==================== truth_table_sweeper
===== config.mk =====
export PLATFORM = sky130hd
export DESIGN_NAME = truth_table_sweeper
export DESIGN_NICKNAME = d
export VERILOG_FILES = /design/src/rtl/tt_sweep_pkg.sv /design/src/rtl/truth_table_sweeper_eval.sv /design/src/rtl/truth_table_sweeper.sv
export SDC_FILE = /design/constraint.sdc
export NUM_CORES = 1
export LEC_CHECK = 0
export CAP_MARGIN = 20
export CORE_ASPECT_RATIO = 1.25
export CORE_MARGIN = 1.5
export CORE_UTILIZATION = 38
export CTS_BUF_LIST = sky130_fd_sc_hd__clkbuf_8
export CTS_CLUSTER_SIZE = 30
export DETAILED_ROUTE_END_ITERATION = 16
export DONT_BUFFER_PORTS = 1
export PLACE_DENSITY = 0.53
export SETUP_SLACK_MARGIN = 0.1
export SYNTH_ARGS = -nofsm -noshare
export SYNTH_HDL_FRONTEND = slang
export SYNTH_HIERARCHICAL = 1
export SYNTH_SLANG_ARGS = --single-unit

===== constraint.sdc =====
create_clock -name clk -period 5.1 [get_ports clk]
set_input_delay 0.51 -clock clk [delete_from_list [all_inputs] [get_ports clk]]
set_output_delay 0.51 -clock clk [all_outputs]
set_load 0.05 [all_outputs]

===== src/rtl/tt_sweep_pkg.sv =====
// Shared types and MISR constants for the truth-table sweeper.
package tt_sweep_pkg;

  typedef enum logic [1:0] {
    FN_XOR = 2'd0,
    FN_MAJ = 2'd1,
    FN_AND = 2'd2,
    FN_OR  = 2'd3
  } func_e;

  typedef enum logic [1:0] {
    S_IDLE = 2'd0,
    S_RUN  = 2'd1,
    S_DONE = 2'd2
  } state_e;

  localparam int unsigned MISR_W = 8;
  // Feedback taps at bits 7, 5, 4 and 3.
  localparam logic [MISR_W-1:0] MISR_TAPS = 8'b1011_1000;

  function automatic logic [MISR_W-1:0] misr_step(input logic [MISR_W-1:0] sig,
                                                  input logic              din);
    return {sig[MISR_W-2:0], (^(sig & MISR_TAPS)) ^ din};
  endfunction

endpackage


===== src/rtl/truth_table_sweeper_eval.sv =====
// Combinational reduction-function evaluator: XOR, strict majority, AND, OR.
module logic_func_eval
  import tt_sweep_pkg::*;
#(
  parameter int unsigned N_IN = 4
) (
  input  logic [N_IN-1:0] i_vec,
  input  logic [1:0]      i_func,
  output logic            o_res
);

  localparam int unsigned PC_W = $clog2(N_IN + 1);

  logic [PC_W-1:0] w_pc;

  always_comb begin
    w_pc = '0;
    for (int i = 0; i < int'(N_IN); i++) begin
      w_pc = w_pc + PC_W'(i_vec[i]);
    end
  end

  // Majority is strict, so an even-width tie evaluates to 0.
  always_comb begin
    o_res = 1'b0;
    case (func_e'(i_func))
      FN_XOR:  o_res = ^i_vec;
      FN_MAJ:  o_res = (w_pc > PC_W'(N_IN / 2));
      FN_AND:  o_res = &i_vec;
      FN_OR:   o_res = |i_vec;
      default: o_res = 1'b0;
    endcase
  end

endmodule


===== src/rtl/truth_table_sweeper.sv =====
// Sweeps every N_IN-bit vector, streams {vector, f(vector)} pairs and counts ones.
// Optional result signature MISR is enabled by defining TT_SWEEP_SIG_EN.
module truth_table_sweeper
  import tt_sweep_pkg::*;
#(
  parameter  int unsigned N_IN  = 4,
  localparam int unsigned CNT_W = N_IN + 1
) (
  input  logic             clk,
  input  logic             rst,
  input  logic             start,
  input  logic [1:0]       func_sel,
  input  logic             out_ready,
  output logic             out_valid,
  output logic [N_IN-1:0]  vec_out,
  output logic             res_out,
  output logic             busy,
  output logic             done,
  output logic [CNT_W-1:0] ones_cnt,
  output logic [7:0]       sig_out
);

  localparam logic [N_IN-1:0] VEC_LAST = '1;

  state_e           r_state;
  state_e           w_state_nxt;
  func_e            r_func;
  func_e            w_func_nxt;
  logic [N_IN-1:0]  w_vec_nxt;
  logic             w_valid_nxt;
  logic             w_res_nxt;
  logic             w_busy_nxt;
  logic             w_done_nxt;
  logic [CNT_W-1:0] w_ones_nxt;
  logic             w_res_eval;
  logic [1:0]       w_eval_func;
  logic             w_start_acc;
  logic             w_hs;
  logic             w_last;

  assign w_start_acc = (r_state == S_IDLE) && start;
  assign w_hs        = (r_state == S_RUN) && out_valid && out_ready;
  assign w_last      = (vec_out == VEC_LAST);
  // The function is evaluated on the vector about to be registered.
  assign w_eval_func = w_start_acc ? func_sel : 2'(r_func);

  logic_func_eval #(.N_IN(N_IN)) u_eval (
    .i_vec  (w_vec_nxt),
    .i_func (w_eval_func),
    .o_res  (w_res_eval)
  );

  always_comb begin
    w_state_nxt = r_state;
    w_func_nxt  = r_func;
    w_vec_nxt   = vec_out;
    w_valid_nxt = out_valid;
    w_res_nxt   = res_out;
    w_busy_nxt  = busy;
    w_done_nxt  = 1'b0;
    w_ones_nxt  = ones_cnt;
    case (r_state)
      S_IDLE: begin
        if (start) begin
          w_state_nxt = S_RUN;
          w_func_nxt  = func_e'(func_sel);
          w_vec_nxt   = '0;
          w_valid_nxt = 1'b1;
          w_res_nxt   = w_res_eval;
          w_busy_nxt  = 1'b1;
          w_ones_nxt  = '0;
        end
      end
      S_RUN: begin
        if (w_hs) begin
          w_ones_nxt = ones_cnt + CNT_W'(res_out);
          if (w_last) begin
            w_state_nxt = S_DONE;
            w_valid_nxt = 1'b0;
            w_busy_nxt  = 1'b0;
            w_done_nxt  = 1'b1;
          end else begin
            w_vec_nxt = vec_out + N_IN'(1);
            w_res_nxt = w_res_eval;
          end
        end
      end
      S_DONE: begin
        w_state_nxt = S_IDLE;
      end
      default: begin
        w_state_nxt = S_IDLE;
        w_valid_nxt = 1'b0;
        w_busy_nxt  = 1'b0;
      end
    endcase
  end

  always_ff @(posedge clk) begin
    if (rst) begin
      r_state   <= S_IDLE;
      r_func    <= FN_XOR;
      out_valid <= 1'b0;
      vec_out   <= '0;
      res_out   <= 1'b0;
      busy      <= 1'b0;
      done      <= 1'b0;
      ones_cnt  <= '0;
    end else begin
      r_state   <= w_state_nxt;
      r_func    <= w_func_nxt;
      out_valid <= w_valid_nxt;
      vec_out   <= w_vec_nxt;
      res_out   <= w_res_nxt;
      busy      <= w_busy_nxt;
      done      <= w_done_nxt;
      ones_cnt  <= w_ones_nxt;
    end
  end

`ifdef TT_SWEEP_SIG_EN
  logic [MISR_W-1:0] r_sig;

  // Signature is seeded on start and folds in each accepted result.
  always_ff @(posedge clk) begin
    if (rst) begin
      r_sig <= '0;
    end else if (w_start_acc) begin
      r_sig <= '0;
    end else if (w_hs) begin
      r_sig <= misr_step(r_sig, res_out);
    end
  end

  assign sig_out = r_sig;
`else
  assign sig_out = 8'h00;
`endif

endmodule

==================== mc_ctrl
===== src/rtl/mc_ctrl.sv =====
// mc_ctrl: multi-cycle MIPS sequencing controller.
// Steps each instruction through fetch/decode/execute/memory/writeback and
// drives the datapath enables, mux selects and ALU operation per state.
// Optional feature macro: MC_MEM_WAIT_EN (memory accesses stall on mem_ready).
// ALU and extension codes come from the ALUOp_* / EXT_* macros; the values
// below are used only when those macros have not already been defined.

`ifndef ALUOp_NOP
`define ALUOp_NOP  5'd0
`endif
`ifndef ALUOp_LUI
`define ALUOp_LUI  5'd1
`endif
`ifndef ALUOp_ADD
`define ALUOp_ADD  5'd2
`endif
`ifndef ALUOp_ADDU
`define ALUOp_ADDU 5'd3
`endif
`ifndef ALUOp_SUB
`define ALUOp_SUB  5'd4
`endif
`ifndef ALUOp_SUBU
`define ALUOp_SUBU 5'd5
`endif
`ifndef ALUOp_AND
`define ALUOp_AND  5'd6
`endif
`ifndef ALUOp_OR
`define ALUOp_OR   5'd7
`endif
`ifndef ALUOp_NOR
`define ALUOp_NOR  5'd8
`endif
`ifndef ALUOp_XOR
`define ALUOp_XOR  5'd9
`endif
`ifndef ALUOp_SLT
`define ALUOp_SLT  5'd10
`endif
`ifndef ALUOp_SLTU
`define ALUOp_SLTU 5'd11
`endif
`ifndef ALUOp_SLL
`define ALUOp_SLL  5'd12
`endif
`ifndef ALUOp_SRL
`define ALUOp_SRL  5'd13
`endif
`ifndef EXT_ZERO
`define EXT_ZERO   1'b0
`endif
`ifndef EXT_SIGNED
`define EXT_SIGNED 1'b1
`endif

module mc_ctrl (
  input  logic       clk,
  input  logic       rst,
  input  logic [5:0] OpCode,
  input  logic [5:0] funct,
  input  logic       Zero,
  input  logic       mem_ready,
  output logic       PCWr,
  output logic       IRWr,
  output logic       MemR,
  output logic       MemW,
  output logic       RegW,
  output logic       RegDst,
  output logic       Mem2R,
  output logic       AluSrcA,
  output logic [1:0] AluSrcB,
  output logic       ExtOp,
  output logic [4:0] Aluctrl,
  output logic [1:0] PCSrc,
  output logic [3:0] state,
  output logic       illegal
);

  typedef enum logic [3:0] {
    S_FETCH   = 4'd0,
    S_DECODE  = 4'd1,
    S_EXE_R   = 4'd2,
    S_EXE_I   = 4'd3,
    S_MEM_ADR = 4'd4,
    S_MEM_RD  = 4'd5,
    S_MEM_WR  = 4'd6,
    S_WB_MEM  = 4'd7,
    S_WB_ALU  = 4'd8,
    S_BRANCH  = 4'd9,
    S_JUMP    = 4'd10
  } state_t;

  localparam logic [5:0] OP_RTYPE = 6'b000000;
  localparam logic [5:0] OP_LW    = 6'b100011;
  localparam logic [5:0] OP_SW    = 6'b101011;
  localparam logic [5:0] OP_ORI   = 6'b001101;
  localparam logic [5:0] OP_ADDI  = 6'b001000;
  localparam logic [5:0] OP_LUI   = 6'b001111;
  localparam logic [5:0] OP_BEQ   = 6'b000100;
  localparam logic [5:0] OP_BNE   = 6'b000101;
  localparam logic [5:0] OP_J     = 6'b000010;

  state_t state_q, state_d;
  logic   mem_done;

`ifdef MC_MEM_WAIT_EN
  assign mem_done = mem_ready;
`else
  // Every access completes in one cycle; mem_ready is deliberately unused.
  logic unused_mem_ready;
  assign unused_mem_ready = mem_ready;
  assign mem_done = 1'b1;
`endif

  assign state = state_q;

  // State register; reset returns to FETCH and aborts any instruction.
  always_ff @(posedge clk) begin
    if (rst) state_q <= S_FETCH;
    else     state_q <= state_d;
  end

  // Next-state and per-state datapath controls; write strobes gated by reset.
  always_comb begin
    state_d = S_FETCH;
    PCWr    = 1'b0;
    IRWr    = 1'b0;
    MemR    = 1'b0;
    MemW    = 1'b0;
    RegW    = 1'b0;
    RegDst  = 1'b0;
    Mem2R   = 1'b0;
    AluSrcA = 1'b0;
    AluSrcB = 2'b00;
    ExtOp   = `EXT_ZERO;
    Aluctrl = `ALUOp_NOP;
    PCSrc   = 2'b00;
    illegal = 1'b0;
    case (state_q)
      S_FETCH: begin
        MemR    = 1'b1;
        IRWr    = mem_done;
        PCWr    = mem_done;
        AluSrcB = 2'b01;
        Aluctrl = `ALUOp_ADDU;
        state_d = mem_done ? S_DECODE : S_FETCH;
      end
      S_DECODE: begin
        // Branch target precomputed into ALUOut while the opcode is decoded.
        AluSrcB = 2'b11;
        ExtOp   = `EXT_SIGNED;
        Aluctrl = `ALUOp_ADDU;
        case (OpCode)
          OP_RTYPE:               state_d = S_EXE_R;
          OP_LW, OP_SW:           state_d = S_MEM_ADR;
          OP_ORI, OP_ADDI, OP_LUI: state_d = S_EXE_I;
          OP_BEQ, OP_BNE:         state_d = S_BRANCH;
          OP_J:                   state_d = S_JUMP;
          default: begin
            illegal = 1'b1;
            state_d = S_FETCH;
          end
        endcase
      end
      S_EXE_R: begin
        AluSrcA = 1'b1;
        state_d = S_WB_ALU;
        case (funct)
          6'b100000: Aluctrl = `ALUOp_ADD;
          6'b100001: Aluctrl = `ALUOp_ADDU;
          6'b100010: Aluctrl = `ALUOp_SUB;
          6'b100011: Aluctrl = `ALUOp_SUBU;
          6'b100100: Aluctrl = `ALUOp_AND;
          6'b100111: Aluctrl = `ALUOp_NOR;
          6'b100101: Aluctrl = `ALUOp_OR;
          6'b100110: Aluctrl = `ALUOp_XOR;
          6'b101010: Aluctrl = `ALUOp_SLT;
          6'b101011: Aluctrl = `ALUOp_SLTU;
          6'b000000: Aluctrl = `ALUOp_SLL;
          6'b000010: Aluctrl = `ALUOp_SRL;
          default: begin
            illegal = 1'b1;
            state_d = S_FETCH;
          end
        endcase
      end
      S_EXE_I: begin
        AluSrcA = 1'b1;
        AluSrcB = 2'b10;
        state_d = S_WB_ALU;
        case (OpCode)
          OP_ORI: begin
            Aluctrl = `ALUOp_OR;
            ExtOp   = `EXT_ZERO;
          end
          OP_ADDI: begin
            Aluctrl = `ALUOp_ADD;
            ExtOp   = `EXT_SIGNED;
          end
          OP_LUI: begin
            Aluctrl = `ALUOp_LUI;
            ExtOp   = `EXT_SIGNED;
          end
          default: ;
        endcase
      end
      S_MEM_ADR: begin
        AluSrcA = 1'b1;
        AluSrcB = 2'b10;
        ExtOp   = `EXT_SIGNED;
        Aluctrl = `ALUOp_ADDU;
        state_d = (OpCode == OP_SW) ? S_MEM_WR : S_MEM_RD;
      end
      S_MEM_RD: begin
        MemR    = 1'b1;
        state_d = mem_done ? S_WB_MEM : S_MEM_RD;
      end
      S_MEM_WR: begin
        MemW    = 1'b1;
        state_d = mem_done ? S_FETCH : S_MEM_WR;
      end
      S_WB_MEM: begin
        RegW  = 1'b1;
        Mem2R = 1'b1;
      end
      S_WB_ALU: begin
        RegW   = 1'b1;
        RegDst = (OpCode == OP_RTYPE);
      end
      S_BRANCH: begin
        AluSrcA = 1'b1;
        Aluctrl = `ALUOp_SUBU;
        PCSrc   = 2'b01;
        PCWr    = (OpCode == OP_BNE) ? ~Zero : Zero;
      end
      S_JUMP: begin
        PCSrc = 2'b10;
        PCWr  = 1'b1;
      end
      default: ;
    endcase
    // No architectural side effects while reset is held.
    if (rst) begin
      PCWr    = 1'b0;
      IRWr    = 1'b0;
      MemR    = 1'b0;
      MemW    = 1'b0;
      RegW    = 1'b0;
      illegal = 1'b0;
    end
  end

endmodule

===== config.mk =====
export PLATFORM = sky130hd
export DESIGN_NAME = mc_ctrl
export DESIGN_NICKNAME = d
export VERILOG_FILES = /design/src/rtl/mc_ctrl.sv
export SDC_FILE = /design/constraint.sdc
export NUM_CORES = 1
export LEC_CHECK = 0
export ABC_AREA = 0
export CORE_MARGIN = 4
export CORE_UTILIZATION = 39
export CTS_CLUSTER_SIZE = 8
export DETAILED_ROUTE_END_ITERATION = 7
export HOLD_SLACK_MARGIN = 0.08
export PLACE_DENSITY = 0.79
export SLEW_MARGIN = 20
export SYNTH_ARGS = -nofsm -noshare
export SYNTH_HDL_FRONTEND = slang
export SYNTH_SLANG_ARGS = --single-unit

===== constraint.sdc =====
create_clock -name clk -period 2.1 [get_ports clk]
set_input_delay 0.315 -clock clk [delete_from_list [all_inputs] [get_ports clk]]
set_output_delay 0.315 -clock clk [all_outputs]
set_load 0.03 [all_outputs]

==================== decode_stage
===== src/rtl/decode_stage.sv =====
// RV32I instruction decode stage: IF/ID register, field/immediate decode,
// 32x32 register file with write-back bypass, and a registered ID/EX bundle.
module decode_stage #(
    parameter logic [31:0] NOP_INSTR = 32'h0000_0013
) (
    input  logic        clk,
    input  logic        rst,
    input  logic [31:0] if_pc_i,
    input  logic [31:0] if_instr_i,
    input  logic        stall_i,
    input  logic        flush_i,
    input  logic        wb_we_i,
    input  logic [4:0]  wb_rd_i,
    input  logic [31:0] wb_data_i,
    output logic        id_valid_o,
    output logic [31:0] id_pc_o,
    output logic [6:0]  id_opcode_o,
    output logic [2:0]  id_funct3_o,
    output logic        id_funct7b5_o,
    output logic [4:0]  id_rs1_o,
    output logic [4:0]  id_rs2_o,
    output logic [4:0]  id_rd_o,
    output logic [31:0] id_rs1_data_o,
    output logic [31:0] id_rs2_data_o,
    output logic [31:0] id_imm_o,
    output logic        id_illegal_o
);

    function automatic logic signed [31:0] sext12(input logic [11:0] v);
        return {{20{v[11]}}, v};
    endfunction

    function automatic logic signed [31:0] sext13(input logic [12:0] v);
        return {{19{v[12]}}, v};
    endfunction

    function automatic logic signed [31:0] sext21(input logic [20:0] v);
        return {{11{v[20]}}, v};
    endfunction

    // ---- IF/ID register (stage p0) ----
    logic [31:0] pc_p0_q, pc_p0_d;
    logic [31:0] instr_p0_q, instr_p0_d;
    logic        vld_p0_q, vld_p0_d;

    always_comb begin
        pc_p0_d    = pc_p0_q;
        instr_p0_d = instr_p0_q;
        vld_p0_d   = vld_p0_q;
        if (rst || flush_i) begin
            pc_p0_d    = '0;
            instr_p0_d = NOP_INSTR;
            vld_p0_d   = 1'b0;
        end else if (!stall_i) begin
            pc_p0_d    = if_pc_i;
            instr_p0_d = if_instr_i;
            vld_p0_d   = 1'b1;
        end
    end

    always_ff @(posedge clk) begin
        pc_p0_q    <= pc_p0_d;
        instr_p0_q <= instr_p0_d;
        vld_p0_q   <= vld_p0_d;
    end

    // ---- Decode and operand read (combinational from p0) ----
    logic [6:0]         opcode_p0;
    logic [4:0]         rs1_p0, rs2_p0, rd_p0;
    logic signed [31:0] imm_p0;
    logic               illegal_p0;
    logic [31:0]        rs1_data_p0, rs2_data_p0;

    assign opcode_p0 = instr_p0_q[6:0];
    assign rd_p0     = instr_p0_q[11:7];
    assign rs1_p0    = instr_p0_q[19:15];
    assign rs2_p0    = instr_p0_q[24:20];

    always_comb begin
        imm_p0     = '0;
        illegal_p0 = 1'b0;
        if (instr_p0_q[1:0] != 2'b11) begin
            illegal_p0 = 1'b1;
        end else begin
            case (opcode_p0)
                7'b0010011, 7'b0000011, 7'b1100111, 7'b1110011, 7'b0001111:
                    imm_p0 = sext12(instr_p0_q[31:20]);
                7'b0100011:
                    imm_p0 = sext12({instr_p0_q[31:25], instr_p0_q[11:7]});
                7'b1100011:
                    imm_p0 = sext13({instr_p0_q[31], instr_p0_q[7], instr_p0_q[30:25],
                                     instr_p0_q[11:8], 1'b0});
                7'b0110111, 7'b0010111:
                    imm_p0 = {instr_p0_q[31:12], 12'b0};
                7'b1101111:
                    imm_p0 = sext21({instr_p0_q[31], instr_p0_q[19:12], instr_p0_q[20],
                                     instr_p0_q[30:21], 1'b0});
                7'b0110011:
                    imm_p0 = '0;
                default:
                    illegal_p0 = 1'b1;
            endcase
        end
    end

    logic [31:0] rf_q [32];
    logic        wb_wr;

    // x0 is never written, so its entry stays at its reset value of zero
    assign wb_wr = wb_we_i && (wb_rd_i != 5'd0);

    always_ff @(posedge clk) begin
        if (rst) begin
            for (int i = 0; i < 32; i++) rf_q[i] <= '0;
        end else if (wb_wr) begin
            rf_q[wb_rd_i] <= wb_data_i;
        end
    end

    always_comb begin
        rs1_data_p0 = '0;
        rs2_data_p0 = '0;
        if (rs1_p0 != 5'd0) rs1_data_p0 = (wb_wr && wb_rd_i == rs1_p0) ? wb_data_i : rf_q[rs1_p0];
        if (rs2_p0 != 5'd0) rs2_data_p0 = (wb_wr && wb_rd_i == rs2_p0) ? wb_data_i : rf_q[rs2_p0];
    end

    // ---- ID/EX register (stage p1) ----
    logic               vld_p1_q, vld_p1_d;
    logic [31:0]        pc_p1_q, pc_p1_d;
    logic [6:0]         opcode_p1_q, opcode_p1_d;
    logic [2:0]         funct3_p1_q, funct3_p1_d;
    logic               f7b5_p1_q, f7b5_p1_d;
    logic [4:0]         rs1_p1_q, rs1_p1_d, rs2_p1_q, rs2_p1_d, rd_p1_q, rd_p1_d;
    logic [31:0]        rs1_data_p1_q, rs1_data_p1_d, rs2_data_p1_q, rs2_data_p1_d;
    logic signed [31:0] imm_p1_q, imm_p1_d;
    logic               illegal_p1_q, illegal_p1_d;

    // A stall bubbles ID/EX exactly like a flush; IF/ID holds so the instruction re-decodes
    always_comb begin
        vld_p1_d      = 1'b0;
        pc_p1_d       = '0;
        opcode_p1_d   = '0;
        funct3_p1_d   = '0;
        f7b5_p1_d     = 1'b0;
        rs1_p1_d      = '0;
        rs2_p1_d      = '0;
        rd_p1_d       = '0;
        rs1_data_p1_d = '0;
        rs2_data_p1_d = '0;
        imm_p1_d      = '0;
        illegal_p1_d  = 1'b0;
        if (!(rst || flush_i || stall_i)) begin
            vld_p1_d      = vld_p0_q;
            pc_p1_d       = pc_p0_q;
            opcode_p1_d   = opcode_p0;
            funct3_p1_d   = instr_p0_q[14:12];
            f7b5_p1_d     = instr_p0_q[30];
            rs1_p1_d      = rs1_p0;
            rs2_p1_d      = rs2_p0;
            rd_p1_d       = rd_p0;
            rs1_data_p1_d = rs1_data_p0;
            rs2_data_p1_d = rs2_data_p0;
            imm_p1_d      = imm_p0;
            illegal_p1_d  = illegal_p0;
        end
    end

    always_ff @(posedge clk) begin
        vld_p1_q      <= vld_p1_d;
        pc_p1_q       <= pc_p1_d;
        opcode_p1_q   <= opcode_p1_d;
        funct3_p1_q   <= funct3_p1_d;
        f7b5_p1_q     <= f7b5_p1_d;
        rs1_p1_q      <= rs1_p1_d;
        rs2_p1_q      <= rs2_p1_d;
        rd_p1_q       <= rd_p1_d;
        rs1_data_p1_q <= rs1_data_p1_d;
        rs2_data_p1_q <= rs2_data_p1_d;
        imm_p1_q      <= imm_p1_d;
        illegal_p1_q  <= illegal_p1_d;
    end

    assign id_valid_o    = vld_p1_q;
    assign id_pc_o       = pc_p1_q;
    assign id_opcode_o   = opcode_p1_q;
    assign id_funct3_o   = funct3_p1_q;
    assign id_funct7b5_o = f7b5_p1_q;
    assign id_rs1_o      = rs1_p1_q;
    assign id_rs2_o      = rs2_p1_q;
    assign id_rd_o       = rd_p1_q;
    assign id_rs1_data_o = rs1_data_p1_q;
    assign id_rs2_data_o = rs2_data_p1_q;
    assign id_imm_o      = imm_p1_q;
    assign id_illegal_o  = illegal_p1_q;

endmodule


===== config.mk =====
export PLATFORM = sky130hd
export DESIGN_NAME = decode_stage
export DESIGN_NICKNAME = d
export VERILOG_FILES = /design/src/rtl/decode_stage.sv
export SDC_FILE = /design/constraint.sdc
export NUM_CORES = 2
export LEC_CHECK = 0
export ABC_CLOCK_PERIOD_IN_PS = 4000
export CAP_MARGIN = 40
export CELL_PAD_IN_SITES_DETAIL_PLACEMENT = 0
export CELL_PAD_IN_SITES_GLOBAL_PLACEMENT = 1
export CORE_MARGIN = 5
export CORE_UTILIZATION = 60
export CTS_BUF_LIST = sky130_fd_sc_hd__clkbuf_8
export DETAILED_ROUTE_END_ITERATION = 10
export DONT_BUFFER_PORTS = 1
export PLACE_DENSITY_LB_ADDON = 0.25
export SETUP_SLACK_MARGIN = 0.2
export SLEW_MARGIN = 20
export SYNTH_ARGS = -nofsm -noshare
export SYNTH_HDL_FRONTEND = slang
export SYNTH_SLANG_ARGS = --single-unit

===== constraint.sdc =====
create_clock -name clk -period 4 [get_ports clk]
set_clock_uncertainty 0.1 [all_clocks]
set_input_delay 0.4 -clock clk [delete_from_list [all_inputs] [get_ports clk]]
set_output_delay 0.4 -clock clk [all_outputs]
set_load 0.01 [all_outputs]

==================== fetch_prefetch_flat
### config.mk
export PLATFORM = sky130hd
export DESIGN_NAME = fetch_prefetch_flat
export DESIGN_NICKNAME = d
export VERILOG_FILES = /design/src/rtl/fetch_prefetch_if.sv /design/src/rtl/fetch_prefetch.sv /design/src/flat_wrapper.sv
export SDC_FILE = /design/constraint.sdc
export NUM_CORES = 1
export LEC_CHECK = 0
export CELL_PAD_IN_SITES_DETAIL_PLACEMENT = 1
export CELL_PAD_IN_SITES_GLOBAL_PLACEMENT = 2
export CORE_UTILIZATION = 44
export DETAILED_ROUTE_END_ITERATION = 8
export HOLD_SLACK_MARGIN = 0.03
export PLACE_DENSITY_LB_ADDON = 0.08
export SLEW_MARGIN = 20
export SYNTH_ARGS = -nofsm -noshare
export SYNTH_HDL_FRONTEND = slang
export SYNTH_SLANG_ARGS = --single-unit
### constraint.sdc
create_clock -name clk_i -period 7.8 [get_ports clk_i]
set_clock_uncertainty 0.1 [all_clocks]
set_input_delay 1.56 -clock clk_i [delete_from_list [all_inputs] [get_ports clk_i]]
set_output_delay 1.56 -clock clk_i [all_outputs]
set_load 0.02 [all_outputs]
### src/rtl/fetch_prefetch_if.sv
// Bus bundle shared by the prefetching fetch stage and its neighbours.
// Groups the WISHBONE read master signals and the DECODE valid/ready and
// redirect signals. Signal suffixes are named from the fetch stage's view.
//   master : the fetch stage (drives wb_* requests and dc_* head outputs)
//   slave  : the environment (instruction bus slave plus DECODE)
interface fetch_prefetch_if #(
    parameter int AW = 16,
    parameter int DW = 16
);
    logic          wb_cyc_o;
    logic          wb_stb_o;
    logic          wb_stall_i;
    logic [AW-1:0] wb_addr_o;
    logic          wb_ack_i;
    logic [DW-1:0] wb_data_i;
    logic          dc_valid_o;
    logic          dc_ready_i;
    logic [AW-1:0] dc_addr_o;
    logic [DW-1:0] dc_inst_o;
    logic          dc_valid_i;
    logic [AW-1:0] dc_pc_i;

    modport master (
        output wb_cyc_o, wb_stb_o, wb_addr_o, dc_valid_o, dc_addr_o, dc_inst_o,
        input  wb_stall_i, wb_ack_i, wb_data_i, dc_ready_i, dc_valid_i, dc_pc_i
    );

    modport slave (
        input  wb_cyc_o, wb_stb_o, wb_addr_o, dc_valid_o, dc_addr_o, dc_inst_o,
        output wb_stall_i, wb_ack_i, wb_data_i, dc_ready_i, dc_valid_i, dc_pc_i
    );
endinterface

### src/rtl/fetch_prefetch.sv
// Prefetching instruction fetch stage.
// Keeps a small FIFO of {address, instruction} filled with pipelined
// WISHBONE reads so DECODE can take one instruction per cycle. DECODE can
// redirect the stream at any time by presenting a new PC.
// Ports:
//   clk_i   rising-edge clock
//   rst_ni  asynchronous active-low reset
//   bus     fetch_prefetch_if.master: WISHBONE read master (cyc/stb/addr,
//           stall/ack/data) and DECODE side (head valid/ready/addr/inst,
//           redirect valid/pc)
//
// state   | meaning
// --------+---------------------------------------------------------------
// ST_HOLD | bus idle for one cycle (after reset or redirect); acks dropped
// ST_RUN  | issuing requests and collecting responses
module fetch_prefetch #(
    parameter int            AW              = 16,
    parameter int            DW              = 16,
    parameter int            DEPTH           = 4,
    parameter int            MAX_OUTSTANDING = 2,
    parameter logic [AW-1:0] RESET_PC        = '0
) (
    input  logic             clk_i,
    input  logic             rst_ni,
    fetch_prefetch_if.master bus
);
    localparam int PW = (DEPTH > 1) ? $clog2(DEPTH) : 1;
    localparam int CW = $clog2(DEPTH + 1);
    localparam logic [CW:0]   DEPTH_L = (CW + 1)'(DEPTH);
    localparam logic [CW-1:0] MAX_L   = CW'(MAX_OUTSTANDING);

    typedef enum logic {ST_HOLD, ST_RUN} state_e;

    state_e        state_q, state_d;
    logic [AW-1:0] req_pc_q, req_pc_d;
    logic [AW-1:0] ack_pc_q, ack_pc_d;
    logic [CW-1:0] count_q, count_d;
    logic [CW-1:0] outst_q, outst_d;
    logic [PW-1:0] rd_ptr_q, rd_ptr_d;
    logic [PW-1:0] wr_ptr_q, wr_ptr_d;

    logic [AW-1:0] mem_addr [DEPTH];
    logic [DW-1:0] mem_data [DEPTH];

    logic [CW:0]   used;
    logic          stb;
    logic          cyc;
    logic          accept;
    logic          push;
    logic          pop;

    // Entries already in the FIFO plus reads in flight must never exceed the
    // FIFO size, so every ack is guaranteed a free slot.
    assign used   = {1'b0, count_q} + {1'b0, outst_q};
    assign stb    = (state_q == ST_RUN) && (used < DEPTH_L) && (outst_q < MAX_L);
    assign cyc    = (state_q == ST_RUN) && (stb || (outst_q != '0));
    assign accept = stb && !bus.wb_stall_i;
    assign push   = cyc && bus.wb_ack_i && (outst_q != '0);
    assign pop    = (count_q != '0) && bus.dc_ready_i;

    always_comb begin
        state_d  = ST_RUN;
        req_pc_d = req_pc_q;
        ack_pc_d = ack_pc_q;
        outst_d  = outst_q;
        count_d  = count_q;
        rd_ptr_d = rd_ptr_q;
        wr_ptr_d = wr_ptr_q;

        if (accept) begin
            req_pc_d = req_pc_q + AW'(1);
        end
        // Responses return in order, so the response address is a separate
        // counter trailing the request PC.
        if (push) begin
            ack_pc_d = ack_pc_q + AW'(1);
            wr_ptr_d = wr_ptr_q + PW'(1);
        end
        if (pop) begin
            rd_ptr_d = rd_ptr_q + PW'(1);
        end

        case ({accept, push})
            2'b10:   outst_d = outst_q + CW'(1);
            2'b01:   outst_d = outst_q - CW'(1);
            default: outst_d = outst_q;
        endcase

        case ({push, pop})
            2'b10:   count_d = count_q + CW'(1);
            2'b01:   count_d = count_q - CW'(1);
            default: count_d = count_q;
        endcase

        // Redirect overrides everything decided above for this cycle.
        if (bus.dc_valid_i) begin
            state_d  = ST_HOLD;
            req_pc_d = bus.dc_pc_i;
            ack_pc_d = bus.dc_pc_i;
            outst_d  = '0;
            count_d  = '0;
            rd_ptr_d = '0;
            wr_ptr_d = '0;
        end
    end

    always_ff @(posedge clk_i or negedge rst_ni) begin
        if (!rst_ni) begin
            state_q  <= ST_HOLD;
            req_pc_q <= RESET_PC;
            ack_pc_q <= RESET_PC;
            outst_q  <= '0;
            count_q  <= '0;
            rd_ptr_q <= '0;
            wr_ptr_q <= '0;
        end else begin
            state_q  <= state_d;
            req_pc_q <= req_pc_d;
            ack_pc_q <= ack_pc_d;
            outst_q  <= outst_d;
            count_q  <= count_d;
            rd_ptr_q <= rd_ptr_d;
            wr_ptr_q <= wr_ptr_d;
        end
    end

    // Storage needs no reset: entries are only visible while count_q says so.
    always_ff @(posedge clk_i) begin
        if (push) begin
            mem_addr[wr_ptr_q] <= ack_pc_q;
            mem_data[wr_ptr_q] <= bus.wb_data_i;
        end
    end

    assign bus.wb_cyc_o   = cyc;
    assign bus.wb_stb_o   = stb;
    assign bus.wb_addr_o  = req_pc_q;
    assign bus.dc_valid_o = (count_q != '0);
    assign bus.dc_addr_o  = mem_addr[rd_ptr_q];
    assign bus.dc_inst_o  = mem_data[rd_ptr_q];
endmodule

### src/flat_wrapper.sv
// flat-port wrapper written by rule: the top's interface ports become plain ports
module fetch_prefetch_flat 
#(
    parameter int            AW              = 16,
    parameter int            DW              = 16,
    parameter int            DEPTH           = 4,
    parameter int            MAX_OUTSTANDING = 2,
    parameter logic [AW-1:0] RESET_PC        = '0
)
  (clk_i, rst_ni, bus_wb_cyc_o, bus_wb_stb_o, bus_wb_addr_o, bus_dc_valid_o, bus_dc_addr_o, bus_dc_inst_o, bus_wb_stall_i, bus_wb_ack_i, bus_wb_data_i, bus_dc_ready_i, bus_dc_valid_i, bus_dc_pc_i);
  fetch_prefetch_if #(.AW(AW), .DW(DW)) bus_i ();
  input  logic clk_i;
  input  logic rst_ni;
  output wire logic [$bits(bus_i.wb_cyc_o)-1:0] bus_wb_cyc_o;
  output wire logic [$bits(bus_i.wb_stb_o)-1:0] bus_wb_stb_o;
  output wire logic [$bits(bus_i.wb_addr_o)-1:0] bus_wb_addr_o;
  output wire logic [$bits(bus_i.dc_valid_o)-1:0] bus_dc_valid_o;
  output wire logic [$bits(bus_i.dc_addr_o)-1:0] bus_dc_addr_o;
  output wire logic [$bits(bus_i.dc_inst_o)-1:0] bus_dc_inst_o;
  input wire logic [$bits(bus_i.wb_stall_i)-1:0] bus_wb_stall_i;
  input wire logic [$bits(bus_i.wb_ack_i)-1:0] bus_wb_ack_i;
  input wire logic [$bits(bus_i.wb_data_i)-1:0] bus_wb_data_i;
  input wire logic [$bits(bus_i.dc_ready_i)-1:0] bus_dc_ready_i;
  input wire logic [$bits(bus_i.dc_valid_i)-1:0] bus_dc_valid_i;
  input wire logic [$bits(bus_i.dc_pc_i)-1:0] bus_dc_pc_i;
  assign bus_wb_cyc_o = bus_i.wb_cyc_o;
  assign bus_wb_stb_o = bus_i.wb_stb_o;
  assign bus_wb_addr_o = bus_i.wb_addr_o;
  assign bus_dc_valid_o = bus_i.dc_valid_o;
  assign bus_dc_addr_o = bus_i.dc_addr_o;
  assign bus_dc_inst_o = bus_i.dc_inst_o;
  assign bus_i.wb_stall_i = bus_wb_stall_i;
  assign bus_i.wb_ack_i = bus_wb_ack_i;
  assign bus_i.wb_data_i = bus_wb_data_i;
  assign bus_i.dc_ready_i = bus_dc_ready_i;
  assign bus_i.dc_valid_i = bus_dc_valid_i;
  assign bus_i.dc_pc_i = bus_dc_pc_i;
  fetch_prefetch #(.AW(AW), .DW(DW), .DEPTH(DEPTH), .MAX_OUTSTANDING(MAX_OUTSTANDING), .RESET_PC(RESET_PC)) u_core (.clk_i(clk_i), .rst_ni(rst_ni), .bus(bus_i));
endmodule
**fetch_prefetch_flat: register map, names as in the netlist**

Bar = 50 um. Other sequential cells in the stronger gray, the rest of the logic in the fainter gray.
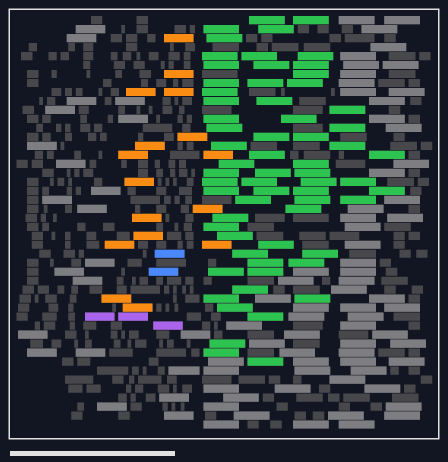
Key: orange = u_core.ack_pc_q [sequential cells 16]; green = u_core.mem_addr [sequential cells 64]; purple = u_core.outst_q [sequential cells 3]; blue = u_core.wr_ptr_q [sequential cells 2]
sequential group power: 1.15 mW
Seq/total area: 55.7%
Final Util: 55.6%
register cell area after layout: 4920 um^2

**fetch_prefetch_flat: I/O nets highlighted**

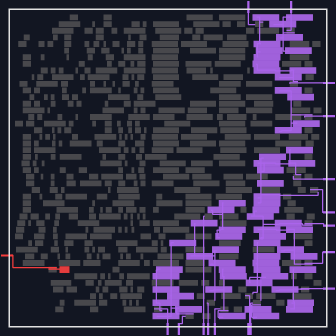
Key: red = bus_wb_cyc_o [bits 1, direction output, edge left, end cells 1, buffers 1, wire 28.2 um]; purple = bus_wb_data_i [bits 16, direction input, edge 7 bottom, 7 right, 2 top, end cells 64, buffers 16, wire 762 um]
Top-Level Pins: 89
# port buffers: 88

==> results.toml, fetch_prefetch_flat <==
# synthesis and place-and-route metrics
[cells_and_area]
fillCellCount = 1520
combGateArea_um2 = 2120
layout-area-overhead-vs-synth_pct = 23.5
clock_buffer_count = 18

[critical_path]
startpoint = "u_core.rd_ptr_q[0]$_DFFE_PN0P_"
criticalPathCategory = "flop to output pin"
critical_path.max_fanout = 26
rr_endpoint = "u_core.outst_q[2]$_DFFE_PN0P_"

[logic_synthesis]
synth_top_cell_by_area = "sky130_fd_sc_hd__edfxtp_1"
syn_area_per_cell_um2 = 16.6

[routing]
avgRoutedWirePerCell_um = 19.6
totalWireLength_mm = 14.7
routed-wl-met2_mm = 7.29

[sta]
final.period_utilization_pct = 55.4
totalNegativeSetupSlack_ps = 0
fmax_mhz = 231

[pwr]
power.static_leakage_nw = 2.98
p_switching_uw = 797
clock_network_power_uw = 817

[min_path]
hold-path-endpoint = "u_core.mem_addr[0][13]$_DFFE_PP_"

[status]
outcome = "finished clean"

[placed_design]
place_inst = 720

[clock_tree]
cts_sink_cnt = 171
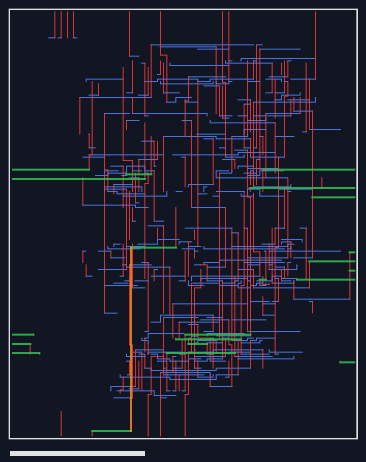
**Above:** truth_table_sweeper (metal layers overlaid).
Bar = 20 um.
Key: orange = met4 [wire length 27.2 um]; green = met3 [wire length 143 um]; blue = met1 [wire length 917 um]; red = met2 [wire length 1,100 um]
Detailed Route WL: 2.18 mm
vias: 816

**truth_table_sweeper: the clock network**

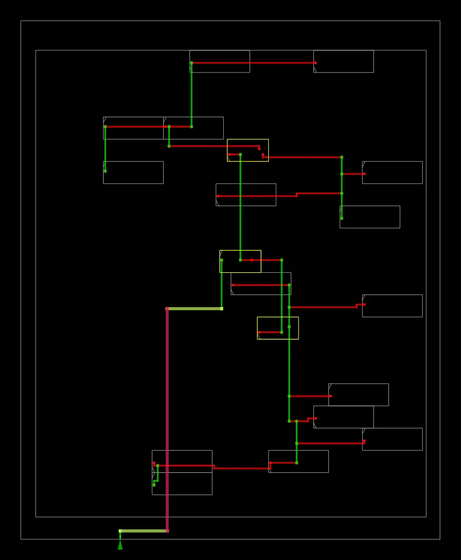
final clock skew: 0.644 ps
CTS sink cnt: 16
total clock buffers created by CTS: 3

==> results.toml, truth_table_sweeper <==
# synthesis and place-and-route metrics
[critical_path]
cp_slowest_cell = "sky130_fd_sc_hd__and4b_1"
critical_path_buf_inv_count = 1

[die]
tapcell.inserted = 34

[sta]
finalWorstPathRequiredPeriod_ps = 3460
post-route-worst-setup-slack_ps = 1640
final.period_utilization_pct = 67.8

[cells_and_area]
drive_gt1_share_pct = 12.5
most_used_logic_cell_in_the_final_layout = "sky130_fd_sc_hd__dfxtp_1"

[placed_design]
buffer_ports.inserted = 0
placed_area_um2 = 1070

[logic_synthesis]
yosys.cell_count.top_type = "sky130_fd_sc_hd__dfxtp_1"
post_synth_fa_ha_maj_area_fraction_pct = 13.1
synth-seq-cells = 16

[routing]
drt_iter0_markers = 29

[clock_tree]
tritoncts = "built"
clkTransAtPathRegs_ps = 60

[status]
outcome = "finished clean"
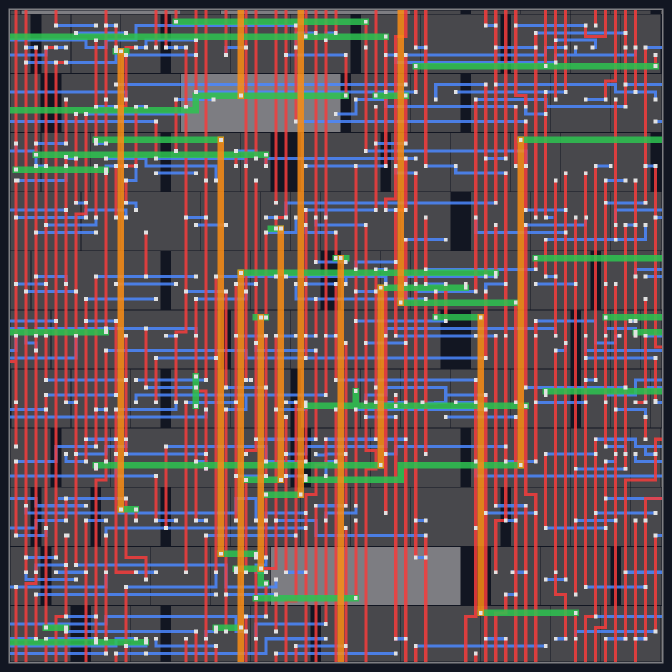
**Above:** mc_ctrl (zoomed window).
Window x 11 to 41, y 11 to 41 um. Cells in gray, sequential cells in the stronger gray; small squares are vias.
Key: red = met2; green = met3; blue = met1; orange = met4
Sequential cells in the window: 2. Most frequent: buf_4 (29), nor2_1 (10), clkdlybuf4s50_1 (6). 106 logic cells have their middle in the window. Netlist names of flops here include state (2).

==> results.toml, mc_ctrl <==
# synthesis and place-and-route metrics
[logic_synthesis]
synth_warnings = 0
synth.top_cells.by_count = "13 x sky130_fd_sc_hd__nor2_1, 11 x sky130_fd_sc_hd__nor3_1, 7 x sky130_fd_sc_hd__nand2_1, 7 x sky130_fd_sc_hd__nor2b_1"
yosys.area.top_type_share_pct = 10.5
synth.yosys.num_cells = 115
yosys.area_share.simple_pct = 42.8

[pwr]
p_seq_share_pct = 16.7
power_combinational_uw = 280
maxPowerGroup = "combinational logic"

[sta]
final.period_utilization_pct = 100
post-route-worst-setup-slack_ps = -3.43
setup_repair_after_global_routing_missed_its_margin = "yes"
setup_viol = 1

[cells_and_area]
layout.nets = 206
seq_cell_count = 4
layout.nonclk_buf_share_pct = 46.1
clk_share_pct = 1.43

[clock_tree]
cts-root-to-sink-buffers = 2

[placed_design]
place_inst = 200

[critical_path]
data_arrival_at_the_endpoint_of_the_critical_path_ps = 1790

[status]
outcome = "complete, but fails checks"
violations = "setup timing"

[die]
tapcell.inserted = 25

[routing]
routed-wl-met2_mm = 2.05

[grt]
global_route_wire_length_before_repair_mm = 5.78
**decode_stage: register map, names as in the netlist**

Bar = 100 um. Other sequential cells in the stronger gray, the rest of the logic in the fainter gray.
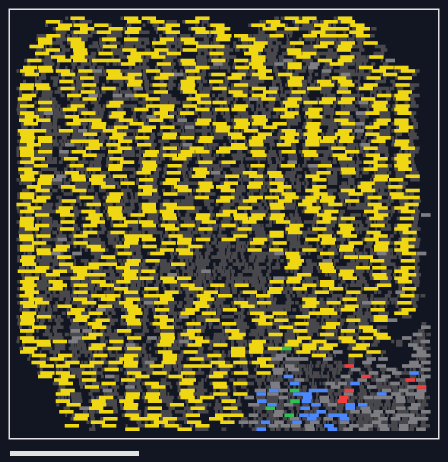
Key: blue = id_imm_o [sequential cells 32]; green = id_rs1_o [sequential cells 5]; yellow = rf_q [sequential cells 1,024, where widely spread]; red = id_opcode_o [sequential cells 7, where lower right]

==> results.toml, decode_stage <==
# synthesis and place-and-route metrics
[cells_and_area]
postLayoutCellArea_um2 = 69700
fillCellCount = 7305

[critical_path]
critical_path_buf_inv_count = 6
data_arrival_at_the_endpoint_of_the_critical_path_ps = 4410
criticalPathCategory = "primary input to flop"
cpLargestDelayFamily = "buffers and inverters"

[die]
die_h_um = 331
die_area_um2 = 110000

[status]
outcome = "finished clean"

[sta]
tightest_slew_ps = 865

[logic_synthesis]
synth_async_sr_flop_share_pct = 0
synth_top_cell_by_area = "sky130_fd_sc_hd__edfxtp_1"
post_synth_num_cell_types = 53
syn_area_per_cell_um2 = 13.8

[clock_tree]
tritoncts = "built"

[pwr]
p_seq_share_pct = 53.0

[flow_run]
drv_cap = 0

[grt]
grt.met2_usage_pct = 58.6

## Gallery

Sizing map.
Plate I
Bar = 100 um.
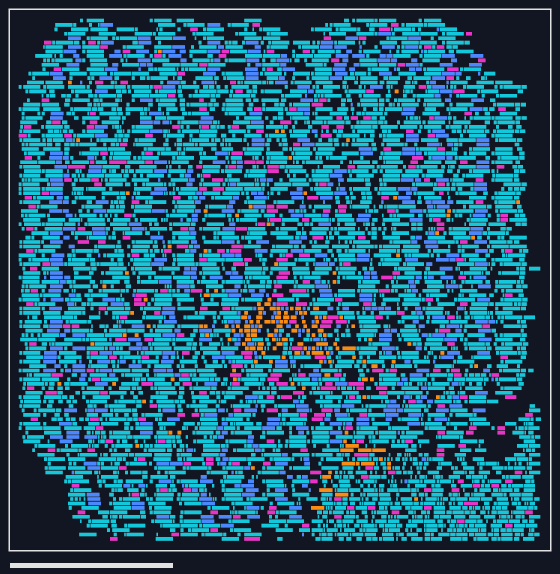
Plate II
Bar = 50 um.
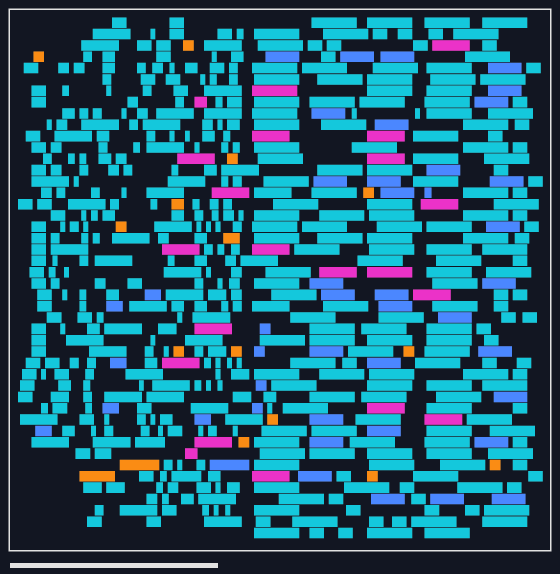
Plate III
Bar = 20 um.
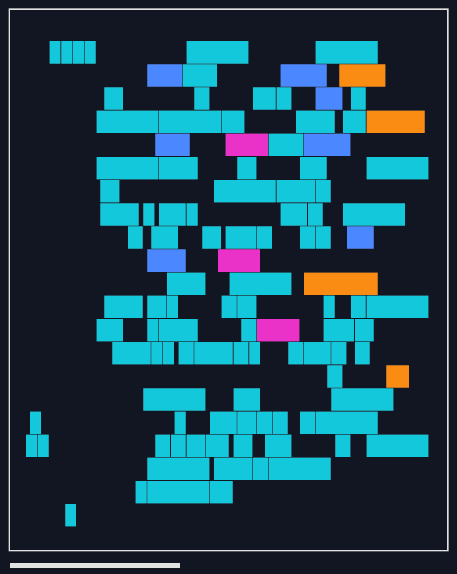
Plate IV
Bar = 20 um.
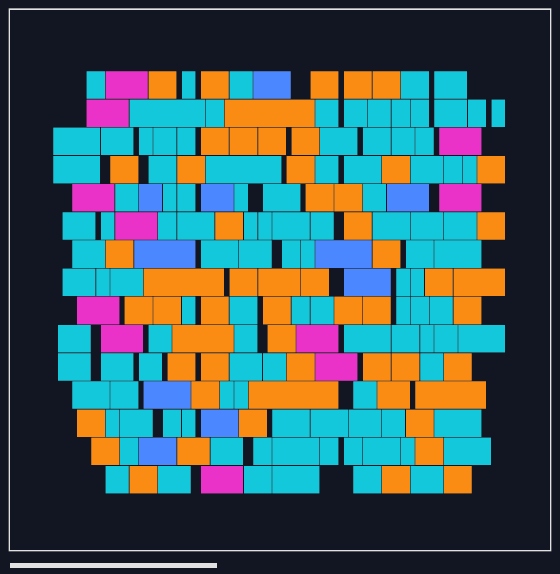
fetch_prefetch_flat: Plate II
mc_ctrl: Plate IV
truth_table_sweeper: Plate III
decode_stage: Plate I

Key to Plate II:
Key: cyan = drive 1 or less [cells 455, most used edfxtp_1]; orange = drive 3 to 4 [cells 16, most used clkinvlp_4]; magenta = drive 6 and up [cells 21, most used clkbuf_16]; blue = drive 2 [cells 44, most used mux4_2]


==================== mips16_mc_ctrl
### src/rtl/mips16_mc_ctrl.sv
// Multicycle control FSM for the MIPS-16 datapath: sequences each instruction,
// waits on mem_ready with a bounded timeout and drives the datapath enables.
module mips16_mc_ctrl #(
  parameter int unsigned ALUOP_W = 2,
  parameter int unsigned TMO_W   = 4,
  parameter int unsigned TIMEOUT = 15
) (
  input  logic               clk,
  input  logic               rst_n,
  input  logic               run,
  input  logic [2:0]         op,
  input  logic               select,
  input  logic               mem_ready,
  output logic               pcwrite,
  output logic               branch,
  output logic               iord,
  output logic               memread,
  output logic               memwrite,
  output logic               irwrite,
  output logic               regwrite,
  output logic               regdst,
  output logic               memtoreg,
  output logic               link,
  output logic               alusrca,
  output logic [1:0]         alusrcb,
  output logic [1:0]         pcsrc,
  output logic [ALUOP_W-1:0] aluop,
  output logic               bus_err,
  output logic [3:0]         state
);

  typedef enum logic [3:0] {
    S_FETCH  = 4'd0,
    S_DECODE = 4'd1,
    S_MEMADR = 4'd2,
    S_MEMRD  = 4'd3,
    S_MEMWB  = 4'd4,
    S_MEMWR  = 4'd5,
    S_RTEX   = 4'd6,
    S_IMMEX  = 4'd7,
    S_ALUWB  = 4'd8,
    S_BRANCH = 4'd9,
    S_JUMP   = 4'd10
  } state_t;

  localparam logic [ALUOP_W-1:0] ALU_ADD = '0;
  localparam logic [ALUOP_W-1:0] ALU_SUB = ALUOP_W'(1);
  localparam logic [ALUOP_W-1:0] ALU_RT  = ALUOP_W'(3);
  localparam logic [TMO_W-1:0]   TMO_LAST = TMO_W'(TIMEOUT - 1);

  state_t             state_q, state_d;
  logic [TMO_W-1:0]   cnt_q, cnt_d;
  logic [2:0]         op_q;
  logic               sel_q;
  logic               bus_err_q, bus_err_d;
  logic               waiting;

  logic               pcwrite_c, branch_c, iord_c, memread_c, memwrite_c, irwrite_c;
  logic               regwrite_c, regdst_c, memtoreg_c, link_c, alusrca_c;
  logic [1:0]         alusrcb_c, pcsrc_c;
  logic [ALUOP_W-1:0] aluop_c;

  always_ff @(posedge clk or negedge rst_n) begin
    if (!rst_n) begin
      state_q   <= S_FETCH;
      cnt_q     <= '0;
      op_q      <= '0;
      sel_q     <= 1'b0;
      bus_err_q <= 1'b0;
    end else begin
      state_q   <= state_d;
      cnt_q     <= cnt_d;
      bus_err_q <= bus_err_d;
      if (state_q == S_DECODE) begin
        op_q  <= op;
        sel_q <= select;
      end
    end
  end

  always_comb begin
    state_d    = state_q;
    cnt_d      = cnt_q;
    bus_err_d  = bus_err_q;
    waiting    = 1'b0;
    pcwrite_c  = 1'b0;
    branch_c   = 1'b0;
    iord_c     = 1'b0;
    memread_c  = 1'b0;
    memwrite_c = 1'b0;
    irwrite_c  = 1'b0;
    regwrite_c = 1'b0;
    regdst_c   = 1'b0;
    memtoreg_c = 1'b0;
    link_c     = 1'b0;
    alusrca_c  = 1'b0;
    alusrcb_c  = 2'b00;
    pcsrc_c    = 2'b00;
    aluop_c    = ALU_ADD;

    case (state_q)
      S_FETCH: begin
        if (run) begin
          memread_c = 1'b1;
          alusrcb_c = 2'b01;
          irwrite_c = mem_ready;
          pcwrite_c = mem_ready;
          if (mem_ready) state_d = S_DECODE;
          else           waiting = 1'b1;
        end else begin
          cnt_d = '0;
        end
      end
      S_DECODE: begin
        alusrcb_c = 2'b11;
        case (op)
          3'b000:         state_d = S_FETCH;
          3'b001:         state_d = S_RTEX;
          3'b010, 3'b011: state_d = S_IMMEX;
          3'b100:         state_d = S_MEMADR;
          3'b101:         state_d = S_BRANCH;
          default:        state_d = S_JUMP;
        endcase
      end
      S_MEMADR: begin
        alusrca_c = 1'b1;
        alusrcb_c = 2'b10;
        state_d   = sel_q ? S_MEMRD : S_MEMWR;
      end
      S_MEMRD: begin
        memread_c = 1'b1;
        iord_c    = 1'b1;
        if (mem_ready) state_d = S_MEMWB;
        else           waiting = 1'b1;
      end
      S_MEMWB: begin
        regwrite_c = 1'b1;
        memtoreg_c = 1'b1;
        state_d    = S_FETCH;
      end
      S_MEMWR: begin
        memwrite_c = 1'b1;
        iord_c     = 1'b1;
        if (mem_ready) state_d = S_FETCH;
        else           waiting = 1'b1;
      end
      S_RTEX: begin
        alusrca_c = 1'b1;
        aluop_c   = ALU_RT;
        state_d   = S_ALUWB;
      end
      S_IMMEX: begin
        alusrca_c = 1'b1;
        alusrcb_c = 2'b10;
        aluop_c   = (op_q == 3'b011) ? ALU_SUB : ALU_ADD;
        state_d   = S_ALUWB;
      end
      S_ALUWB: begin
        regwrite_c = 1'b1;
        regdst_c   = (op_q == 3'b001);
        state_d    = S_FETCH;
      end
      S_BRANCH: begin
        alusrca_c = 1'b1;
        aluop_c   = ALU_SUB;
        branch_c  = 1'b1;
        pcsrc_c   = 2'b01;
        state_d   = S_FETCH;
      end
      S_JUMP: begin
        pcwrite_c = 1'b1;
        if (op_q == 3'b110 && !sel_q) begin
          pcsrc_c = 2'b10;
        end else begin
          pcsrc_c = 2'b11;
          if (op_q == 3'b110) begin
            link_c     = 1'b1;
            regwrite_c = 1'b1;
          end
        end
        state_d = S_FETCH;
      end
      default: state_d = S_FETCH;
    endcase

    // a timeout in FETCH stays in FETCH, so the counter is cleared explicitly there too
    if (waiting) begin
      if (cnt_q == TMO_LAST) begin
        bus_err_d = 1'b1;
        state_d   = S_FETCH;
        cnt_d     = '0;
      end else begin
        cnt_d = cnt_q + 1'b1;
      end
    end
    if (state_d != state_q) cnt_d = '0;
  end

  // outputs forced low while reset is held, even though FETCH decoding would drive memread
  assign pcwrite  = rst_n & pcwrite_c;
  assign branch   = rst_n & branch_c;
  assign iord     = rst_n & iord_c;
  assign memread  = rst_n & memread_c;
  assign memwrite = rst_n & memwrite_c;
  assign irwrite  = rst_n & irwrite_c;
  assign regwrite = rst_n & regwrite_c;
  assign regdst   = rst_n & regdst_c;
  assign memtoreg = rst_n & memtoreg_c;
  assign link     = rst_n & link_c;
  assign alusrca  = rst_n & alusrca_c;
  assign alusrcb  = rst_n ? alusrcb_c : '0;
  assign pcsrc    = rst_n ? pcsrc_c : '0;
  assign aluop    = rst_n ? aluop_c : '0;
  assign bus_err  = rst_n & bus_err_q;
  assign state    = rst_n ? state_q : '0;

endmodule
### config.mk
export PLATFORM = sky130hd
export DESIGN_NAME = mips16_mc_ctrl
export DESIGN_NICKNAME = d
export VERILOG_FILES = /design/src/rtl/mips16_mc_ctrl.sv
export SDC_FILE = /design/constraint.sdc
export NUM_CORES = 1
export LEC_CHECK = 0
export CORE_UTILIZATION = 49
export DETAILED_ROUTE_END_ITERATION = 8
export PLACE_DENSITY = 0.92
export SYNTH_ARGS = -nofsm -noshare
export SYNTH_HDL_FRONTEND = slang
export SYNTH_SLANG_ARGS = --single-unit
export TNS_END_PERCENT = 10
### constraint.sdc
create_clock -name clk -period 2.5 [get_ports clk]
set_clock_uncertainty 0.15 [all_clocks]
set_input_delay 0.5 -clock clk [delete_from_list [all_inputs] [get_ports clk]]
set_output_delay 0.5 -clock clk [all_outputs]
set_load 0.1 [all_outputs]
==================== operand_fetch
===== config.mk =====
export PLATFORM = sky130hd
export DESIGN_NAME = operand_fetch
export DESIGN_NICKNAME = d
export VERILOG_FILES = /design/src/rtl/operand_fetch.sv
export SDC_FILE = /design/constraint.sdc
export NUM_CORES = 1
export LEC_CHECK = 0
export ABC_AREA = 1
export ABC_CLOCK_PERIOD_IN_PS = 5900
export CAP_MARGIN = 20
export CORE_ASPECT_RATIO = 1.1
export CORE_MARGIN = 3
export CORE_UTILIZATION = 40
export DETAILED_ROUTE_END_ITERATION = 7
export GPL_TIMING_DRIVEN = 0
export PLACE_DENSITY = 0.78
export SLEW_MARGIN = 20
export SYNTH_ARGS = -nofsm -noshare
export SYNTH_HDL_FRONTEND = slang
export SYNTH_SLANG_ARGS = --single-unit

===== constraint.sdc =====
create_clock -name i_clk -period 5.9 [get_ports i_clk]
set_clock_uncertainty 0.1 [all_clocks]
set_input_delay 1.18 -clock i_clk [delete_from_list [all_inputs] [get_ports i_clk]]
set_output_delay 1.18 -clock i_clk [all_outputs]
set_load 0.1 [all_outputs]

===== src/rtl/operand_fetch.sv =====
// Operand-fetch / issue stage: regfile read, writeback bypass,
// busy scoreboard with RAW/WAW stall, valid/ready register toward EX.
module operand_fetch #(
  parameter int DATA_W = 32,
  parameter int ADDR_W = 5,
  parameter int PC_W   = 32
) (
  input  logic              i_clk,
  input  logic              i_reset_n,
  input  logic              i_flush,
  input  logic              i_id_valid,
  output logic              o_id_ready,
  input  logic [PC_W-1:0]   i_id_pc,
  input  logic [ADDR_W-1:0] i_id_rs1_addr,
  input  logic [ADDR_W-1:0] i_id_rs2_addr,
  input  logic [ADDR_W-1:0] i_id_rd_addr,
  input  logic              i_id_rd_wren,
  output logic [ADDR_W-1:0] o_rs1_addr,
  output logic [ADDR_W-1:0] o_rs2_addr,
  input  logic [DATA_W-1:0] i_rs1_data,
  input  logic [DATA_W-1:0] i_rs2_data,
  input  logic [ADDR_W-1:0] i_wb_rd_addr,
  input  logic [DATA_W-1:0] i_wb_rd_data,
  input  logic              i_wb_rd_wren,
  output logic              o_ex_valid,
  input  logic              i_ex_ready,
  output logic [PC_W-1:0]   o_ex_pc,
  output logic [DATA_W-1:0] o_ex_rs1_data,
  output logic [DATA_W-1:0] o_ex_rs2_data,
  output logic [ADDR_W-1:0] o_ex_rd_addr,
  output logic              o_ex_rd_wren
);

  localparam int NREG = 2**ADDR_W;

  logic [NREG-1:0]   r_busy;
  logic [NREG-1:0]   w_busy_nxt;
  logic              r_ex_valid;
  logic [PC_W-1:0]   r_ex_pc;
  logic [DATA_W-1:0] r_ex_rs1;
  logic [DATA_W-1:0] r_ex_rs2;
  logic [ADDR_W-1:0] r_ex_rd;
  logic              r_ex_wren;

  logic              w_hit_rs1;
  logic              w_hit_rs2;
  logic              w_hit_rd;
  logic              w_haz_rs1;
  logic              w_haz_rs2;
  logic              w_haz_rd;
  logic              w_stall;
  logic              w_accept;
  logic [DATA_W-1:0] w_rs1_op;
  logic [DATA_W-1:0] w_rs2_op;

  assign o_rs1_addr = i_id_rs1_addr;
  assign o_rs2_addr = i_id_rs2_addr;

  assign w_hit_rs1 = i_wb_rd_wren
                  && (i_wb_rd_addr == i_id_rs1_addr)
                  && (i_id_rs1_addr != '0);
  assign w_hit_rs2 = i_wb_rd_wren
                  && (i_wb_rd_addr == i_id_rs2_addr)
                  && (i_id_rs2_addr != '0);
  assign w_hit_rd  = i_wb_rd_wren
                  && (i_wb_rd_addr == i_id_rd_addr);

  assign w_rs1_op = (i_id_rs1_addr == '0) ? '0
                  : w_hit_rs1 ? i_wb_rd_data
                  : i_rs1_data;
  assign w_rs2_op = (i_id_rs2_addr == '0) ? '0
                  : w_hit_rs2 ? i_wb_rd_data
                  : i_rs2_data;

  // A writeback landing this cycle resolves the hazard it would cause.
  assign w_haz_rs1 = (i_id_rs1_addr != '0)
                  && r_busy[i_id_rs1_addr]
                  && !w_hit_rs1;
  assign w_haz_rs2 = (i_id_rs2_addr != '0)
                  && r_busy[i_id_rs2_addr]
                  && !w_hit_rs2;
  assign w_haz_rd  = i_id_rd_wren
                  && (i_id_rd_addr != '0)
                  && r_busy[i_id_rd_addr]
                  && !w_hit_rd;
  assign w_stall   = w_haz_rs1 || w_haz_rs2 || w_haz_rd;

  assign o_id_ready = !i_flush && !w_stall
                   && (!r_ex_valid || i_ex_ready);
  assign w_accept   = i_id_valid && o_id_ready;

  assign o_ex_valid    = r_ex_valid;
  assign o_ex_pc       = r_ex_pc;
  assign o_ex_rs1_data = r_ex_rs1;
  assign o_ex_rs2_data = r_ex_rs2;
  assign o_ex_rd_addr  = r_ex_rd;
  assign o_ex_rd_wren  = r_ex_wren;

  // Scoreboard next state: clears first, then set, so set wins.
  always_comb begin
    w_busy_nxt = r_busy;
    if (i_wb_rd_wren)
      w_busy_nxt[i_wb_rd_addr] = 1'b0;
    if (i_flush && r_ex_valid && r_ex_wren)
      w_busy_nxt[r_ex_rd] = 1'b0;
    if (w_accept && i_id_rd_wren)
      w_busy_nxt[i_id_rd_addr] = 1'b1;
    w_busy_nxt[0] = 1'b0;
  end

  // Scoreboard register.
  always_ff @(posedge i_clk or negedge i_reset_n) begin
    if (!i_reset_n) r_busy <= '0;
    else            r_busy <= w_busy_nxt;
  end

  // EX output register: flush, then load, then drain.
  always_ff @(posedge i_clk or negedge i_reset_n) begin
    if (!i_reset_n) begin
      r_ex_valid <= 1'b0;
      r_ex_pc    <= '0;
      r_ex_rs1   <= '0;
      r_ex_rs2   <= '0;
      r_ex_rd    <= '0;
      r_ex_wren  <= 1'b0;
    end else if (i_flush) begin
      r_ex_valid <= 1'b0;
    end else if (w_accept) begin
      r_ex_valid <= 1'b1;
      r_ex_pc    <= i_id_pc;
      r_ex_rs1   <= w_rs1_op;
      r_ex_rs2   <= w_rs2_op;
      r_ex_rd    <= i_id_rd_addr;
      r_ex_wren  <= i_id_rd_wren;
    end else if (i_ex_ready) begin
      r_ex_valid <= 1'b0;
    end
  end

endmodule


**mips16_mc_ctrl: register map, names as in the netlist**

Bar = 20 um. Other sequential cells in the stronger gray, the rest of the logic in the fainter gray.
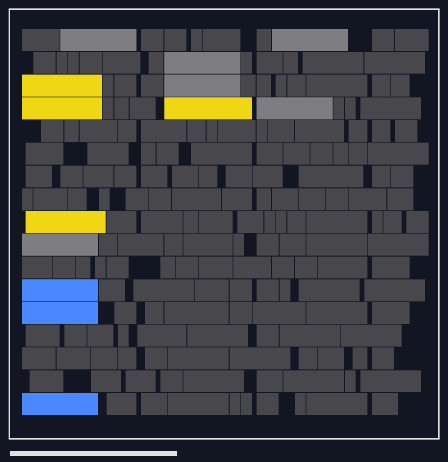
Key: yellow = state_q [sequential cells 4, where upper left]; blue = op_q [sequential cells 3]

**mips16_mc_ctrl: sizing map**

Bar = 20 um.
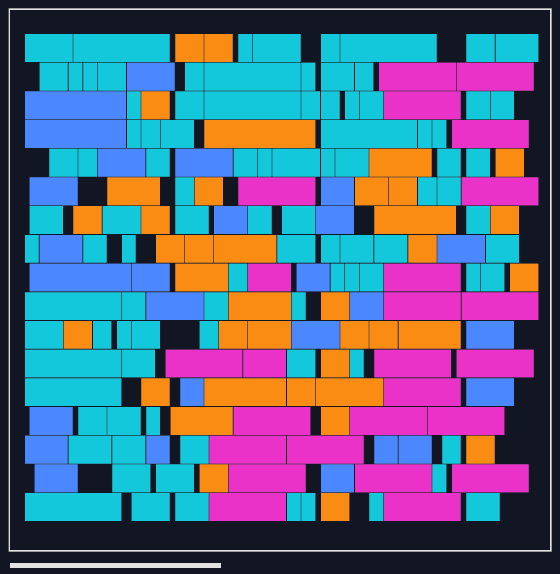
Key: orange = drive 3 to 4 [cells 38, most used buf_4]; blue = drive 2 [cells 27, most used mux2_2]; cyan = drive 1 or less [cells 96, most used nor2_1]; magenta = drive 6 and up [cells 25, most used buf_12]

==> results.toml, mips16_mc_ctrl <==
# synthesis and place-and-route metrics
[logic_synthesis]
post_synth_num_cell_types = 49
synthesis.area_um2 = 1190
yosys.area.top_type_share_pct = 27.4
synthXorXnorAreaFrac_pct = 2.95

[clock_tree]
cts_sink_cnt = 13
root_buffer = "sky130_fd_sc_hd__clkbuf_4"
ctsHtreeMaxLevel = 1

[cells_and_area]
layout.nonclk_buf_share_pct = 34.9
final_util_pct = 90.7
antenna_cells_inserted = 0
clk_share_pct = 1.28

[critical_path]
cp-endpoint = "cnt_q[2]$_DFFE_PN0P_"

[pwr]
p_switching_mw = 1.19

[grt]
met3_usage_pct = 7.74

[sta]
maxSlewHeadroom_pct = 66.6
post-route-worst-setup-slack_ps = 44.1
final.period_utilization_pct = 98.2

[routing]
drc = 0
totalWireLength_mm = 4.48

[die]
initial_core_util_pct = 52.6

[status]
outcome = "finished clean"

[flow_run]
drv_cap = 0
**operand_fetch: the clock network**

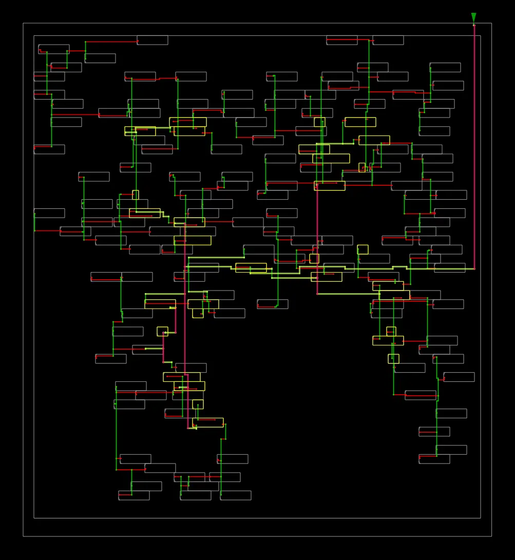
Clock buffer cells: 17
total clock buffers created by CTS: 17
CTS sink cnt: 134
count of flip-flops and latches: 134
clock network power: 1.14 mW

**operand_fetch: I/O nets highlighted**

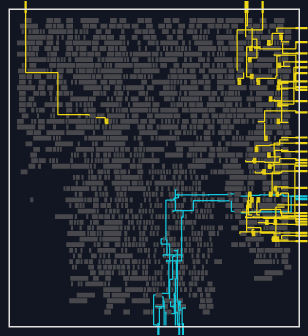
Key: yellow = i_id_pc [bits 32, direction input, edge 28 right, 4 top, end cells 32, buffers 32, wire 990 um]; cyan = o_rs2_addr [bits 5, direction output, edge 3 bottom, 2 right, end cells 0, buffers 14, wire 457 um]
# port buffers: 260
Top-Level Pins: 269

==> results.toml, operand_fetch <==
# synthesis and place-and-route metrics
[cells_and_area]
nonClockBufferCount = 343
final_util_pct = 59.6
most_used_logic_cell_in_the_final_layout = "sky130_fd_sc_hd__nand2_1"
highest_count_cells_in_the_layout_ignoring_fill_and_taps = "367 x sky130_fd_sc_hd__nand2_1, 258 x sky130_fd_sc_hd__clkdlybuf4s50_1, 158 x sky130_fd_sc_hd__nand3_1"
layout-area-overhead-vs-synth_pct = 45.1
drive_gt1_share_pct = 7.30
layout.nets = 1499
comb_cells = 779

[clock_tree]
post_cts_resized = 1
clk_latency_ps = 420

[logic_synthesis]
muxShareOfSynthArea_pct = 0
syn-num-nets = 1219
synth_warnings = 0
synth.yosys.num_cells = 1064
yosys.cell_count.top_type = "sky130_fd_sc_hd__nand2_1"
synth.top_cells.by_count = "367 x sky130_fd_sc_hd__nand2_1, 158 x sky130_fd_sc_hd__nand3_1, 134 x sky130_fd_sc_hd__dfrtp_1, 63 x sky130_fd_sc_hd__a22o_1, 59 x sky130_fd_sc_hd__inv_1"

[critical_path]
cp_slowest_cell = "sky130_fd_sc_hd__clkdlybuf4s50_1"
critical_path.max_fanout = 10

[min_path]
hold-path-endpoint = "o_ex_pc[3]$_DFFE_PN0P_"

[die]
tapcell.inserted = 247

[sta]
setup_repair_after_global_routing_missed_its_margin = "no"
fin_worst_hold_slack_ps = 369

[routing]
postRouteAntennaNets = 0
max_used_layer = "met4"
routed-wl-met3_mm = 2.91
num_vias = 9114

[grt]
gr_busiest_metal = "met2"

[pwr]
switching_share_pct = 51.8

[status]
outcome = "finished clean"

==================== multi_tick_counter
File: src/rtl/multi_tick_counter.sv
// Bank of independent prescaled up/down counters with per-channel divisor and limit,
// plus a free-running heartbeat blink and an LED nibble mirrored from one channel.
module multi_tick_counter #(
    parameter int CLK_FREQ     = 50_000_000,
    parameter int NUM_CH       = 4,
    parameter int BIT_WIDTH    = 32,
    parameter int DVSR_W       = 32,
    parameter int DEFAULT_DVSR = 50_000_000,
    parameter int LED_CH       = 0
) (
    input  logic                        clk,
    input  logic                        rst,
    input  logic [NUM_CH-1:0]           ch_en,
    input  logic [NUM_CH-1:0]           ch_up,
    input  logic [NUM_CH-1:0]           ch_oneshot,
    input  logic [NUM_CH-1:0]           clr,
    input  logic                        cfg_wr,
    input  logic [$clog2(NUM_CH):0]     cfg_ch,
    input  logic [DVSR_W-1:0]           cfg_dvsr,
    input  logic [BIT_WIDTH-1:0]        cfg_limit,
    output logic [NUM_CH*BIT_WIDTH-1:0] count_out,
    output logic [NUM_CH-1:0]           tc_pulse,
    output logic [NUM_CH-1:0]           done,
    output logic                        heartbeat,
    output logic [3:0]                  led
);

    localparam int CH_W = $clog2(NUM_CH) + 1;
    localparam int HB_W = (CLK_FREQ > 1) ? $clog2(CLK_FREQ) : 1;

    localparam logic [DVSR_W-1:0]    DVSR_RST = DVSR_W'(DEFAULT_DVSR);
    localparam logic [DVSR_W-1:0]    Q_ONE    = DVSR_W'(1);
    localparam logic [BIT_WIDTH-1:0] CNT_ONE  = BIT_WIDTH'(1);
    localparam logic [HB_W-1:0]      HB_LAST  = HB_W'(CLK_FREQ - 1);
    localparam logic [HB_W-1:0]      HB_ONE   = HB_W'(1);

    logic [NUM_CH-1:0][DVSR_W-1:0]    q_q, q_d;
    logic [NUM_CH-1:0][DVSR_W-1:0]    dvsr_q, dvsr_d;
    logic [NUM_CH-1:0][BIT_WIDTH-1:0] count_q, count_d;
    logic [NUM_CH-1:0][BIT_WIDTH-1:0] limit_q, limit_d;
    logic [NUM_CH-1:0]                done_q, done_d;
    logic [NUM_CH-1:0]                tc_q, tc_d;
    logic [NUM_CH-1:0]                tick;
    logic [NUM_CH-1:0]                cfg_hit;

    logic [HB_W-1:0] hb_cnt_q, hb_cnt_d;
    logic            heartbeat_q, heartbeat_d;
    logic            hb_wrap;
    logic [3:0]      led_q, led_d;

    always_comb begin
        tick    = '0;
        cfg_hit = '0;
        for (int i = 0; i < NUM_CH; i++) begin
            tick[i]    = ch_en[i] && (q_q[i] == dvsr_q[i]);
            cfg_hit[i] = cfg_wr && (cfg_ch == CH_W'(i));
        end
    end

    always_comb begin
        q_d     = q_q;
        count_d = count_q;
        dvsr_d  = dvsr_q;
        limit_d = limit_q;
        done_d  = done_q;
        tc_d    = '0;
        for (int i = 0; i < NUM_CH; i++) begin
            if (ch_en[i]) begin
                q_d[i] = tick[i] ? '0 : q_q[i] + Q_ONE;
            end

            // A completed one-shot ignores ticks until clr or a cfg write rearms it.
            if (tick[i] && !(ch_oneshot[i] && done_q[i])) begin
                if (ch_up[i]) begin
                    if (count_q[i] < limit_q[i]) begin
                        count_d[i] = count_q[i] + CNT_ONE;
                    end else begin
                        tc_d[i] = 1'b1;
                        if (ch_oneshot[i]) begin
                            done_d[i] = 1'b1;
                        end else begin
                            count_d[i] = '0;
                        end
                    end
                end else begin
                    if (count_q[i] != '0) begin
                        count_d[i] = count_q[i] - CNT_ONE;
                    end else begin
                        tc_d[i] = 1'b1;
                        if (ch_oneshot[i]) begin
                            done_d[i] = 1'b1;
                        end else begin
                            count_d[i] = limit_q[i];
                        end
                    end
                end
            end

            if (cfg_hit[i]) begin
                dvsr_d[i]  = cfg_dvsr;
                limit_d[i] = cfg_limit;
                q_d[i]     = '0;
                done_d[i]  = 1'b0;
            end

            // clr overrides any same-cycle tick; the down reload sees a same-cycle cfg limit.
            if (clr[i]) begin
                q_d[i]     = '0;
                done_d[i]  = 1'b0;
                tc_d[i]    = 1'b0;
                count_d[i] = ch_up[i] ? '0 : limit_d[i];
            end
        end
    end

    always_comb begin
        hb_wrap     = (hb_cnt_q == HB_LAST);
        hb_cnt_d    = hb_wrap ? '0 : hb_cnt_q + HB_ONE;
        heartbeat_d = heartbeat_q ^ hb_wrap;
        led_d       = count_q[LED_CH][BIT_WIDTH-1 -: 4];
    end

    always_ff @(posedge clk or posedge rst) begin
        if (rst) begin
            q_q         <= '0;
            count_q     <= '0;
            dvsr_q      <= {NUM_CH{DVSR_RST}};
            limit_q     <= '1;
            done_q      <= '0;
            tc_q        <= '0;
            hb_cnt_q    <= '0;
            heartbeat_q <= 1'b0;
            led_q       <= '0;
        end else begin
            q_q         <= q_d;
            count_q     <= count_d;
            dvsr_q      <= dvsr_d;
            limit_q     <= limit_d;
            done_q      <= done_d;
            tc_q        <= tc_d;
            hb_cnt_q    <= hb_cnt_d;
            heartbeat_q <= heartbeat_d;
            led_q       <= led_d;
        end
    end

    assign count_out = count_q;
    assign tc_pulse  = tc_q;
    assign done      = done_q;
    assign heartbeat = heartbeat_q;
    assign led       = led_q;

endmodule

File: config.mk
export PLATFORM = sky130hd
export DESIGN_NAME = multi_tick_counter
export DESIGN_NICKNAME = d
export VERILOG_FILES = /design/src/rtl/multi_tick_counter.sv
export SDC_FILE = /design/constraint.sdc
export NUM_CORES = 2
export LEC_CHECK = 0
export CORE_ASPECT_RATIO = 0.7
export CORE_MARGIN = 1.5
export CORE_UTILIZATION = 25
export DETAILED_ROUTE_END_ITERATION = 8
export SLEW_MARGIN = 20
export SYNTH_ARGS = -nofsm -noshare
export SYNTH_HDL_FRONTEND = slang
export SYNTH_SLANG_ARGS = --single-unit
File: constraint.sdc
create_clock -name clk -period 52.4 [get_ports clk]
set_input_delay 10.48 -clock clk [delete_from_list [all_inputs] [get_ports clk]]
set_output_delay 10.48 -clock clk [all_outputs]
set_load 0.005 [all_outputs]
==================== uart_rx
File: config.mk
export PLATFORM = sky130hd
export DESIGN_NAME = uart_rx
export DESIGN_NICKNAME = d
export VERILOG_FILES = /design/src/rtl/uart_pkg.sv /design/src/rtl/uart_rx_sync_2ff.sv /design/src/rtl/uart_rx.sv
export SDC_FILE = /design/constraint.sdc
export NUM_CORES = 1
export LEC_CHECK = 0
export CAP_MARGIN = 5
export CORE_AREA = 2 2 58 60
export DETAILED_ROUTE_END_ITERATION = 6
export DIE_AREA = 0 0 60 62
export MAX_ROUTING_LAYER = met4
export PLACE_DENSITY = 0.81
export SLEW_MARGIN = 25
export SYNTH_ARGS = -nofsm -noshare
export SYNTH_HDL_FRONTEND = slang
export SYNTH_SLANG_ARGS = --single-unit
File: constraint.sdc
create_clock -name clk -period 3.1 [get_ports clk]
set_input_delay 0.62 -clock clk [delete_from_list [all_inputs] [get_ports clk]]
set_output_delay 0.62 -clock clk [all_outputs]
set_load 0.02 [all_outputs]
File: src/rtl/uart_pkg.sv
// Shared definitions for the UART transmit and receive blocks.
package uart_pkg;

   localparam int DATA_BITS = 8;

   typedef enum logic [1:0] {
      IDLE  = 2'd0,
      START = 2'd1,
      DATA  = 2'd2,
      STOP  = 2'd3
   } uart_state_t;

   function automatic int unsigned clks_per_bit(input int unsigned freq, input int unsigned baud);
      return freq / baud;
   endfunction

endpackage

File: src/rtl/uart_rx_sync_2ff.sv
// Two-flop synchronizer for a single asynchronous input, reset to a chosen level.
module sync_2ff #(
   parameter logic RESET_VAL = 1'b1
) (
   input  logic clk,
   input  logic rst_n,
   input  logic d_i,
   output logic q_o
);

   logic meta_q;
   logic sync_q;

   always_ff @(posedge clk or negedge rst_n) begin
      if (!rst_n) begin
         meta_q <= RESET_VAL;
         sync_q <= RESET_VAL;
      end else begin
         meta_q <= d_i;
         sync_q <= meta_q;
      end
   end

   assign q_o = sync_q;

endmodule

File: src/rtl/uart_rx.sv
// 8N1 UART receiver with a one-entry valid/ready holding register.
// Handshake: a byte moves to the consumer on any posedge where rx_valid and rx_ready are both 1.
module uart_rx
   import uart_pkg::*;
#(
   parameter int unsigned CLK_FREQ  = 50_000_000,
   parameter int unsigned BAUD_RATE = 115_200
) (
   input  logic                 clk,
   input  logic                 rst_n,
   input  logic                 rx,
   output logic [DATA_BITS-1:0] rx_data,
   output logic                 rx_valid,
   input  logic                 rx_ready,
   output logic                 rx_busy,
   output logic                 rx_frame_err,
   output logic                 rx_overrun
);

   localparam int unsigned CLKS_PER_BIT = clks_per_bit(CLK_FREQ, BAUD_RATE);
   localparam int unsigned HALF_BIT     = CLKS_PER_BIT / 2;
   localparam int          CW           = $clog2(CLKS_PER_BIT);
   localparam logic [CW-1:0] CNT_HALF_END = CW'(HALF_BIT - 1);
   localparam logic [CW-1:0] CNT_BIT_END  = CW'(CLKS_PER_BIT - 1);

   generate
      if (CLKS_PER_BIT < 4) begin : g_rate_check
         $error("uart_rx: CLK_FREQ/BAUD_RATE must be at least 4");
      end
   endgenerate

   logic rx_s;

   sync_2ff #(.RESET_VAL(1'b1)) u_sync (
      .clk   (clk),
      .rst_n (rst_n),
      .d_i   (rx),
      .q_o   (rx_s)
   );

   uart_state_t          state_q,     state_d;
   logic [CW-1:0]        cnt_q,       cnt_d;
   logic [2:0]           bit_idx_q,   bit_idx_d;
   logic [DATA_BITS-1:0] shreg_q,     shreg_d;
   logic [DATA_BITS-1:0] data_q,      data_d;
   logic                 valid_q,     valid_d;
   logic                 armed_q,     armed_d;
   logic                 frame_err_q, frame_err_d;
   logic                 overrun_q,   overrun_d;
   // rx_s carries the synchronizer's reset value for two cycles after reset;
   // prime_q holds off arming until it reflects the real line.
   logic [1:0]           prime_q,     prime_d;

   always_comb begin
      state_d     = state_q;
      cnt_d       = cnt_q;
      bit_idx_d   = bit_idx_q;
      shreg_d     = shreg_q;
      data_d      = data_q;
      valid_d     = valid_q;
      armed_d     = armed_q;
      prime_d     = prime_q;
      frame_err_d = 1'b0;
      overrun_d   = 1'b0;

      if (prime_q != 2'd2) prime_d = prime_q + 2'd1;
      if (valid_q && rx_ready) valid_d = 1'b0;

      case (state_q)
         IDLE: begin
            if (prime_q == 2'd2) begin
               if (rx_s) begin
                  armed_d = 1'b1;
               end else if (armed_q) begin
                  state_d = START;
                  cnt_d   = '0;
               end
            end
         end
         START: begin
            if (cnt_q == CNT_HALF_END) begin
               cnt_d = '0;
               if (!rx_s) begin
                  state_d   = DATA;
                  bit_idx_d = 3'd0;
               end else begin
                  state_d = IDLE;
                  armed_d = 1'b1;
               end
            end else begin
               cnt_d = cnt_q + 1'b1;
            end
         end
         DATA: begin
            if (cnt_q == CNT_BIT_END) begin
               cnt_d   = '0;
               shreg_d = {rx_s, shreg_q[DATA_BITS-1:1]};
               if (bit_idx_q == 3'd7) state_d = STOP;
               else                   bit_idx_d = bit_idx_q + 3'd1;
            end else begin
               cnt_d = cnt_q + 1'b1;
            end
         end
         STOP: begin
            if (cnt_q == CNT_BIT_END) begin
               cnt_d   = '0;
               state_d = IDLE;
               if (rx_s) begin
                  if (!valid_q || rx_ready) begin
                     data_d  = shreg_q;
                     valid_d = 1'b1;
                  end else begin
                     overrun_d = 1'b1;
                  end
               end else begin
                  frame_err_d = 1'b1;
                  armed_d     = 1'b0;
               end
            end else begin
               cnt_d = cnt_q + 1'b1;
            end
         end
         default: begin
            state_d = IDLE;
            cnt_d   = '0;
         end
      endcase
   end

   always_ff @(posedge clk or negedge rst_n) begin
      if (!rst_n) begin
         state_q     <= IDLE;
         cnt_q       <= '0;
         bit_idx_q   <= '0;
         shreg_q     <= '0;
         data_q      <= '0;
         valid_q     <= 1'b0;
         armed_q     <= 1'b0;
         frame_err_q <= 1'b0;
         overrun_q   <= 1'b0;
         prime_q     <= 2'd0;
      end else begin
         state_q     <= state_d;
         cnt_q       <= cnt_d;
         bit_idx_q   <= bit_idx_d;
         shreg_q     <= shreg_d;
         data_q      <= data_d;
         valid_q     <= valid_d;
         armed_q     <= armed_d;
         frame_err_q <= frame_err_d;
         overrun_q   <= overrun_d;
         prime_q     <= prime_d;
      end
   end

   assign rx_data      = data_q;
   assign rx_valid     = valid_q;
   assign rx_busy      = (state_q != IDLE);
   assign rx_frame_err = frame_err_q;
   assign rx_overrun   = overrun_q;

endmodule

==================== display_selftest
**config.mk**
```make
export PLATFORM = sky130hd
export DESIGN_NAME = display_selftest
export DESIGN_NICKNAME = d
export VERILOG_FILES = /design/src/rtl/display_pkg.sv /design/src/rtl/pb_debounce.sv /design/src/rtl/display_selftest.sv
export SDC_FILE = /design/constraint.sdc
export NUM_CORES = 1
export LEC_CHECK = 0
export CELL_PAD_IN_SITES_DETAIL_PLACEMENT = 1
export CELL_PAD_IN_SITES_GLOBAL_PLACEMENT = 2
export CORE_MARGIN = 1.5
export CORE_UTILIZATION = 36
export CTS_CLUSTER_SIZE = 14
export DETAILED_ROUTE_END_ITERATION = 10
export PLACE_DENSITY_LB_ADDON = 0.08
export SYNTH_ARGS = -nofsm -noshare
export SYNTH_HDL_FRONTEND = slang
export SYNTH_HIERARCHICAL = 1
export SYNTH_SLANG_ARGS = --single-unit
```
**constraint.sdc**
```tcl
create_clock -name HZ100 -period 4.6 [get_ports HZ100]
set_input_delay 0.92 -clock HZ100 [delete_from_list [all_inputs] [get_ports HZ100]]
set_output_delay 0.92 -clock HZ100 [all_outputs]
set_load 0.005 [all_outputs]
```
**src/rtl/display_pkg.sv**
```systemverilog
// ============================================================================
// display_pkg : shared states and constants for the display self-test sequencer
// Revision    : 1.0
// ============================================================================
`default_nettype none

package display_pkg;

  typedef enum logic [2:0] {
    PASS  = 3'd0,
    WALK  = 3'd1,
    FILL  = 3'd2,
    RGB   = 3'd3,
    ALLON = 3'd4
  } state_t;

  localparam int WALK_STEPS  = 64;
  localparam int FILL_STEPS  = 16;
  localparam int RGB_STEPS   = 8;
  localparam int ALLON_STEPS = 1;

  localparam logic [7:0] SEG_ALL = 8'hFF;

  // Index of the final step of a test state; the state advances on its tick.
  function automatic logic [5:0] last_step(input state_t s);
    case (s)
      WALK:    return 6'(WALK_STEPS - 1);
      FILL:    return 6'(FILL_STEPS - 1);
      RGB:     return 6'(RGB_STEPS - 1);
      ALLON:   return 6'(ALLON_STEPS - 1);
      default: return 6'd0;
    endcase
  endfunction

endpackage

`default_nettype wire

```
**src/rtl/pb_debounce.sv**
```systemverilog
// ============================================================================
// pb_debounce : 2-FF synchronizer, level debouncer and rising-edge event pulse
// Revision    : 1.0
// ============================================================================
`default_nettype none

module pb_debounce #(
  parameter int DEBOUNCE = 3
) (
  input  logic clk,
  input  logic rst_n,
  input  logic pb,
  output logic sync,
  output logic rise
);

  localparam int CW = $clog2(DEBOUNCE + 1);

  logic          meta;
  logic          level;
  logic          level_q;
  logic [CW-1:0] cnt;

  always_ff @(posedge clk or negedge rst_n) begin
    if (!rst_n) begin
      meta    <= 1'b0;
      sync    <= 1'b0;
      level   <= 1'b0;
      level_q <= 1'b0;
      cnt     <= '0;
    end else begin
      meta    <= pb;
      sync    <= meta;
      level_q <= level;
      // Any sample agreeing with the current level restarts the count.
      if (sync == level) begin
        cnt <= '0;
      end else if (cnt == CW'(DEBOUNCE - 1)) begin
        cnt   <= '0;
        level <= ~level;
      end else begin
        cnt <= cnt + CW'(1);
      end
    end
  end

  assign rise = level & ~level_q;

endmodule

`default_nettype wire

```
**src/rtl/display_selftest.sv**
```systemverilog
// ============================================================================
// display_selftest : pushbutton pass-through with a PB[19]-triggered output test
// Revision         : 1.0
// ============================================================================
`default_nettype none

module display_selftest
  import display_pkg::*;
#(
  parameter int TICK_DIV = 25,
  parameter int DEBOUNCE = 3
) (
  input  logic        HZ100,
  input  logic        RESET_N,
  input  logic [19:0] PB,
  output logic [7:0]  RIGHT,
  output logic [7:0]  LEFT,
  output logic        RED,
  output logic        GREEN,
  output logic        BLUE,
  output logic [7:0]  SS0,
  output logic [7:0]  SS1,
  output logic [7:0]  SS2,
  output logic [7:0]  SS3,
  output logic [7:0]  SS4,
  output logic [7:0]  SS5,
  output logic [7:0]  SS6,
  output logic [7:0]  SS7,
  output logic        BUSY
);

  localparam int PW = $clog2(TICK_DIV);

  logic [18:0]      pb_meta;
  logic [18:0]      pb_sync;
  logic             sync19;
  logic             event_p;
  logic [19:0]      s;
  state_t           state;
  state_t           state_nxt;
  logic [PW-1:0]    presc;
  logic [5:0]       step;
  logic             tick;
  logic [7:0][7:0]  ss_w;
  logic [15:0]      leds_w;
  logic [2:0]       rgb_w;

  pb_debounce #(.DEBOUNCE(DEBOUNCE)) u_start (
    .clk   (HZ100),
    .rst_n (RESET_N),
    .pb    (PB[19]),
    .sync  (sync19),
    .rise  (event_p)
  );

  always_ff @(posedge HZ100 or negedge RESET_N) begin
    if (!RESET_N) begin
      pb_meta <= '0;
      pb_sync <= '0;
    end else begin
      pb_meta <= PB[18:0];
      pb_sync <= pb_meta;
    end
  end

  assign s    = {sync19, pb_sync};
  assign tick = (presc == PW'(TICK_DIV - 1));

  always_ff @(posedge HZ100 or negedge RESET_N) begin
    if (!RESET_N) begin
      state <= PASS;
    end else begin
      state <= state_nxt;
    end
  end

  // A start/abort event overrides any same-cycle step-driven advance.
  always_comb begin
    state_nxt = state;
    if (event_p) begin
      state_nxt = (state == PASS) ? WALK : PASS;
    end else if (state != PASS && tick && step == last_step(state)) begin
      case (state)
        WALK:    state_nxt = FILL;
        FILL:    state_nxt = RGB;
        RGB:     state_nxt = ALLON;
        default: state_nxt = PASS;
      endcase
    end
  end

  always_ff @(posedge HZ100 or negedge RESET_N) begin
    if (!RESET_N) begin
      presc <= '0;
      step  <= '0;
    end else if (state_nxt != state || state == PASS) begin
      presc <= '0;
      step  <= '0;
    end else if (tick) begin
      presc <= '0;
      step  <= step + 6'd1;
    end else begin
      presc <= presc + PW'(1);
    end
  end

  always_comb begin
    ss_w   = '0;
    leds_w = '0;
    rgb_w  = '0;
    case (state)
      PASS: begin
        leds_w  = s[15:0];
        rgb_w   = s[18:16];
        ss_w[0] = s[7:0];
        ss_w[1] = s[8:1];
        ss_w[2] = s[9:2];
        ss_w[3] = s[10:3];
        ss_w[4] = s[16:9];
        ss_w[5] = s[17:10];
        ss_w[6] = s[18:11];
        ss_w[7] = s[19:12];
      end
      WALK: begin
        ss_w[step[5:3]] = 8'd1 << step[2:0];
        leds_w          = 16'd1 << step[3:0];
      end
      FILL: begin
        // 17-bit intermediate so the last step yields all ones after truncation.
        leds_w = 16'((17'd1 << ({1'b0, step[3:0]} + 5'd1)) - 17'd1);
      end
      RGB: begin
        rgb_w = step[2:0];
      end
      ALLON: begin
        ss_w   = {8{SEG_ALL}};
        leds_w = '1;
        rgb_w  = '1;
      end
      default: ;
    endcase
  end

  always_ff @(posedge HZ100 or negedge RESET_N) begin
    if (!RESET_N) begin
      RIGHT <= '0;
      LEFT  <= '0;
      RED   <= 1'b0;
      GREEN <= 1'b0;
      BLUE  <= 1'b0;
      SS0   <= '0;
      SS1   <= '0;
      SS2   <= '0;
      SS3   <= '0;
      SS4   <= '0;
      SS5   <= '0;
      SS6   <= '0;
      SS7   <= '0;
      BUSY  <= 1'b0;
    end else begin
      RIGHT <= leds_w[7:0];
      LEFT  <= leds_w[15:8];
      {RED, GREEN, BLUE} <= rgb_w;
      SS0   <= ss_w[0];
      SS1   <= ss_w[1];
      SS2   <= ss_w[2];
      SS3   <= ss_w[3];
      SS4   <= ss_w[4];
      SS5   <= ss_w[5];
      SS6   <= ss_w[6];
      SS7   <= ss_w[7];
      BUSY  <= (state != PASS);
    end
  end

endmodule

`default_nettype wire
```
**display_selftest: metal layers overlaid**

Bar = 50 um.
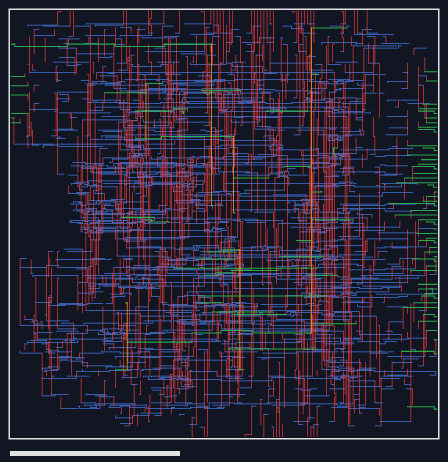
Key: green = met3 [wire length 802 um]; red = met2 [wire length 7,650 um]; blue = met1 [wire length 7,280 um]; orange = met4 [wire length 231 um]

**display_selftest: sizing map**

Bar = 50 um.
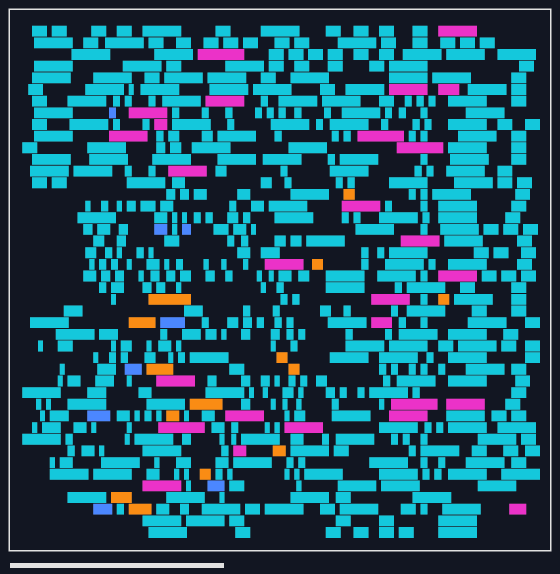
Key: orange = drive 3 to 4 [cells 14, most used buf_4]; magenta = drive 6 and up [cells 27, most used clkbuf_16]; cyan = drive 1 or less [cells 525, most used dfrtp_1]; blue = drive 2 [cells 8, most used mux2_2]
worst path setup slack after routing: 1330 ps
layout overhead on the synthesized area: 34.4%
Signal buffers: 109
Final Cell Area: 7320 um^2

==> results.toml, display_selftest <==
# synthesis and place-and-route metrics
[logic_synthesis]
synthesis.area_um2 = 5450
synth_chip_area_um2 = 5450
yosys-top-cells-area = "sky130_fd_sc_hd__dfrtp_1 65%, sky130_fd_sc_hd__o21ai_0 8.2%, sky130_fd_sc_hd__nor2_1 2.6%"
post_synth_fa_ha_maj_area_fraction_pct = 2.30

[cells_and_area]
highest_count_cells_in_the_layout_ignoring_fill_and_taps = "142 x sky130_fd_sc_hd__dfrtp_1, 104 x sky130_fd_sc_hd__clkdlybuf4s50_1, 89 x sky130_fd_sc_hd__o21ai_0"
combAreaFraction_pct = 23.8

[die]
tapcell.inserted = 184

[grt]
grt.met2_usage_pct = 33.9
grt_usage_pct = 21.1
gr_busiest_metal = "met2"

[clock_tree]
cts-root-to-sink-buffers = 2

[pwr]
maxPowerGroup = "sequential cells"
p_switching_mw = 1.06

[routing]
drc = 13
max_used_layer = "met4"
num_vias = 3978

[sta]
fin_worst_hold_slack_ps = 346
hold_violations_final = 0
finalWorstPathRequiredPeriod_ps = 3270

[min_path]
min_path_type = "flop to flop"

[status]
violations = "DRC"
outcome = "complete, but fails checks"

[critical_path]
reg2reg_slack_ps = 1330
startpoint = "step[2]$_DFFE_PN0P_"
criticalPathCategory = "flop to flop"
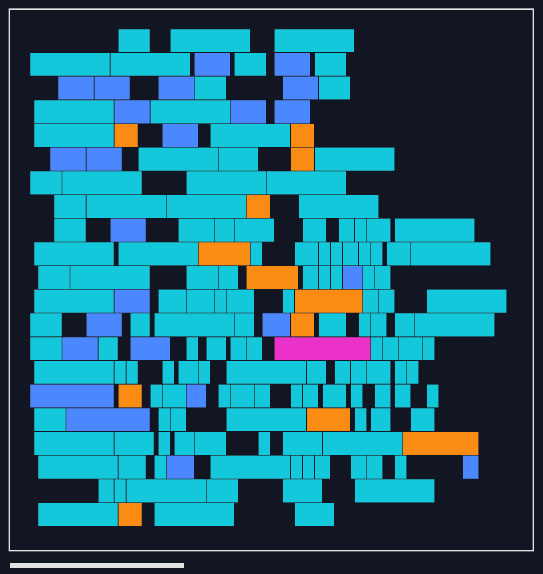
**Above:** uart_rx (sizing map).
Bar = 20 um.
Key: orange = drive 3 to 4 [cells 12, most used clkbuf_4]; magenta = drive 6 and up [cells 1, most used bufinv_16]; cyan = drive 1 or less [cells 140, most used dfrtp_1]; blue = drive 2 [cells 24, most used mux2_2]

==> results.toml, uart_rx <==
# synthesis and place-and-route metrics
[status]
outcome = "finished clean"

[critical_path]
critical_path_buf_inv_count = 1
cpLargestDelayFamily = "flip-flops"
timing.critical_path.required_ps = 2480
rr_endpoint = "bit_idx_q[2]$_DFFE_PN0P_"

[min_path]
min_path_type = "primary input to asynchronous set/reset pin"

[pwr]
power_frac_comb_pct = 21.1
power.static_leakage_nw = 0.922

[sta]
setup_repair_after_global_routing_missed_its_margin = "no"
hold_violations_final = 0
maxSlewHeadroom_pct = 45.2

[cells_and_area]
antenna_cells_inserted = 0
largest_reg_flops = 9
highest_count_cells_in_the_layout_ignoring_fill_and_taps = "36 x sky130_fd_sc_hd__dfrtp_1, 18 x sky130_fd_sc_hd__nand2_1, 16 x sky130_fd_sc_hd__mux2_2"

[clock_tree]
cts_sink_cnt = 38

[placed_design]
gp_congestion = 0.782
placed_area_um2 = 1990

[logic_synthesis]
synth_chip_area_um2 = 1800

[die]
initial_core_util_pct = 56.7
**multi_tick_counter: the clock network**

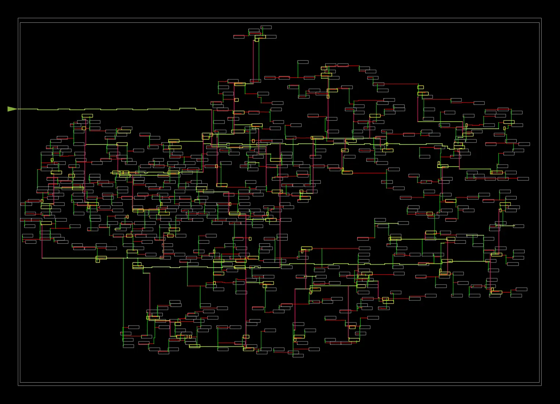
final clock skew: 29.6 ps
Clock buffer cells: 96
total clock buffers created by CTS: 66
clock network power: 483 uW
CTS sink cnt: 551

==> results.toml, multi_tick_counter <==
# synthesis and place-and-route metrics
[clock_tree]
ctsHoldBuffers = 0
clkTransAtPathRegs_ps = 60

[pwr]
maxPowerGroup = "sequential cells"
power.share.clock_pct = 31.1
pwr.group.sequential_uw = 616

[cells_and_area]
final_cell_count_no_fill = 6139
top_area_cell_class = "logic gates"

[critical_path]
reg2reg_slack_ps = 48250

[logic_synthesis]
topCombFamilyByArea = "simple AND/OR/NAND/NOR gates"
syn_inst = 4121
post_synth_num_cell_types = 84
synth_chip_area_um2 = 35200
edf_count = 0
yosys.cell_count.top_type = "sky130_fd_sc_hd__nand2_1"

[die]
tapcell.inserted = 1856
initial_core_util_pct = 25.3

[min_path]
hold-path-endpoint = "dvsr_q[116]$_DFFE_PP1P_"

[grt]
met3_usage_pct = 5.79

[routing]
drc = 0

[placed_design]
place_inst = 6008

[status]
outcome = "finished clean"

==================== instruction_fetch_unit
**instruction_fetch_unit: register map, names as in the netlist**

Bar = 50 um. Other sequential cells in the stronger gray, the rest of the logic in the fainter gray.
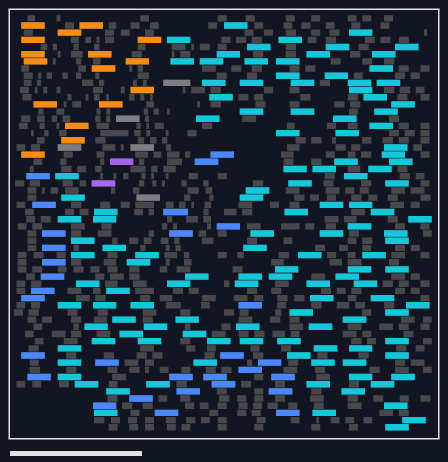

File: config.mk
export PLATFORM = sky130hd
export DESIGN_NAME = instruction_fetch_unit
export DESIGN_NICKNAME = d
export VERILOG_FILES = /design/src/rtl/fetch_pkg.sv /design/src/rtl/fetch_queue.sv /design/src/rtl/instruction_fetch_unit.sv
export SDC_FILE = /design/constraint.sdc
export NUM_CORES = 1
export LEC_CHECK = 0
export CELL_PAD_IN_SITES_DETAIL_PLACEMENT = 2
export CELL_PAD_IN_SITES_GLOBAL_PLACEMENT = 2
export CORE_UTILIZATION = 32
export CTS_BUF_LIST = sky130_fd_sc_hd__clkbuf_8
export DETAILED_ROUTE_END_ITERATION = 16
export PLACE_DENSITY_LB_ADDON = 0.1
export SYNTH_ARGS = -nofsm -noshare
export SYNTH_HDL_FRONTEND = slang
export SYNTH_HIERARCHICAL = 1
export SYNTH_SLANG_ARGS = --single-unit
export TNS_END_PERCENT = 30
File: constraint.sdc
create_clock -name clk -period 4 [get_ports clk]
set_input_delay 0.4 -clock clk [delete_from_list [all_inputs] [get_ports clk]]
set_output_delay 0.4 -clock clk [all_outputs]
set_load 0.01 [all_outputs]
File: src/rtl/fetch_pkg.sv
// Shared types and constants for the instruction fetch unit and its queue.
package fetch_pkg;

  typedef enum logic [1:0] {
    IDLE  = 2'd0,
    FETCH = 2'd1,
    DRAIN = 2'd2,
    DONE  = 2'd3
  } fetch_state_t;

  localparam logic [31:0] DEFAULT_PC_STEP = 32'd4;
  localparam int          ENTRY_W         = 64;

  typedef struct packed {
    logic [31:0] inst;
    logic [31:0] pc;
  } fetch_entry_t;

  // Redirect targets are forced onto a word boundary.
  function automatic logic [31:0] align_pc(input logic [31:0] pc);
    return {pc[31:2], 2'b00};
  endfunction

endpackage

File: src/rtl/fetch_queue.sv
// Small circular FIFO holding fetched {instruction, pc} entries.
// A push and a pop may share a cycle even when the queue is full.
module fetch_queue
  import fetch_pkg::*;
#(
  parameter int DEPTH = 2,
  parameter int WIDTH = ENTRY_W
) (
  input  logic             i_clk,
  input  logic             i_reset,
  input  logic             i_flush,
  input  logic             i_push,
  input  logic [WIDTH-1:0] i_push_data,
  input  logic             i_pop,
  output logic [WIDTH-1:0] o_head,
  output logic             o_empty,
  output logic             o_full
);

  localparam int PW = (DEPTH > 1) ? $clog2(DEPTH) : 1;
  localparam int CW = $clog2(DEPTH + 1);
  localparam logic [PW-1:0] LAST_IDX = PW'(DEPTH - 1);
  localparam logic [CW-1:0] FULL_CNT = CW'(DEPTH);

  logic [WIDTH-1:0] r_mem [DEPTH];
  logic [PW-1:0]    r_wr_ptr;
  logic [PW-1:0]    r_rd_ptr;
  logic [CW-1:0]    r_count;
  logic             w_push_ok;
  logic             w_pop_ok;

  function automatic logic [PW-1:0] inc_ptr(input logic [PW-1:0] p);
    return (p == LAST_IDX) ? '0 : p + PW'(1);
  endfunction

  assign o_empty   = (r_count == '0);
  assign o_full    = (r_count == FULL_CNT);
  assign o_head    = r_mem[r_rd_ptr];
  assign w_pop_ok  = i_pop & ~o_empty;
  assign w_push_ok = i_push & (~o_full | w_pop_ok);

  // When full, the write slot is the head being popped this cycle, so it is safe to overwrite.
  always_ff @(posedge i_clk or posedge i_reset) begin
    if (i_reset) begin
      for (int i = 0; i < DEPTH; i++) r_mem[i] <= '0;
      r_wr_ptr <= '0;
      r_rd_ptr <= '0;
      r_count  <= '0;
    end else if (i_flush) begin
      r_wr_ptr <= '0;
      r_rd_ptr <= '0;
      r_count  <= '0;
    end else begin
      if (w_push_ok) begin
        r_mem[r_wr_ptr] <= i_push_data;
        r_wr_ptr        <= inc_ptr(r_wr_ptr);
      end
      if (w_pop_ok) r_rd_ptr <= inc_ptr(r_rd_ptr);
      if (w_push_ok && !w_pop_ok)      r_count <= r_count + CW'(1);
      else if (w_pop_ok && !w_push_ok) r_count <= r_count - CW'(1);
    end
  end

endmodule

File: src/rtl/instruction_fetch_unit.sv
// Program counter, fetch control FSM and decode-side handshake.
// Instruction memory is read combinationally at the current PC.
module instruction_fetch_unit
  import fetch_pkg::*;
#(
  parameter logic [31:0] RESET_PC = 32'd4,
  parameter logic [31:0] PC_MAX   = 32'd56,
  parameter logic [31:0] PC_STEP  = DEFAULT_PC_STEP,
  parameter int          DEPTH    = 2
) (
  input  logic        clk,
  input  logic        reset,
  input  logic        run,
  output logic [31:0] imem_addr,
  input  logic [31:0] imem_data,
  input  logic        redirect_valid,
  input  logic [31:0] redirect_pc,
  output logic        inst_valid,
  input  logic        inst_ready,
  output logic [31:0] inst_data,
  output logic [31:0] inst_pc,
  output logic        done,
  output logic [15:0] fetch_count
);

  fetch_state_t r_state;
  fetch_state_t w_next_state;
  logic [31:0]  r_pc;
  logic [31:0]  w_next_pc;
  logic         r_done;
  logic [15:0]  r_fetch_count;
  logic         w_pop;
  logic         w_fetch;
  logic         w_flush;
  logic         w_empty;
  logic         w_full;
  fetch_entry_t w_push_entry;
  fetch_entry_t w_head_entry;

  assign w_pop        = inst_valid & inst_ready;
  assign w_flush      = redirect_valid & (r_state != IDLE);
  assign w_fetch      = (r_state == FETCH) & run & ~redirect_valid &
                        (r_pc <= PC_MAX) & (~w_full | w_pop);
  assign w_push_entry = '{inst: imem_data, pc: r_pc};

  fetch_queue #(
    .DEPTH (DEPTH),
    .WIDTH (ENTRY_W)
  ) u_queue (
    .i_clk       (clk),
    .i_reset     (reset),
    .i_flush     (w_flush),
    .i_push      (w_fetch),
    .i_push_data (w_push_entry),
    .i_pop       (w_pop),
    .o_head      (w_head_entry),
    .o_empty     (w_empty),
    .o_full      (w_full)
  );

  assign imem_addr   = r_pc;
  assign inst_valid  = ~w_empty;
  assign inst_data   = w_head_entry.inst;
  assign inst_pc     = w_head_entry.pc;
  assign done        = r_done;
  assign fetch_count = r_fetch_count;

  // A redirect outside IDLE overrides every other transition; in IDLE it only moves the PC.
  always_comb begin
    w_next_state = r_state;
    w_next_pc    = r_pc;
    if (w_fetch) w_next_pc = r_pc + PC_STEP;
    case (r_state)
      IDLE: begin
        if (run) w_next_state = FETCH;
        if (redirect_valid) w_next_pc = align_pc(redirect_pc);
      end
      FETCH: begin
        if (r_pc > PC_MAX) w_next_state = DRAIN;
        else if (!run)     w_next_state = IDLE;
      end
      DRAIN: begin
        if (w_empty) w_next_state = DONE;
      end
      DONE: begin
        w_next_state = DONE;
      end
      default: w_next_state = IDLE;
    endcase
    if (w_flush) begin
      w_next_pc    = align_pc(redirect_pc);
      w_next_state = run ? FETCH : IDLE;
    end
  end

  always_ff @(posedge clk or posedge reset) begin
    if (reset) begin
      r_state       <= IDLE;
      r_pc          <= RESET_PC;
      r_done        <= 1'b0;
      r_fetch_count <= '0;
    end else begin
      r_state <= w_next_state;
      r_pc    <= w_next_pc;
      r_done  <= (w_next_state == DONE);
      if (w_pop && r_fetch_count != 16'hFFFF) r_fetch_count <= r_fetch_count + 16'd1;
    end
  end

endmodule

==================== pool_upsample_tx
==> src/rtl/pool_upsample_tx.sv <==
// Nearest-neighbour 2x upsampler for 3x3x3 pooled maps: two-entry ping-pong map store,
// streamed out as a 6x6 raster, one 3-channel pixel per valid/ready beat.
module pool_upsample_tx #(
  parameter int DW = 8
) (
  input  logic            clk,
  input  logic            rst,
  input  logic            in_vld,
  output logic            in_rdy,
  input  logic [27*DW-1:0] pool_lin,
  output logic            out_vld,
  input  logic            out_rdy,
  output logic [3*DW-1:0] out_pix,
  output logic [2:0]      out_row,
  output logic [2:0]      out_col,
  output logic            out_last
);

  localparam logic [2:0] LAST_IDX = 3'd5;

  logic [27*DW-1:0] map_buf [2];
  logic             wp;
  logic             rp;
  logic [1:0]       cnt;
  logic [2:0]       row;
  logic [2:0]       col;

  logic accept;
  logic beat;
  logic at_end;
  logic last_beat;

  assign in_rdy    = (cnt != 2'd2);
  assign out_vld   = (cnt != 2'd0);
  assign accept    = in_vld && in_rdy;
  assign beat      = out_vld && out_rdy;
  assign at_end    = (row == LAST_IDX) && (col == LAST_IDX);
  assign last_beat = beat && at_end;

  // NOTE: the map store carries no reset; its contents are only ever read after a write.
  always_ff @(posedge clk) begin
    if (accept) map_buf[wp] <= pool_lin;
  end

  always_ff @(posedge clk or posedge rst) begin
    if (rst) begin
      wp  <= 1'b0;
      rp  <= 1'b0;
      cnt <= 2'd0;
      row <= 3'd0;
      col <= 3'd0;
    end else begin
      if (accept) wp <= ~wp;

      case ({accept, last_beat})
        2'b10:   cnt <= cnt + 2'd1;
        2'b01:   cnt <= cnt - 2'd1;
        default: cnt <= cnt;
      endcase

      // With one map held, a simultaneous accept fills the free slot that rp moves to here.
      if (beat) begin
        if (at_end) begin
          row <= 3'd0;
          col <= 3'd0;
          rp  <= ~rp;
        end else if (col == LAST_IDX) begin
          col <= 3'd0;
          row <= row + 3'd1;
        end else begin
          col <= col + 3'd1;
        end
      end
    end
  end

  // Output pixel (R,C) replicates source element (R>>1, C>>1) of every channel.
  logic [3:0]       src_idx;
  logic [27*DW-1:0] rd_map;

  always_comb begin
    src_idx = ({2'b00, row[2:1]} * 4'd3) + {2'b00, col[2:1]};
    rd_map  = map_buf[rp];
    out_pix = '0;
    if (out_vld) begin
      for (int ch = 0; ch < 3; ch++) begin
        out_pix[ch*DW +: DW] = rd_map[(ch*9 + int'(src_idx))*DW +: DW];
      end
    end
  end

  assign out_row  = out_vld ? row : 3'd0;
  assign out_col  = out_vld ? col : 3'd0;
  assign out_last = out_vld && at_end;

endmodule
==> config.mk <==
export PLATFORM = sky130hd
export DESIGN_NAME = pool_upsample_tx
export DESIGN_NICKNAME = d
export VERILOG_FILES = /design/src/rtl/pool_upsample_tx.sv
export SDC_FILE = /design/constraint.sdc
export NUM_CORES = 1
export LEC_CHECK = 0
export ABC_CLOCK_PERIOD_IN_PS = 17100
export CAP_MARGIN = 20
export CORE_UTILIZATION = 60
export DETAILED_ROUTE_END_ITERATION = 8
export GPL_TIMING_DRIVEN = 1
export HOLD_SLACK_MARGIN = 0.02
export PLACE_DENSITY = 0.91
export SYNTH_ARGS = -nofsm -noshare
export SYNTH_HDL_FRONTEND = slang
export SYNTH_SLANG_ARGS = --single-unit
==> constraint.sdc <==
create_clock -name clk -period 17.1 [get_ports clk]
set_input_delay 2.565 -clock clk [delete_from_list [all_inputs] [get_ports clk]]
set_output_delay 2.565 -clock clk [all_outputs]
set_load 0.02 [all_outputs]
==================== star_axis
### src/rtl/star_pkg.sv
// Shared definitions for the star actuator model and the star state machine:
// command bit indices, position codes and the counter-to-position decode.
package star_pkg;

  // Bit positions inside the 4-bit motor command word.
  localparam int CMD_GRILL_OPEN   = 3;
  localparam int CMD_GRILL_CLOSE  = 2;
  localparam int CMD_STAR_RETRACT = 1;
  localparam int CMD_STAR_EXTEND  = 0;

  // Position counters are wide enough for the largest legal travel (1023).
  localparam int CNT_W = 10;

  // Prescaler width covers the largest legal step divider (255).
  localparam int PRESC_W = 8;

  // Position codes; 2'b11 is never produced.
  typedef enum logic [1:0] {
    POS_LOW  = 2'b00,
    POS_HIGH = 2'b01,
    POS_MID  = 2'b10
  } pos_t;

  // Map a counter value onto its position code for an axis of given travel.
  function automatic pos_t decode_pos(input logic [CNT_W-1:0] cnt,
                                      input logic [CNT_W-1:0] travel);
    if (cnt == '0)          return POS_LOW;
    else if (cnt == travel) return POS_HIGH;
    else                    return POS_MID;
  endfunction

endpackage : star_pkg

### src/rtl/star_axis.sv
// One motion axis: saturating up/down step counter loaded with INIT at reset,
// plus a combinational decode of the counter into a position code.
// Callers qualify inc_i/dec_i with the step tick and interlocks.
module star_axis
  import star_pkg::*;
#(
  parameter int TRAVEL = 100,
  parameter int INIT   = 0
) (
  input  logic             clk_i,
  input  logic             rst_n_i,
  input  logic             inc_i,
  input  logic             dec_i,
  output logic [CNT_W-1:0] cnt_o,
  output logic [1:0]       pos_o
);

  localparam logic [CNT_W-1:0] TRAVEL_C = CNT_W'(TRAVEL);
  localparam logic [CNT_W-1:0] INIT_C   = CNT_W'(INIT);

  logic [CNT_W-1:0] cnt_q, cnt_d;

  // Next count: step toward the requested end, holding at either endpoint.
  always_comb begin
    // NOTE: cnt_d is given a default before any branch so no path leaves it
    // unassigned; otherwise synthesis infers a latch.
    cnt_d = cnt_q;
    if (inc_i && (cnt_q != TRAVEL_C)) begin
      cnt_d = cnt_q + CNT_W'(1);
    end else if (dec_i && (cnt_q != '0)) begin
      cnt_d = cnt_q - CNT_W'(1);
    end
  end

  // Position register; reset reloads the initial position, dropping any
  // partial travel.
  always_ff @(posedge clk_i or negedge rst_n_i) begin
    // NOTE: sequential state uses non-blocking assignments so every flop
    // samples pre-edge values regardless of statement order.
    if (!rst_n_i) cnt_q <= INIT_C;
    else          cnt_q <= cnt_d;
  end

  assign cnt_o = cnt_q;
  assign pos_o = decode_pos(cnt_q, TRAVEL_C);

endmodule : star_axis

### config.mk
export PLATFORM = sky130hd
export DESIGN_NAME = star_axis
export DESIGN_NICKNAME = d
export VERILOG_FILES = /design/src/rtl/star_pkg.sv /design/src/rtl/star_axis.sv
export SDC_FILE = /design/constraint.sdc
export NUM_CORES = 1
export LEC_CHECK = 0
export ABC_CLOCK_PERIOD_IN_PS = 3750
export CORE_MARGIN = 8
export CORE_UTILIZATION = 51
export CTS_CLUSTER_DIAMETER = 50
export DETAILED_ROUTE_END_ITERATION = 8
export PLACE_DENSITY = 0.79
export SLEW_MARGIN = 20
export SYNTH_ARGS = -nofsm -noshare
export SYNTH_HDL_FRONTEND = slang
export SYNTH_SLANG_ARGS = --single-unit
### constraint.sdc
create_clock -name clk_i -period 3.75 [get_ports clk_i]
set_input_delay 0.375 -clock clk_i [delete_from_list [all_inputs] [get_ports clk_i]]
set_output_delay 0.375 -clock clk_i [all_outputs]
set_load 0.02 [all_outputs]
**star_axis: zoomed window**

Window x 14 to 44, y 14 to 44 um. Cells in gray, sequential cells in the stronger gray; small squares are vias.
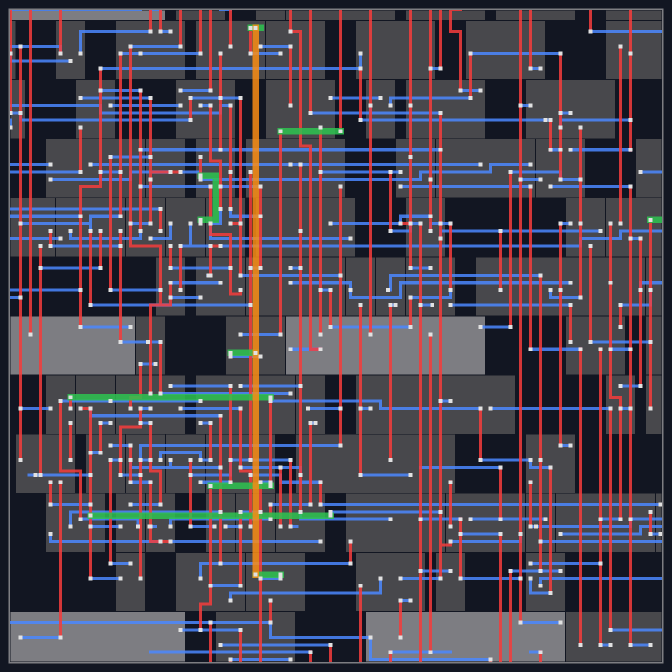
Key: orange = met4; red = met2; blue = met1; green = met3
Netlist names of flops here include cnt_o (4). Sequential cells in the window: 4. 75 logic cells have their middle in the window. Most frequent: nand2_1 (8), ha_1 (8), a21oi_1 (6).

**star_axis: sizing map**

Bar = 20 um.
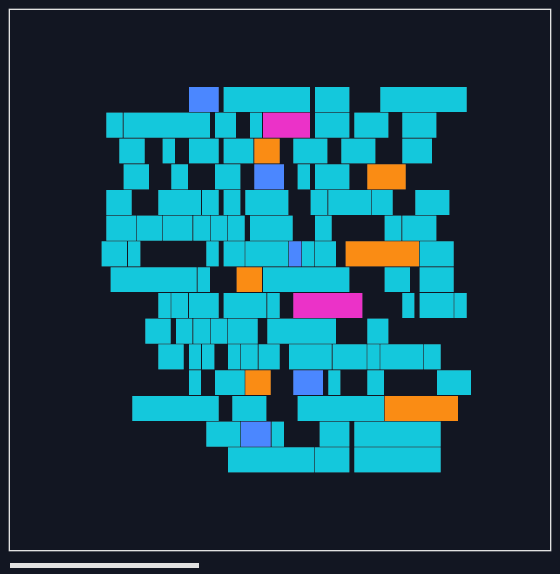
Key: magenta = drive 6 and up [cells 2]; orange = drive 3 to 4 [cells 6, most used clkbuf_4]; blue = drive 2 [cells 5, most used o21ai_2]; cyan = drive 1 or less [cells 95, most used clkdlybuf4s50_1]

==> results.toml, star_axis <==
# synthesis and place-and-route metrics
[logic_synthesis]
flop_cell = "sky130_fd_sc_hd__dfrtp_1"
synth_top_cell_by_area = "sky130_fd_sc_hd__dfrtp_1"

[pwr]
power.static_leakage_nw = 0.444
power_per_standard_cell_area_nw_per_um2 = 951
worst_ir_drop_vdd_mv = 0.493
p_switching_uw = 477

[critical_path]
criticalPathCategory = "flop to flop"
crit_path_start_kind = "flop"
startpoint = "cnt_o[7]$_DFFE_PN0P_"

[routing]
detailedRoute.firstPassIterationCount = 5
postRouteAntennaNets = 0
max_used_layer = "met4"

[status]
outcome = "finished clean"

[die]
row_cnt = 15

[clock_tree]
root_buffer = "sky130_fd_sc_hd__clkbuf_4"
cts_sink_cnt = 10
tritoncts = "built"

[grt]
global_route_wire_length_before_repair_mm = 3.38

[cells_and_area]
seq-cell-share_pct = 23.9

[sta]
tightest_slew_ps = 658
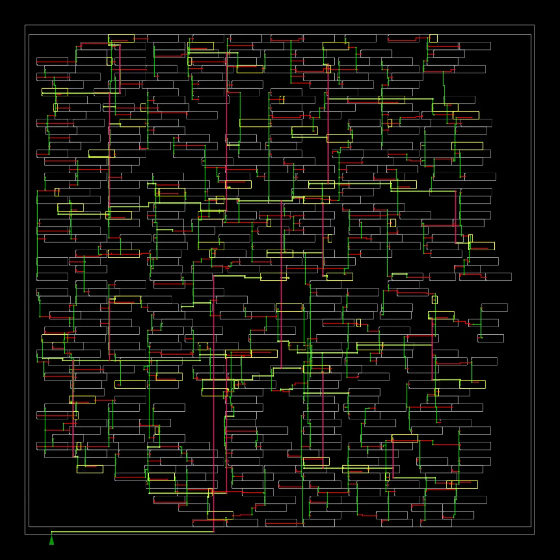
**Above:** pool_upsample_tx (the clock network).
clock network power: 924 uW
final clock skew: 17.7 ps
Clock buffer cells: 52

==> results.toml, pool_upsample_tx <==
# synthesis and place-and-route metrics
[cells_and_area]
clk_share_pct = 5.86
layout-area-overhead-vs-synth_pct = 21.9
top_area_cell_class = "flip-flops and latches"
layout_top_registers = "map_buf x432, col x3, row x3"
highest_count_cells_in_the_layout_ignoring_fill_and_taps = "432 x sky130_fd_sc_hd__edfxtp_1, 252 x sky130_fd_sc_hd__clkdlybuf4s50_1, 148 x sky130_fd_sc_hd__mux4_2"

[logic_synthesis]
synth.top_cells.by_count = "432 x sky130_fd_sc_hd__edfxtp_1, 148 x sky130_fd_sc_hd__mux4_2, 58 x sky130_fd_sc_hd__nand2_1, 41 x sky130_fd_sc_hd__mux2i_1, 22 x sky130_fd_sc_hd__mux2_2"
synth_chip_area_um2 = 19000
syn-num-nets = 1179

[clock_tree]
post_cts_resized = 0
postCtsSetupBuffers = 0
ctsHoldBuffers = 0
cts-root-to-sink-buffers = 3

[grt]
antenna_found_initial = 12
grt_pass1_vias = 11404

[critical_path]
path_cells = "inv_1 -> fa_1 -> inv_1 -> ha_4 -> inv_1 -> fa_2 -> buf_4 -> nor2b_1 -> a31oi_1 -> a311o_1 -> a31oi_1 -> clkdlybuf4s50_1"
crit_path_start_kind = "flop"
cp_common_cell = "sky130_fd_sc_hd__inv_1"

[pwr]
internal_power_mw = 2.82
power_per_standard_cell_area_nw_per_um2 = 188

[sta]
maxSlewHeadroom_pct = 14.5

[routing]
totalWireLength_mm = 46.5
drt_iter0_markers = 1440
drc = 0

[min_path]
min_path_type = "flop to flop"

[status]
outcome = "finished clean"
**instruction_fetch_unit: the clock network**

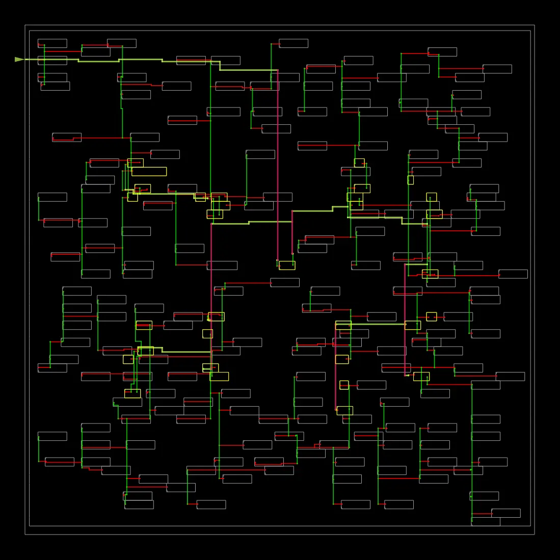
total clock buffers created by CTS: 17
clock network power: 1.30 mW
CTS sink cnt: 181

**instruction_fetch_unit: sizing map**

Bar = 50 um.
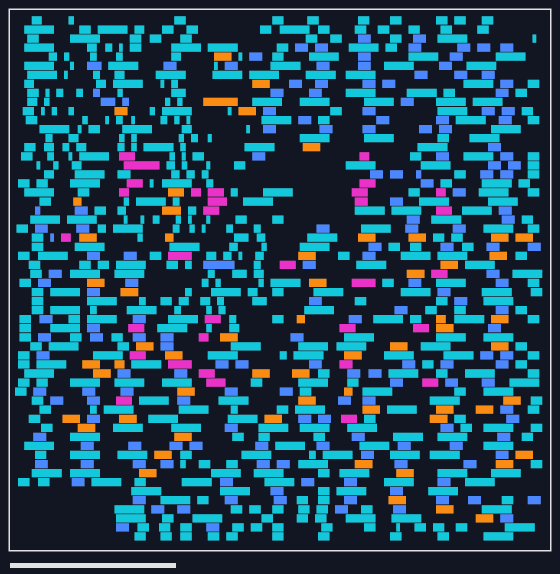
Key: magenta = drive 6 and up [cells 32, most used clkbuf_8]; orange = drive 3 to 4 [cells 59, most used mux2_4]; cyan = drive 1 or less [cells 489, most used dfrtp_1]; blue = drive 2 [cells 177, most used mux2_2]
worst path setup slack after routing: 755 ps
layout overhead on the synthesized area: 31.1%
Final Cell Area: 10,800 um^2

Notes on 'register map, names as in the netlist' of instruction_fetch_unit above:
Key: purple = r_state [sequential cells 2]; orange = fetch_count [sequential cells 16, where upper left]; cyan = u_queue/r_mem [sequential cells 128, where widely spread]; blue = imem_addr [sequential cells 30]
Final Util: 42.8%
register cell area after layout: 4530 um^2
sequential group power: 1.93 mW

==> results.toml, instruction_fetch_unit <==
# synthesis and place-and-route metrics
[routing]
avgRoutedWirePerCell_um = 19.7
postRouteAntennaNets = 0

[critical_path]
crit_path_start_kind = "flop"
criticalPathCategory = "flop to flop"
endpoint_kind = "flop"
critical_path_cell_count = 7

[logic_synthesis]
post_synthesis_share_of_cell_area_spent_on_and_or_and_or_and_gates_pct = 2.01

[die]
floorplan.die.width_um = 162
ioPinCount = 183

[sta]
final.period_utilization_pct = 81.1
setup_viol = 0

[flow_run]
drv_cap = 0

[grt]
grt-ovfl-total = 0
antenna_found_initial = 0

[pwr]
p_switching_uw = 948
power_combinational_uw = 286

[clock_tree]
tritoncts = "built"
root_buffer = "sky130_fd_sc_hd__clkbuf_8"

[status]
outcome = "finished clean"


==> screenshots <==
Register map, names as in the netlist.
panel A
Bar = 50 um. Other sequential cells in the stronger gray, the rest of the logic in the fainter gray.
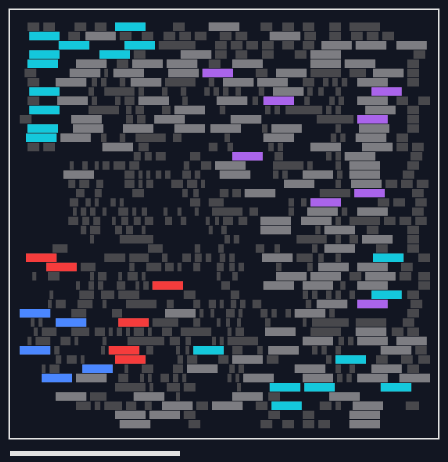
panel B
Bar = 20 um. Other sequential cells in the stronger gray, the rest of the logic in the fainter gray.
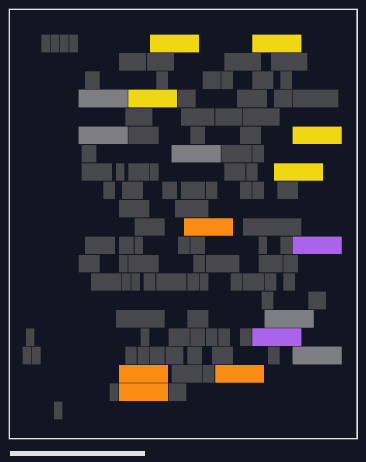
panel C
Bar = 100 um. Other sequential cells in the stronger gray, the rest of the logic in the fainter gray.
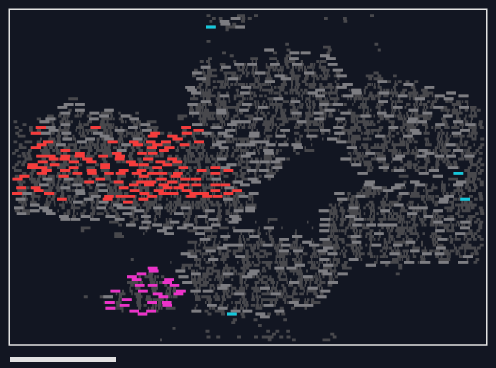
panel D
Bar = 50 um. Other sequential cells in the stronger gray, the rest of the logic in the fainter gray.
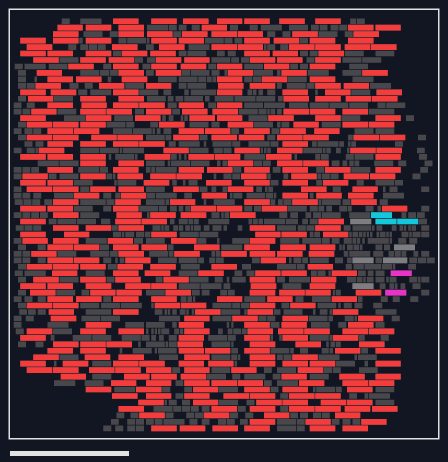
panel E
Bar = 20 um. Other sequential cells in the stronger gray, the rest of the logic in the fainter gray.
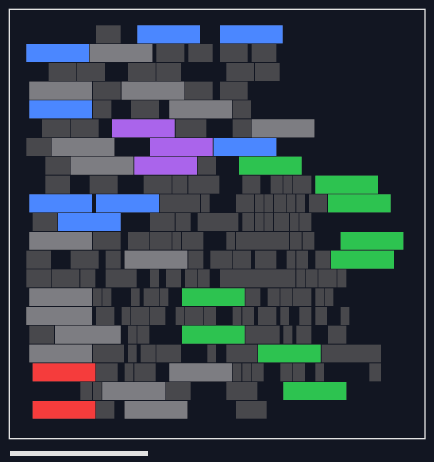
panel F
Bar = 50 um. Other sequential cells in the stronger gray, the rest of the logic in the fainter gray.
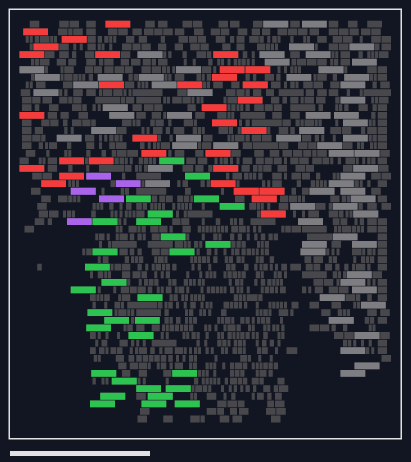
The one with the most cells is panel C.
The one with the fewest cells is panel B.
multi_tick_counter is panel C.
uart_rx is panel E.
display_selftest is panel A.
operand_fetch is panel F.
pool_upsample_tx is panel D.
truth_table_sweeper is panel B.

Key to panel D:
Key: red = map_buf [sequential cells 432, where widely spread]; cyan = col [sequential cells 3]; magenta = cnt [sequential cells 2]


==> notes/layouts.md <==
Pictures saved along the way, in no particular order.

Metal layers overlaid.
image #1
Bar = 50 um.
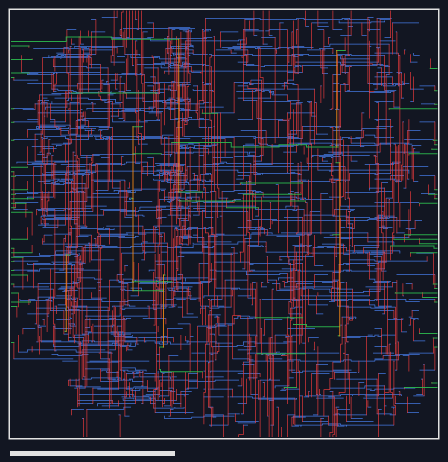
image #2
Bar = 50 um.
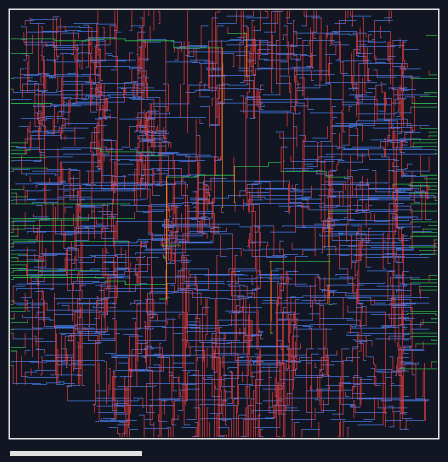
image #3
Bar = 100 um.
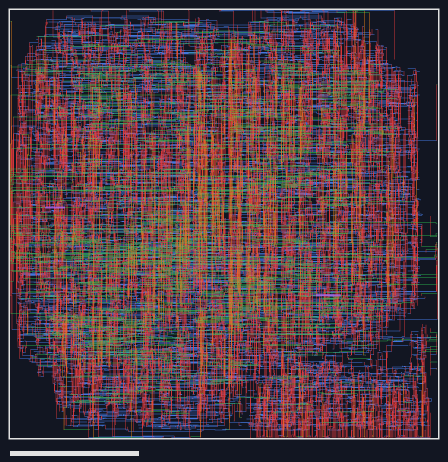
image #4
Bar = 20 um.
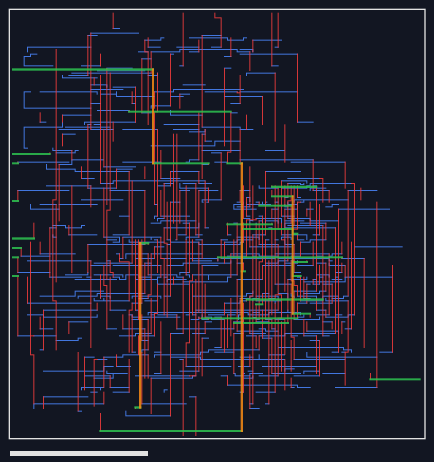
image #5
Bar = 20 um.
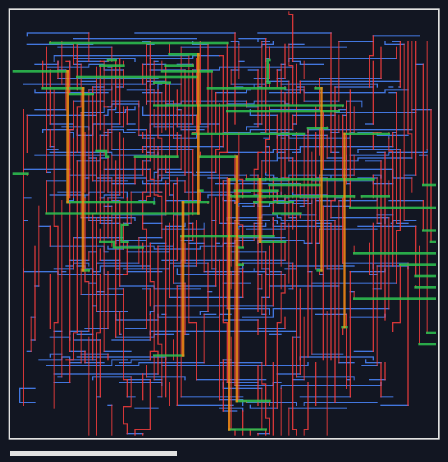
image #6
Bar = 50 um.
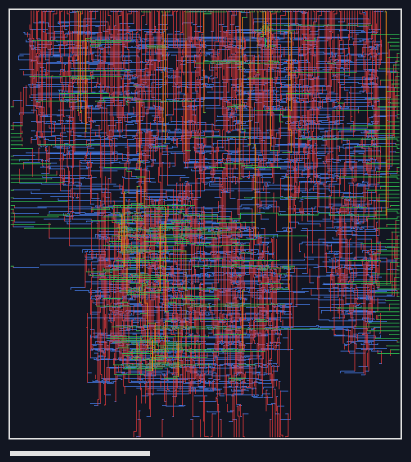
Image #3 comes from decode_stage.
Image #6 comes from operand_fetch.
Image #4 comes from uart_rx.
Image #2 comes from instruction_fetch_unit.
Image #1 comes from fetch_prefetch_flat.
Image #5 comes from mips16_mc_ctrl.

Power figures rest on the tool's default switching activity, not on a simulated workload.
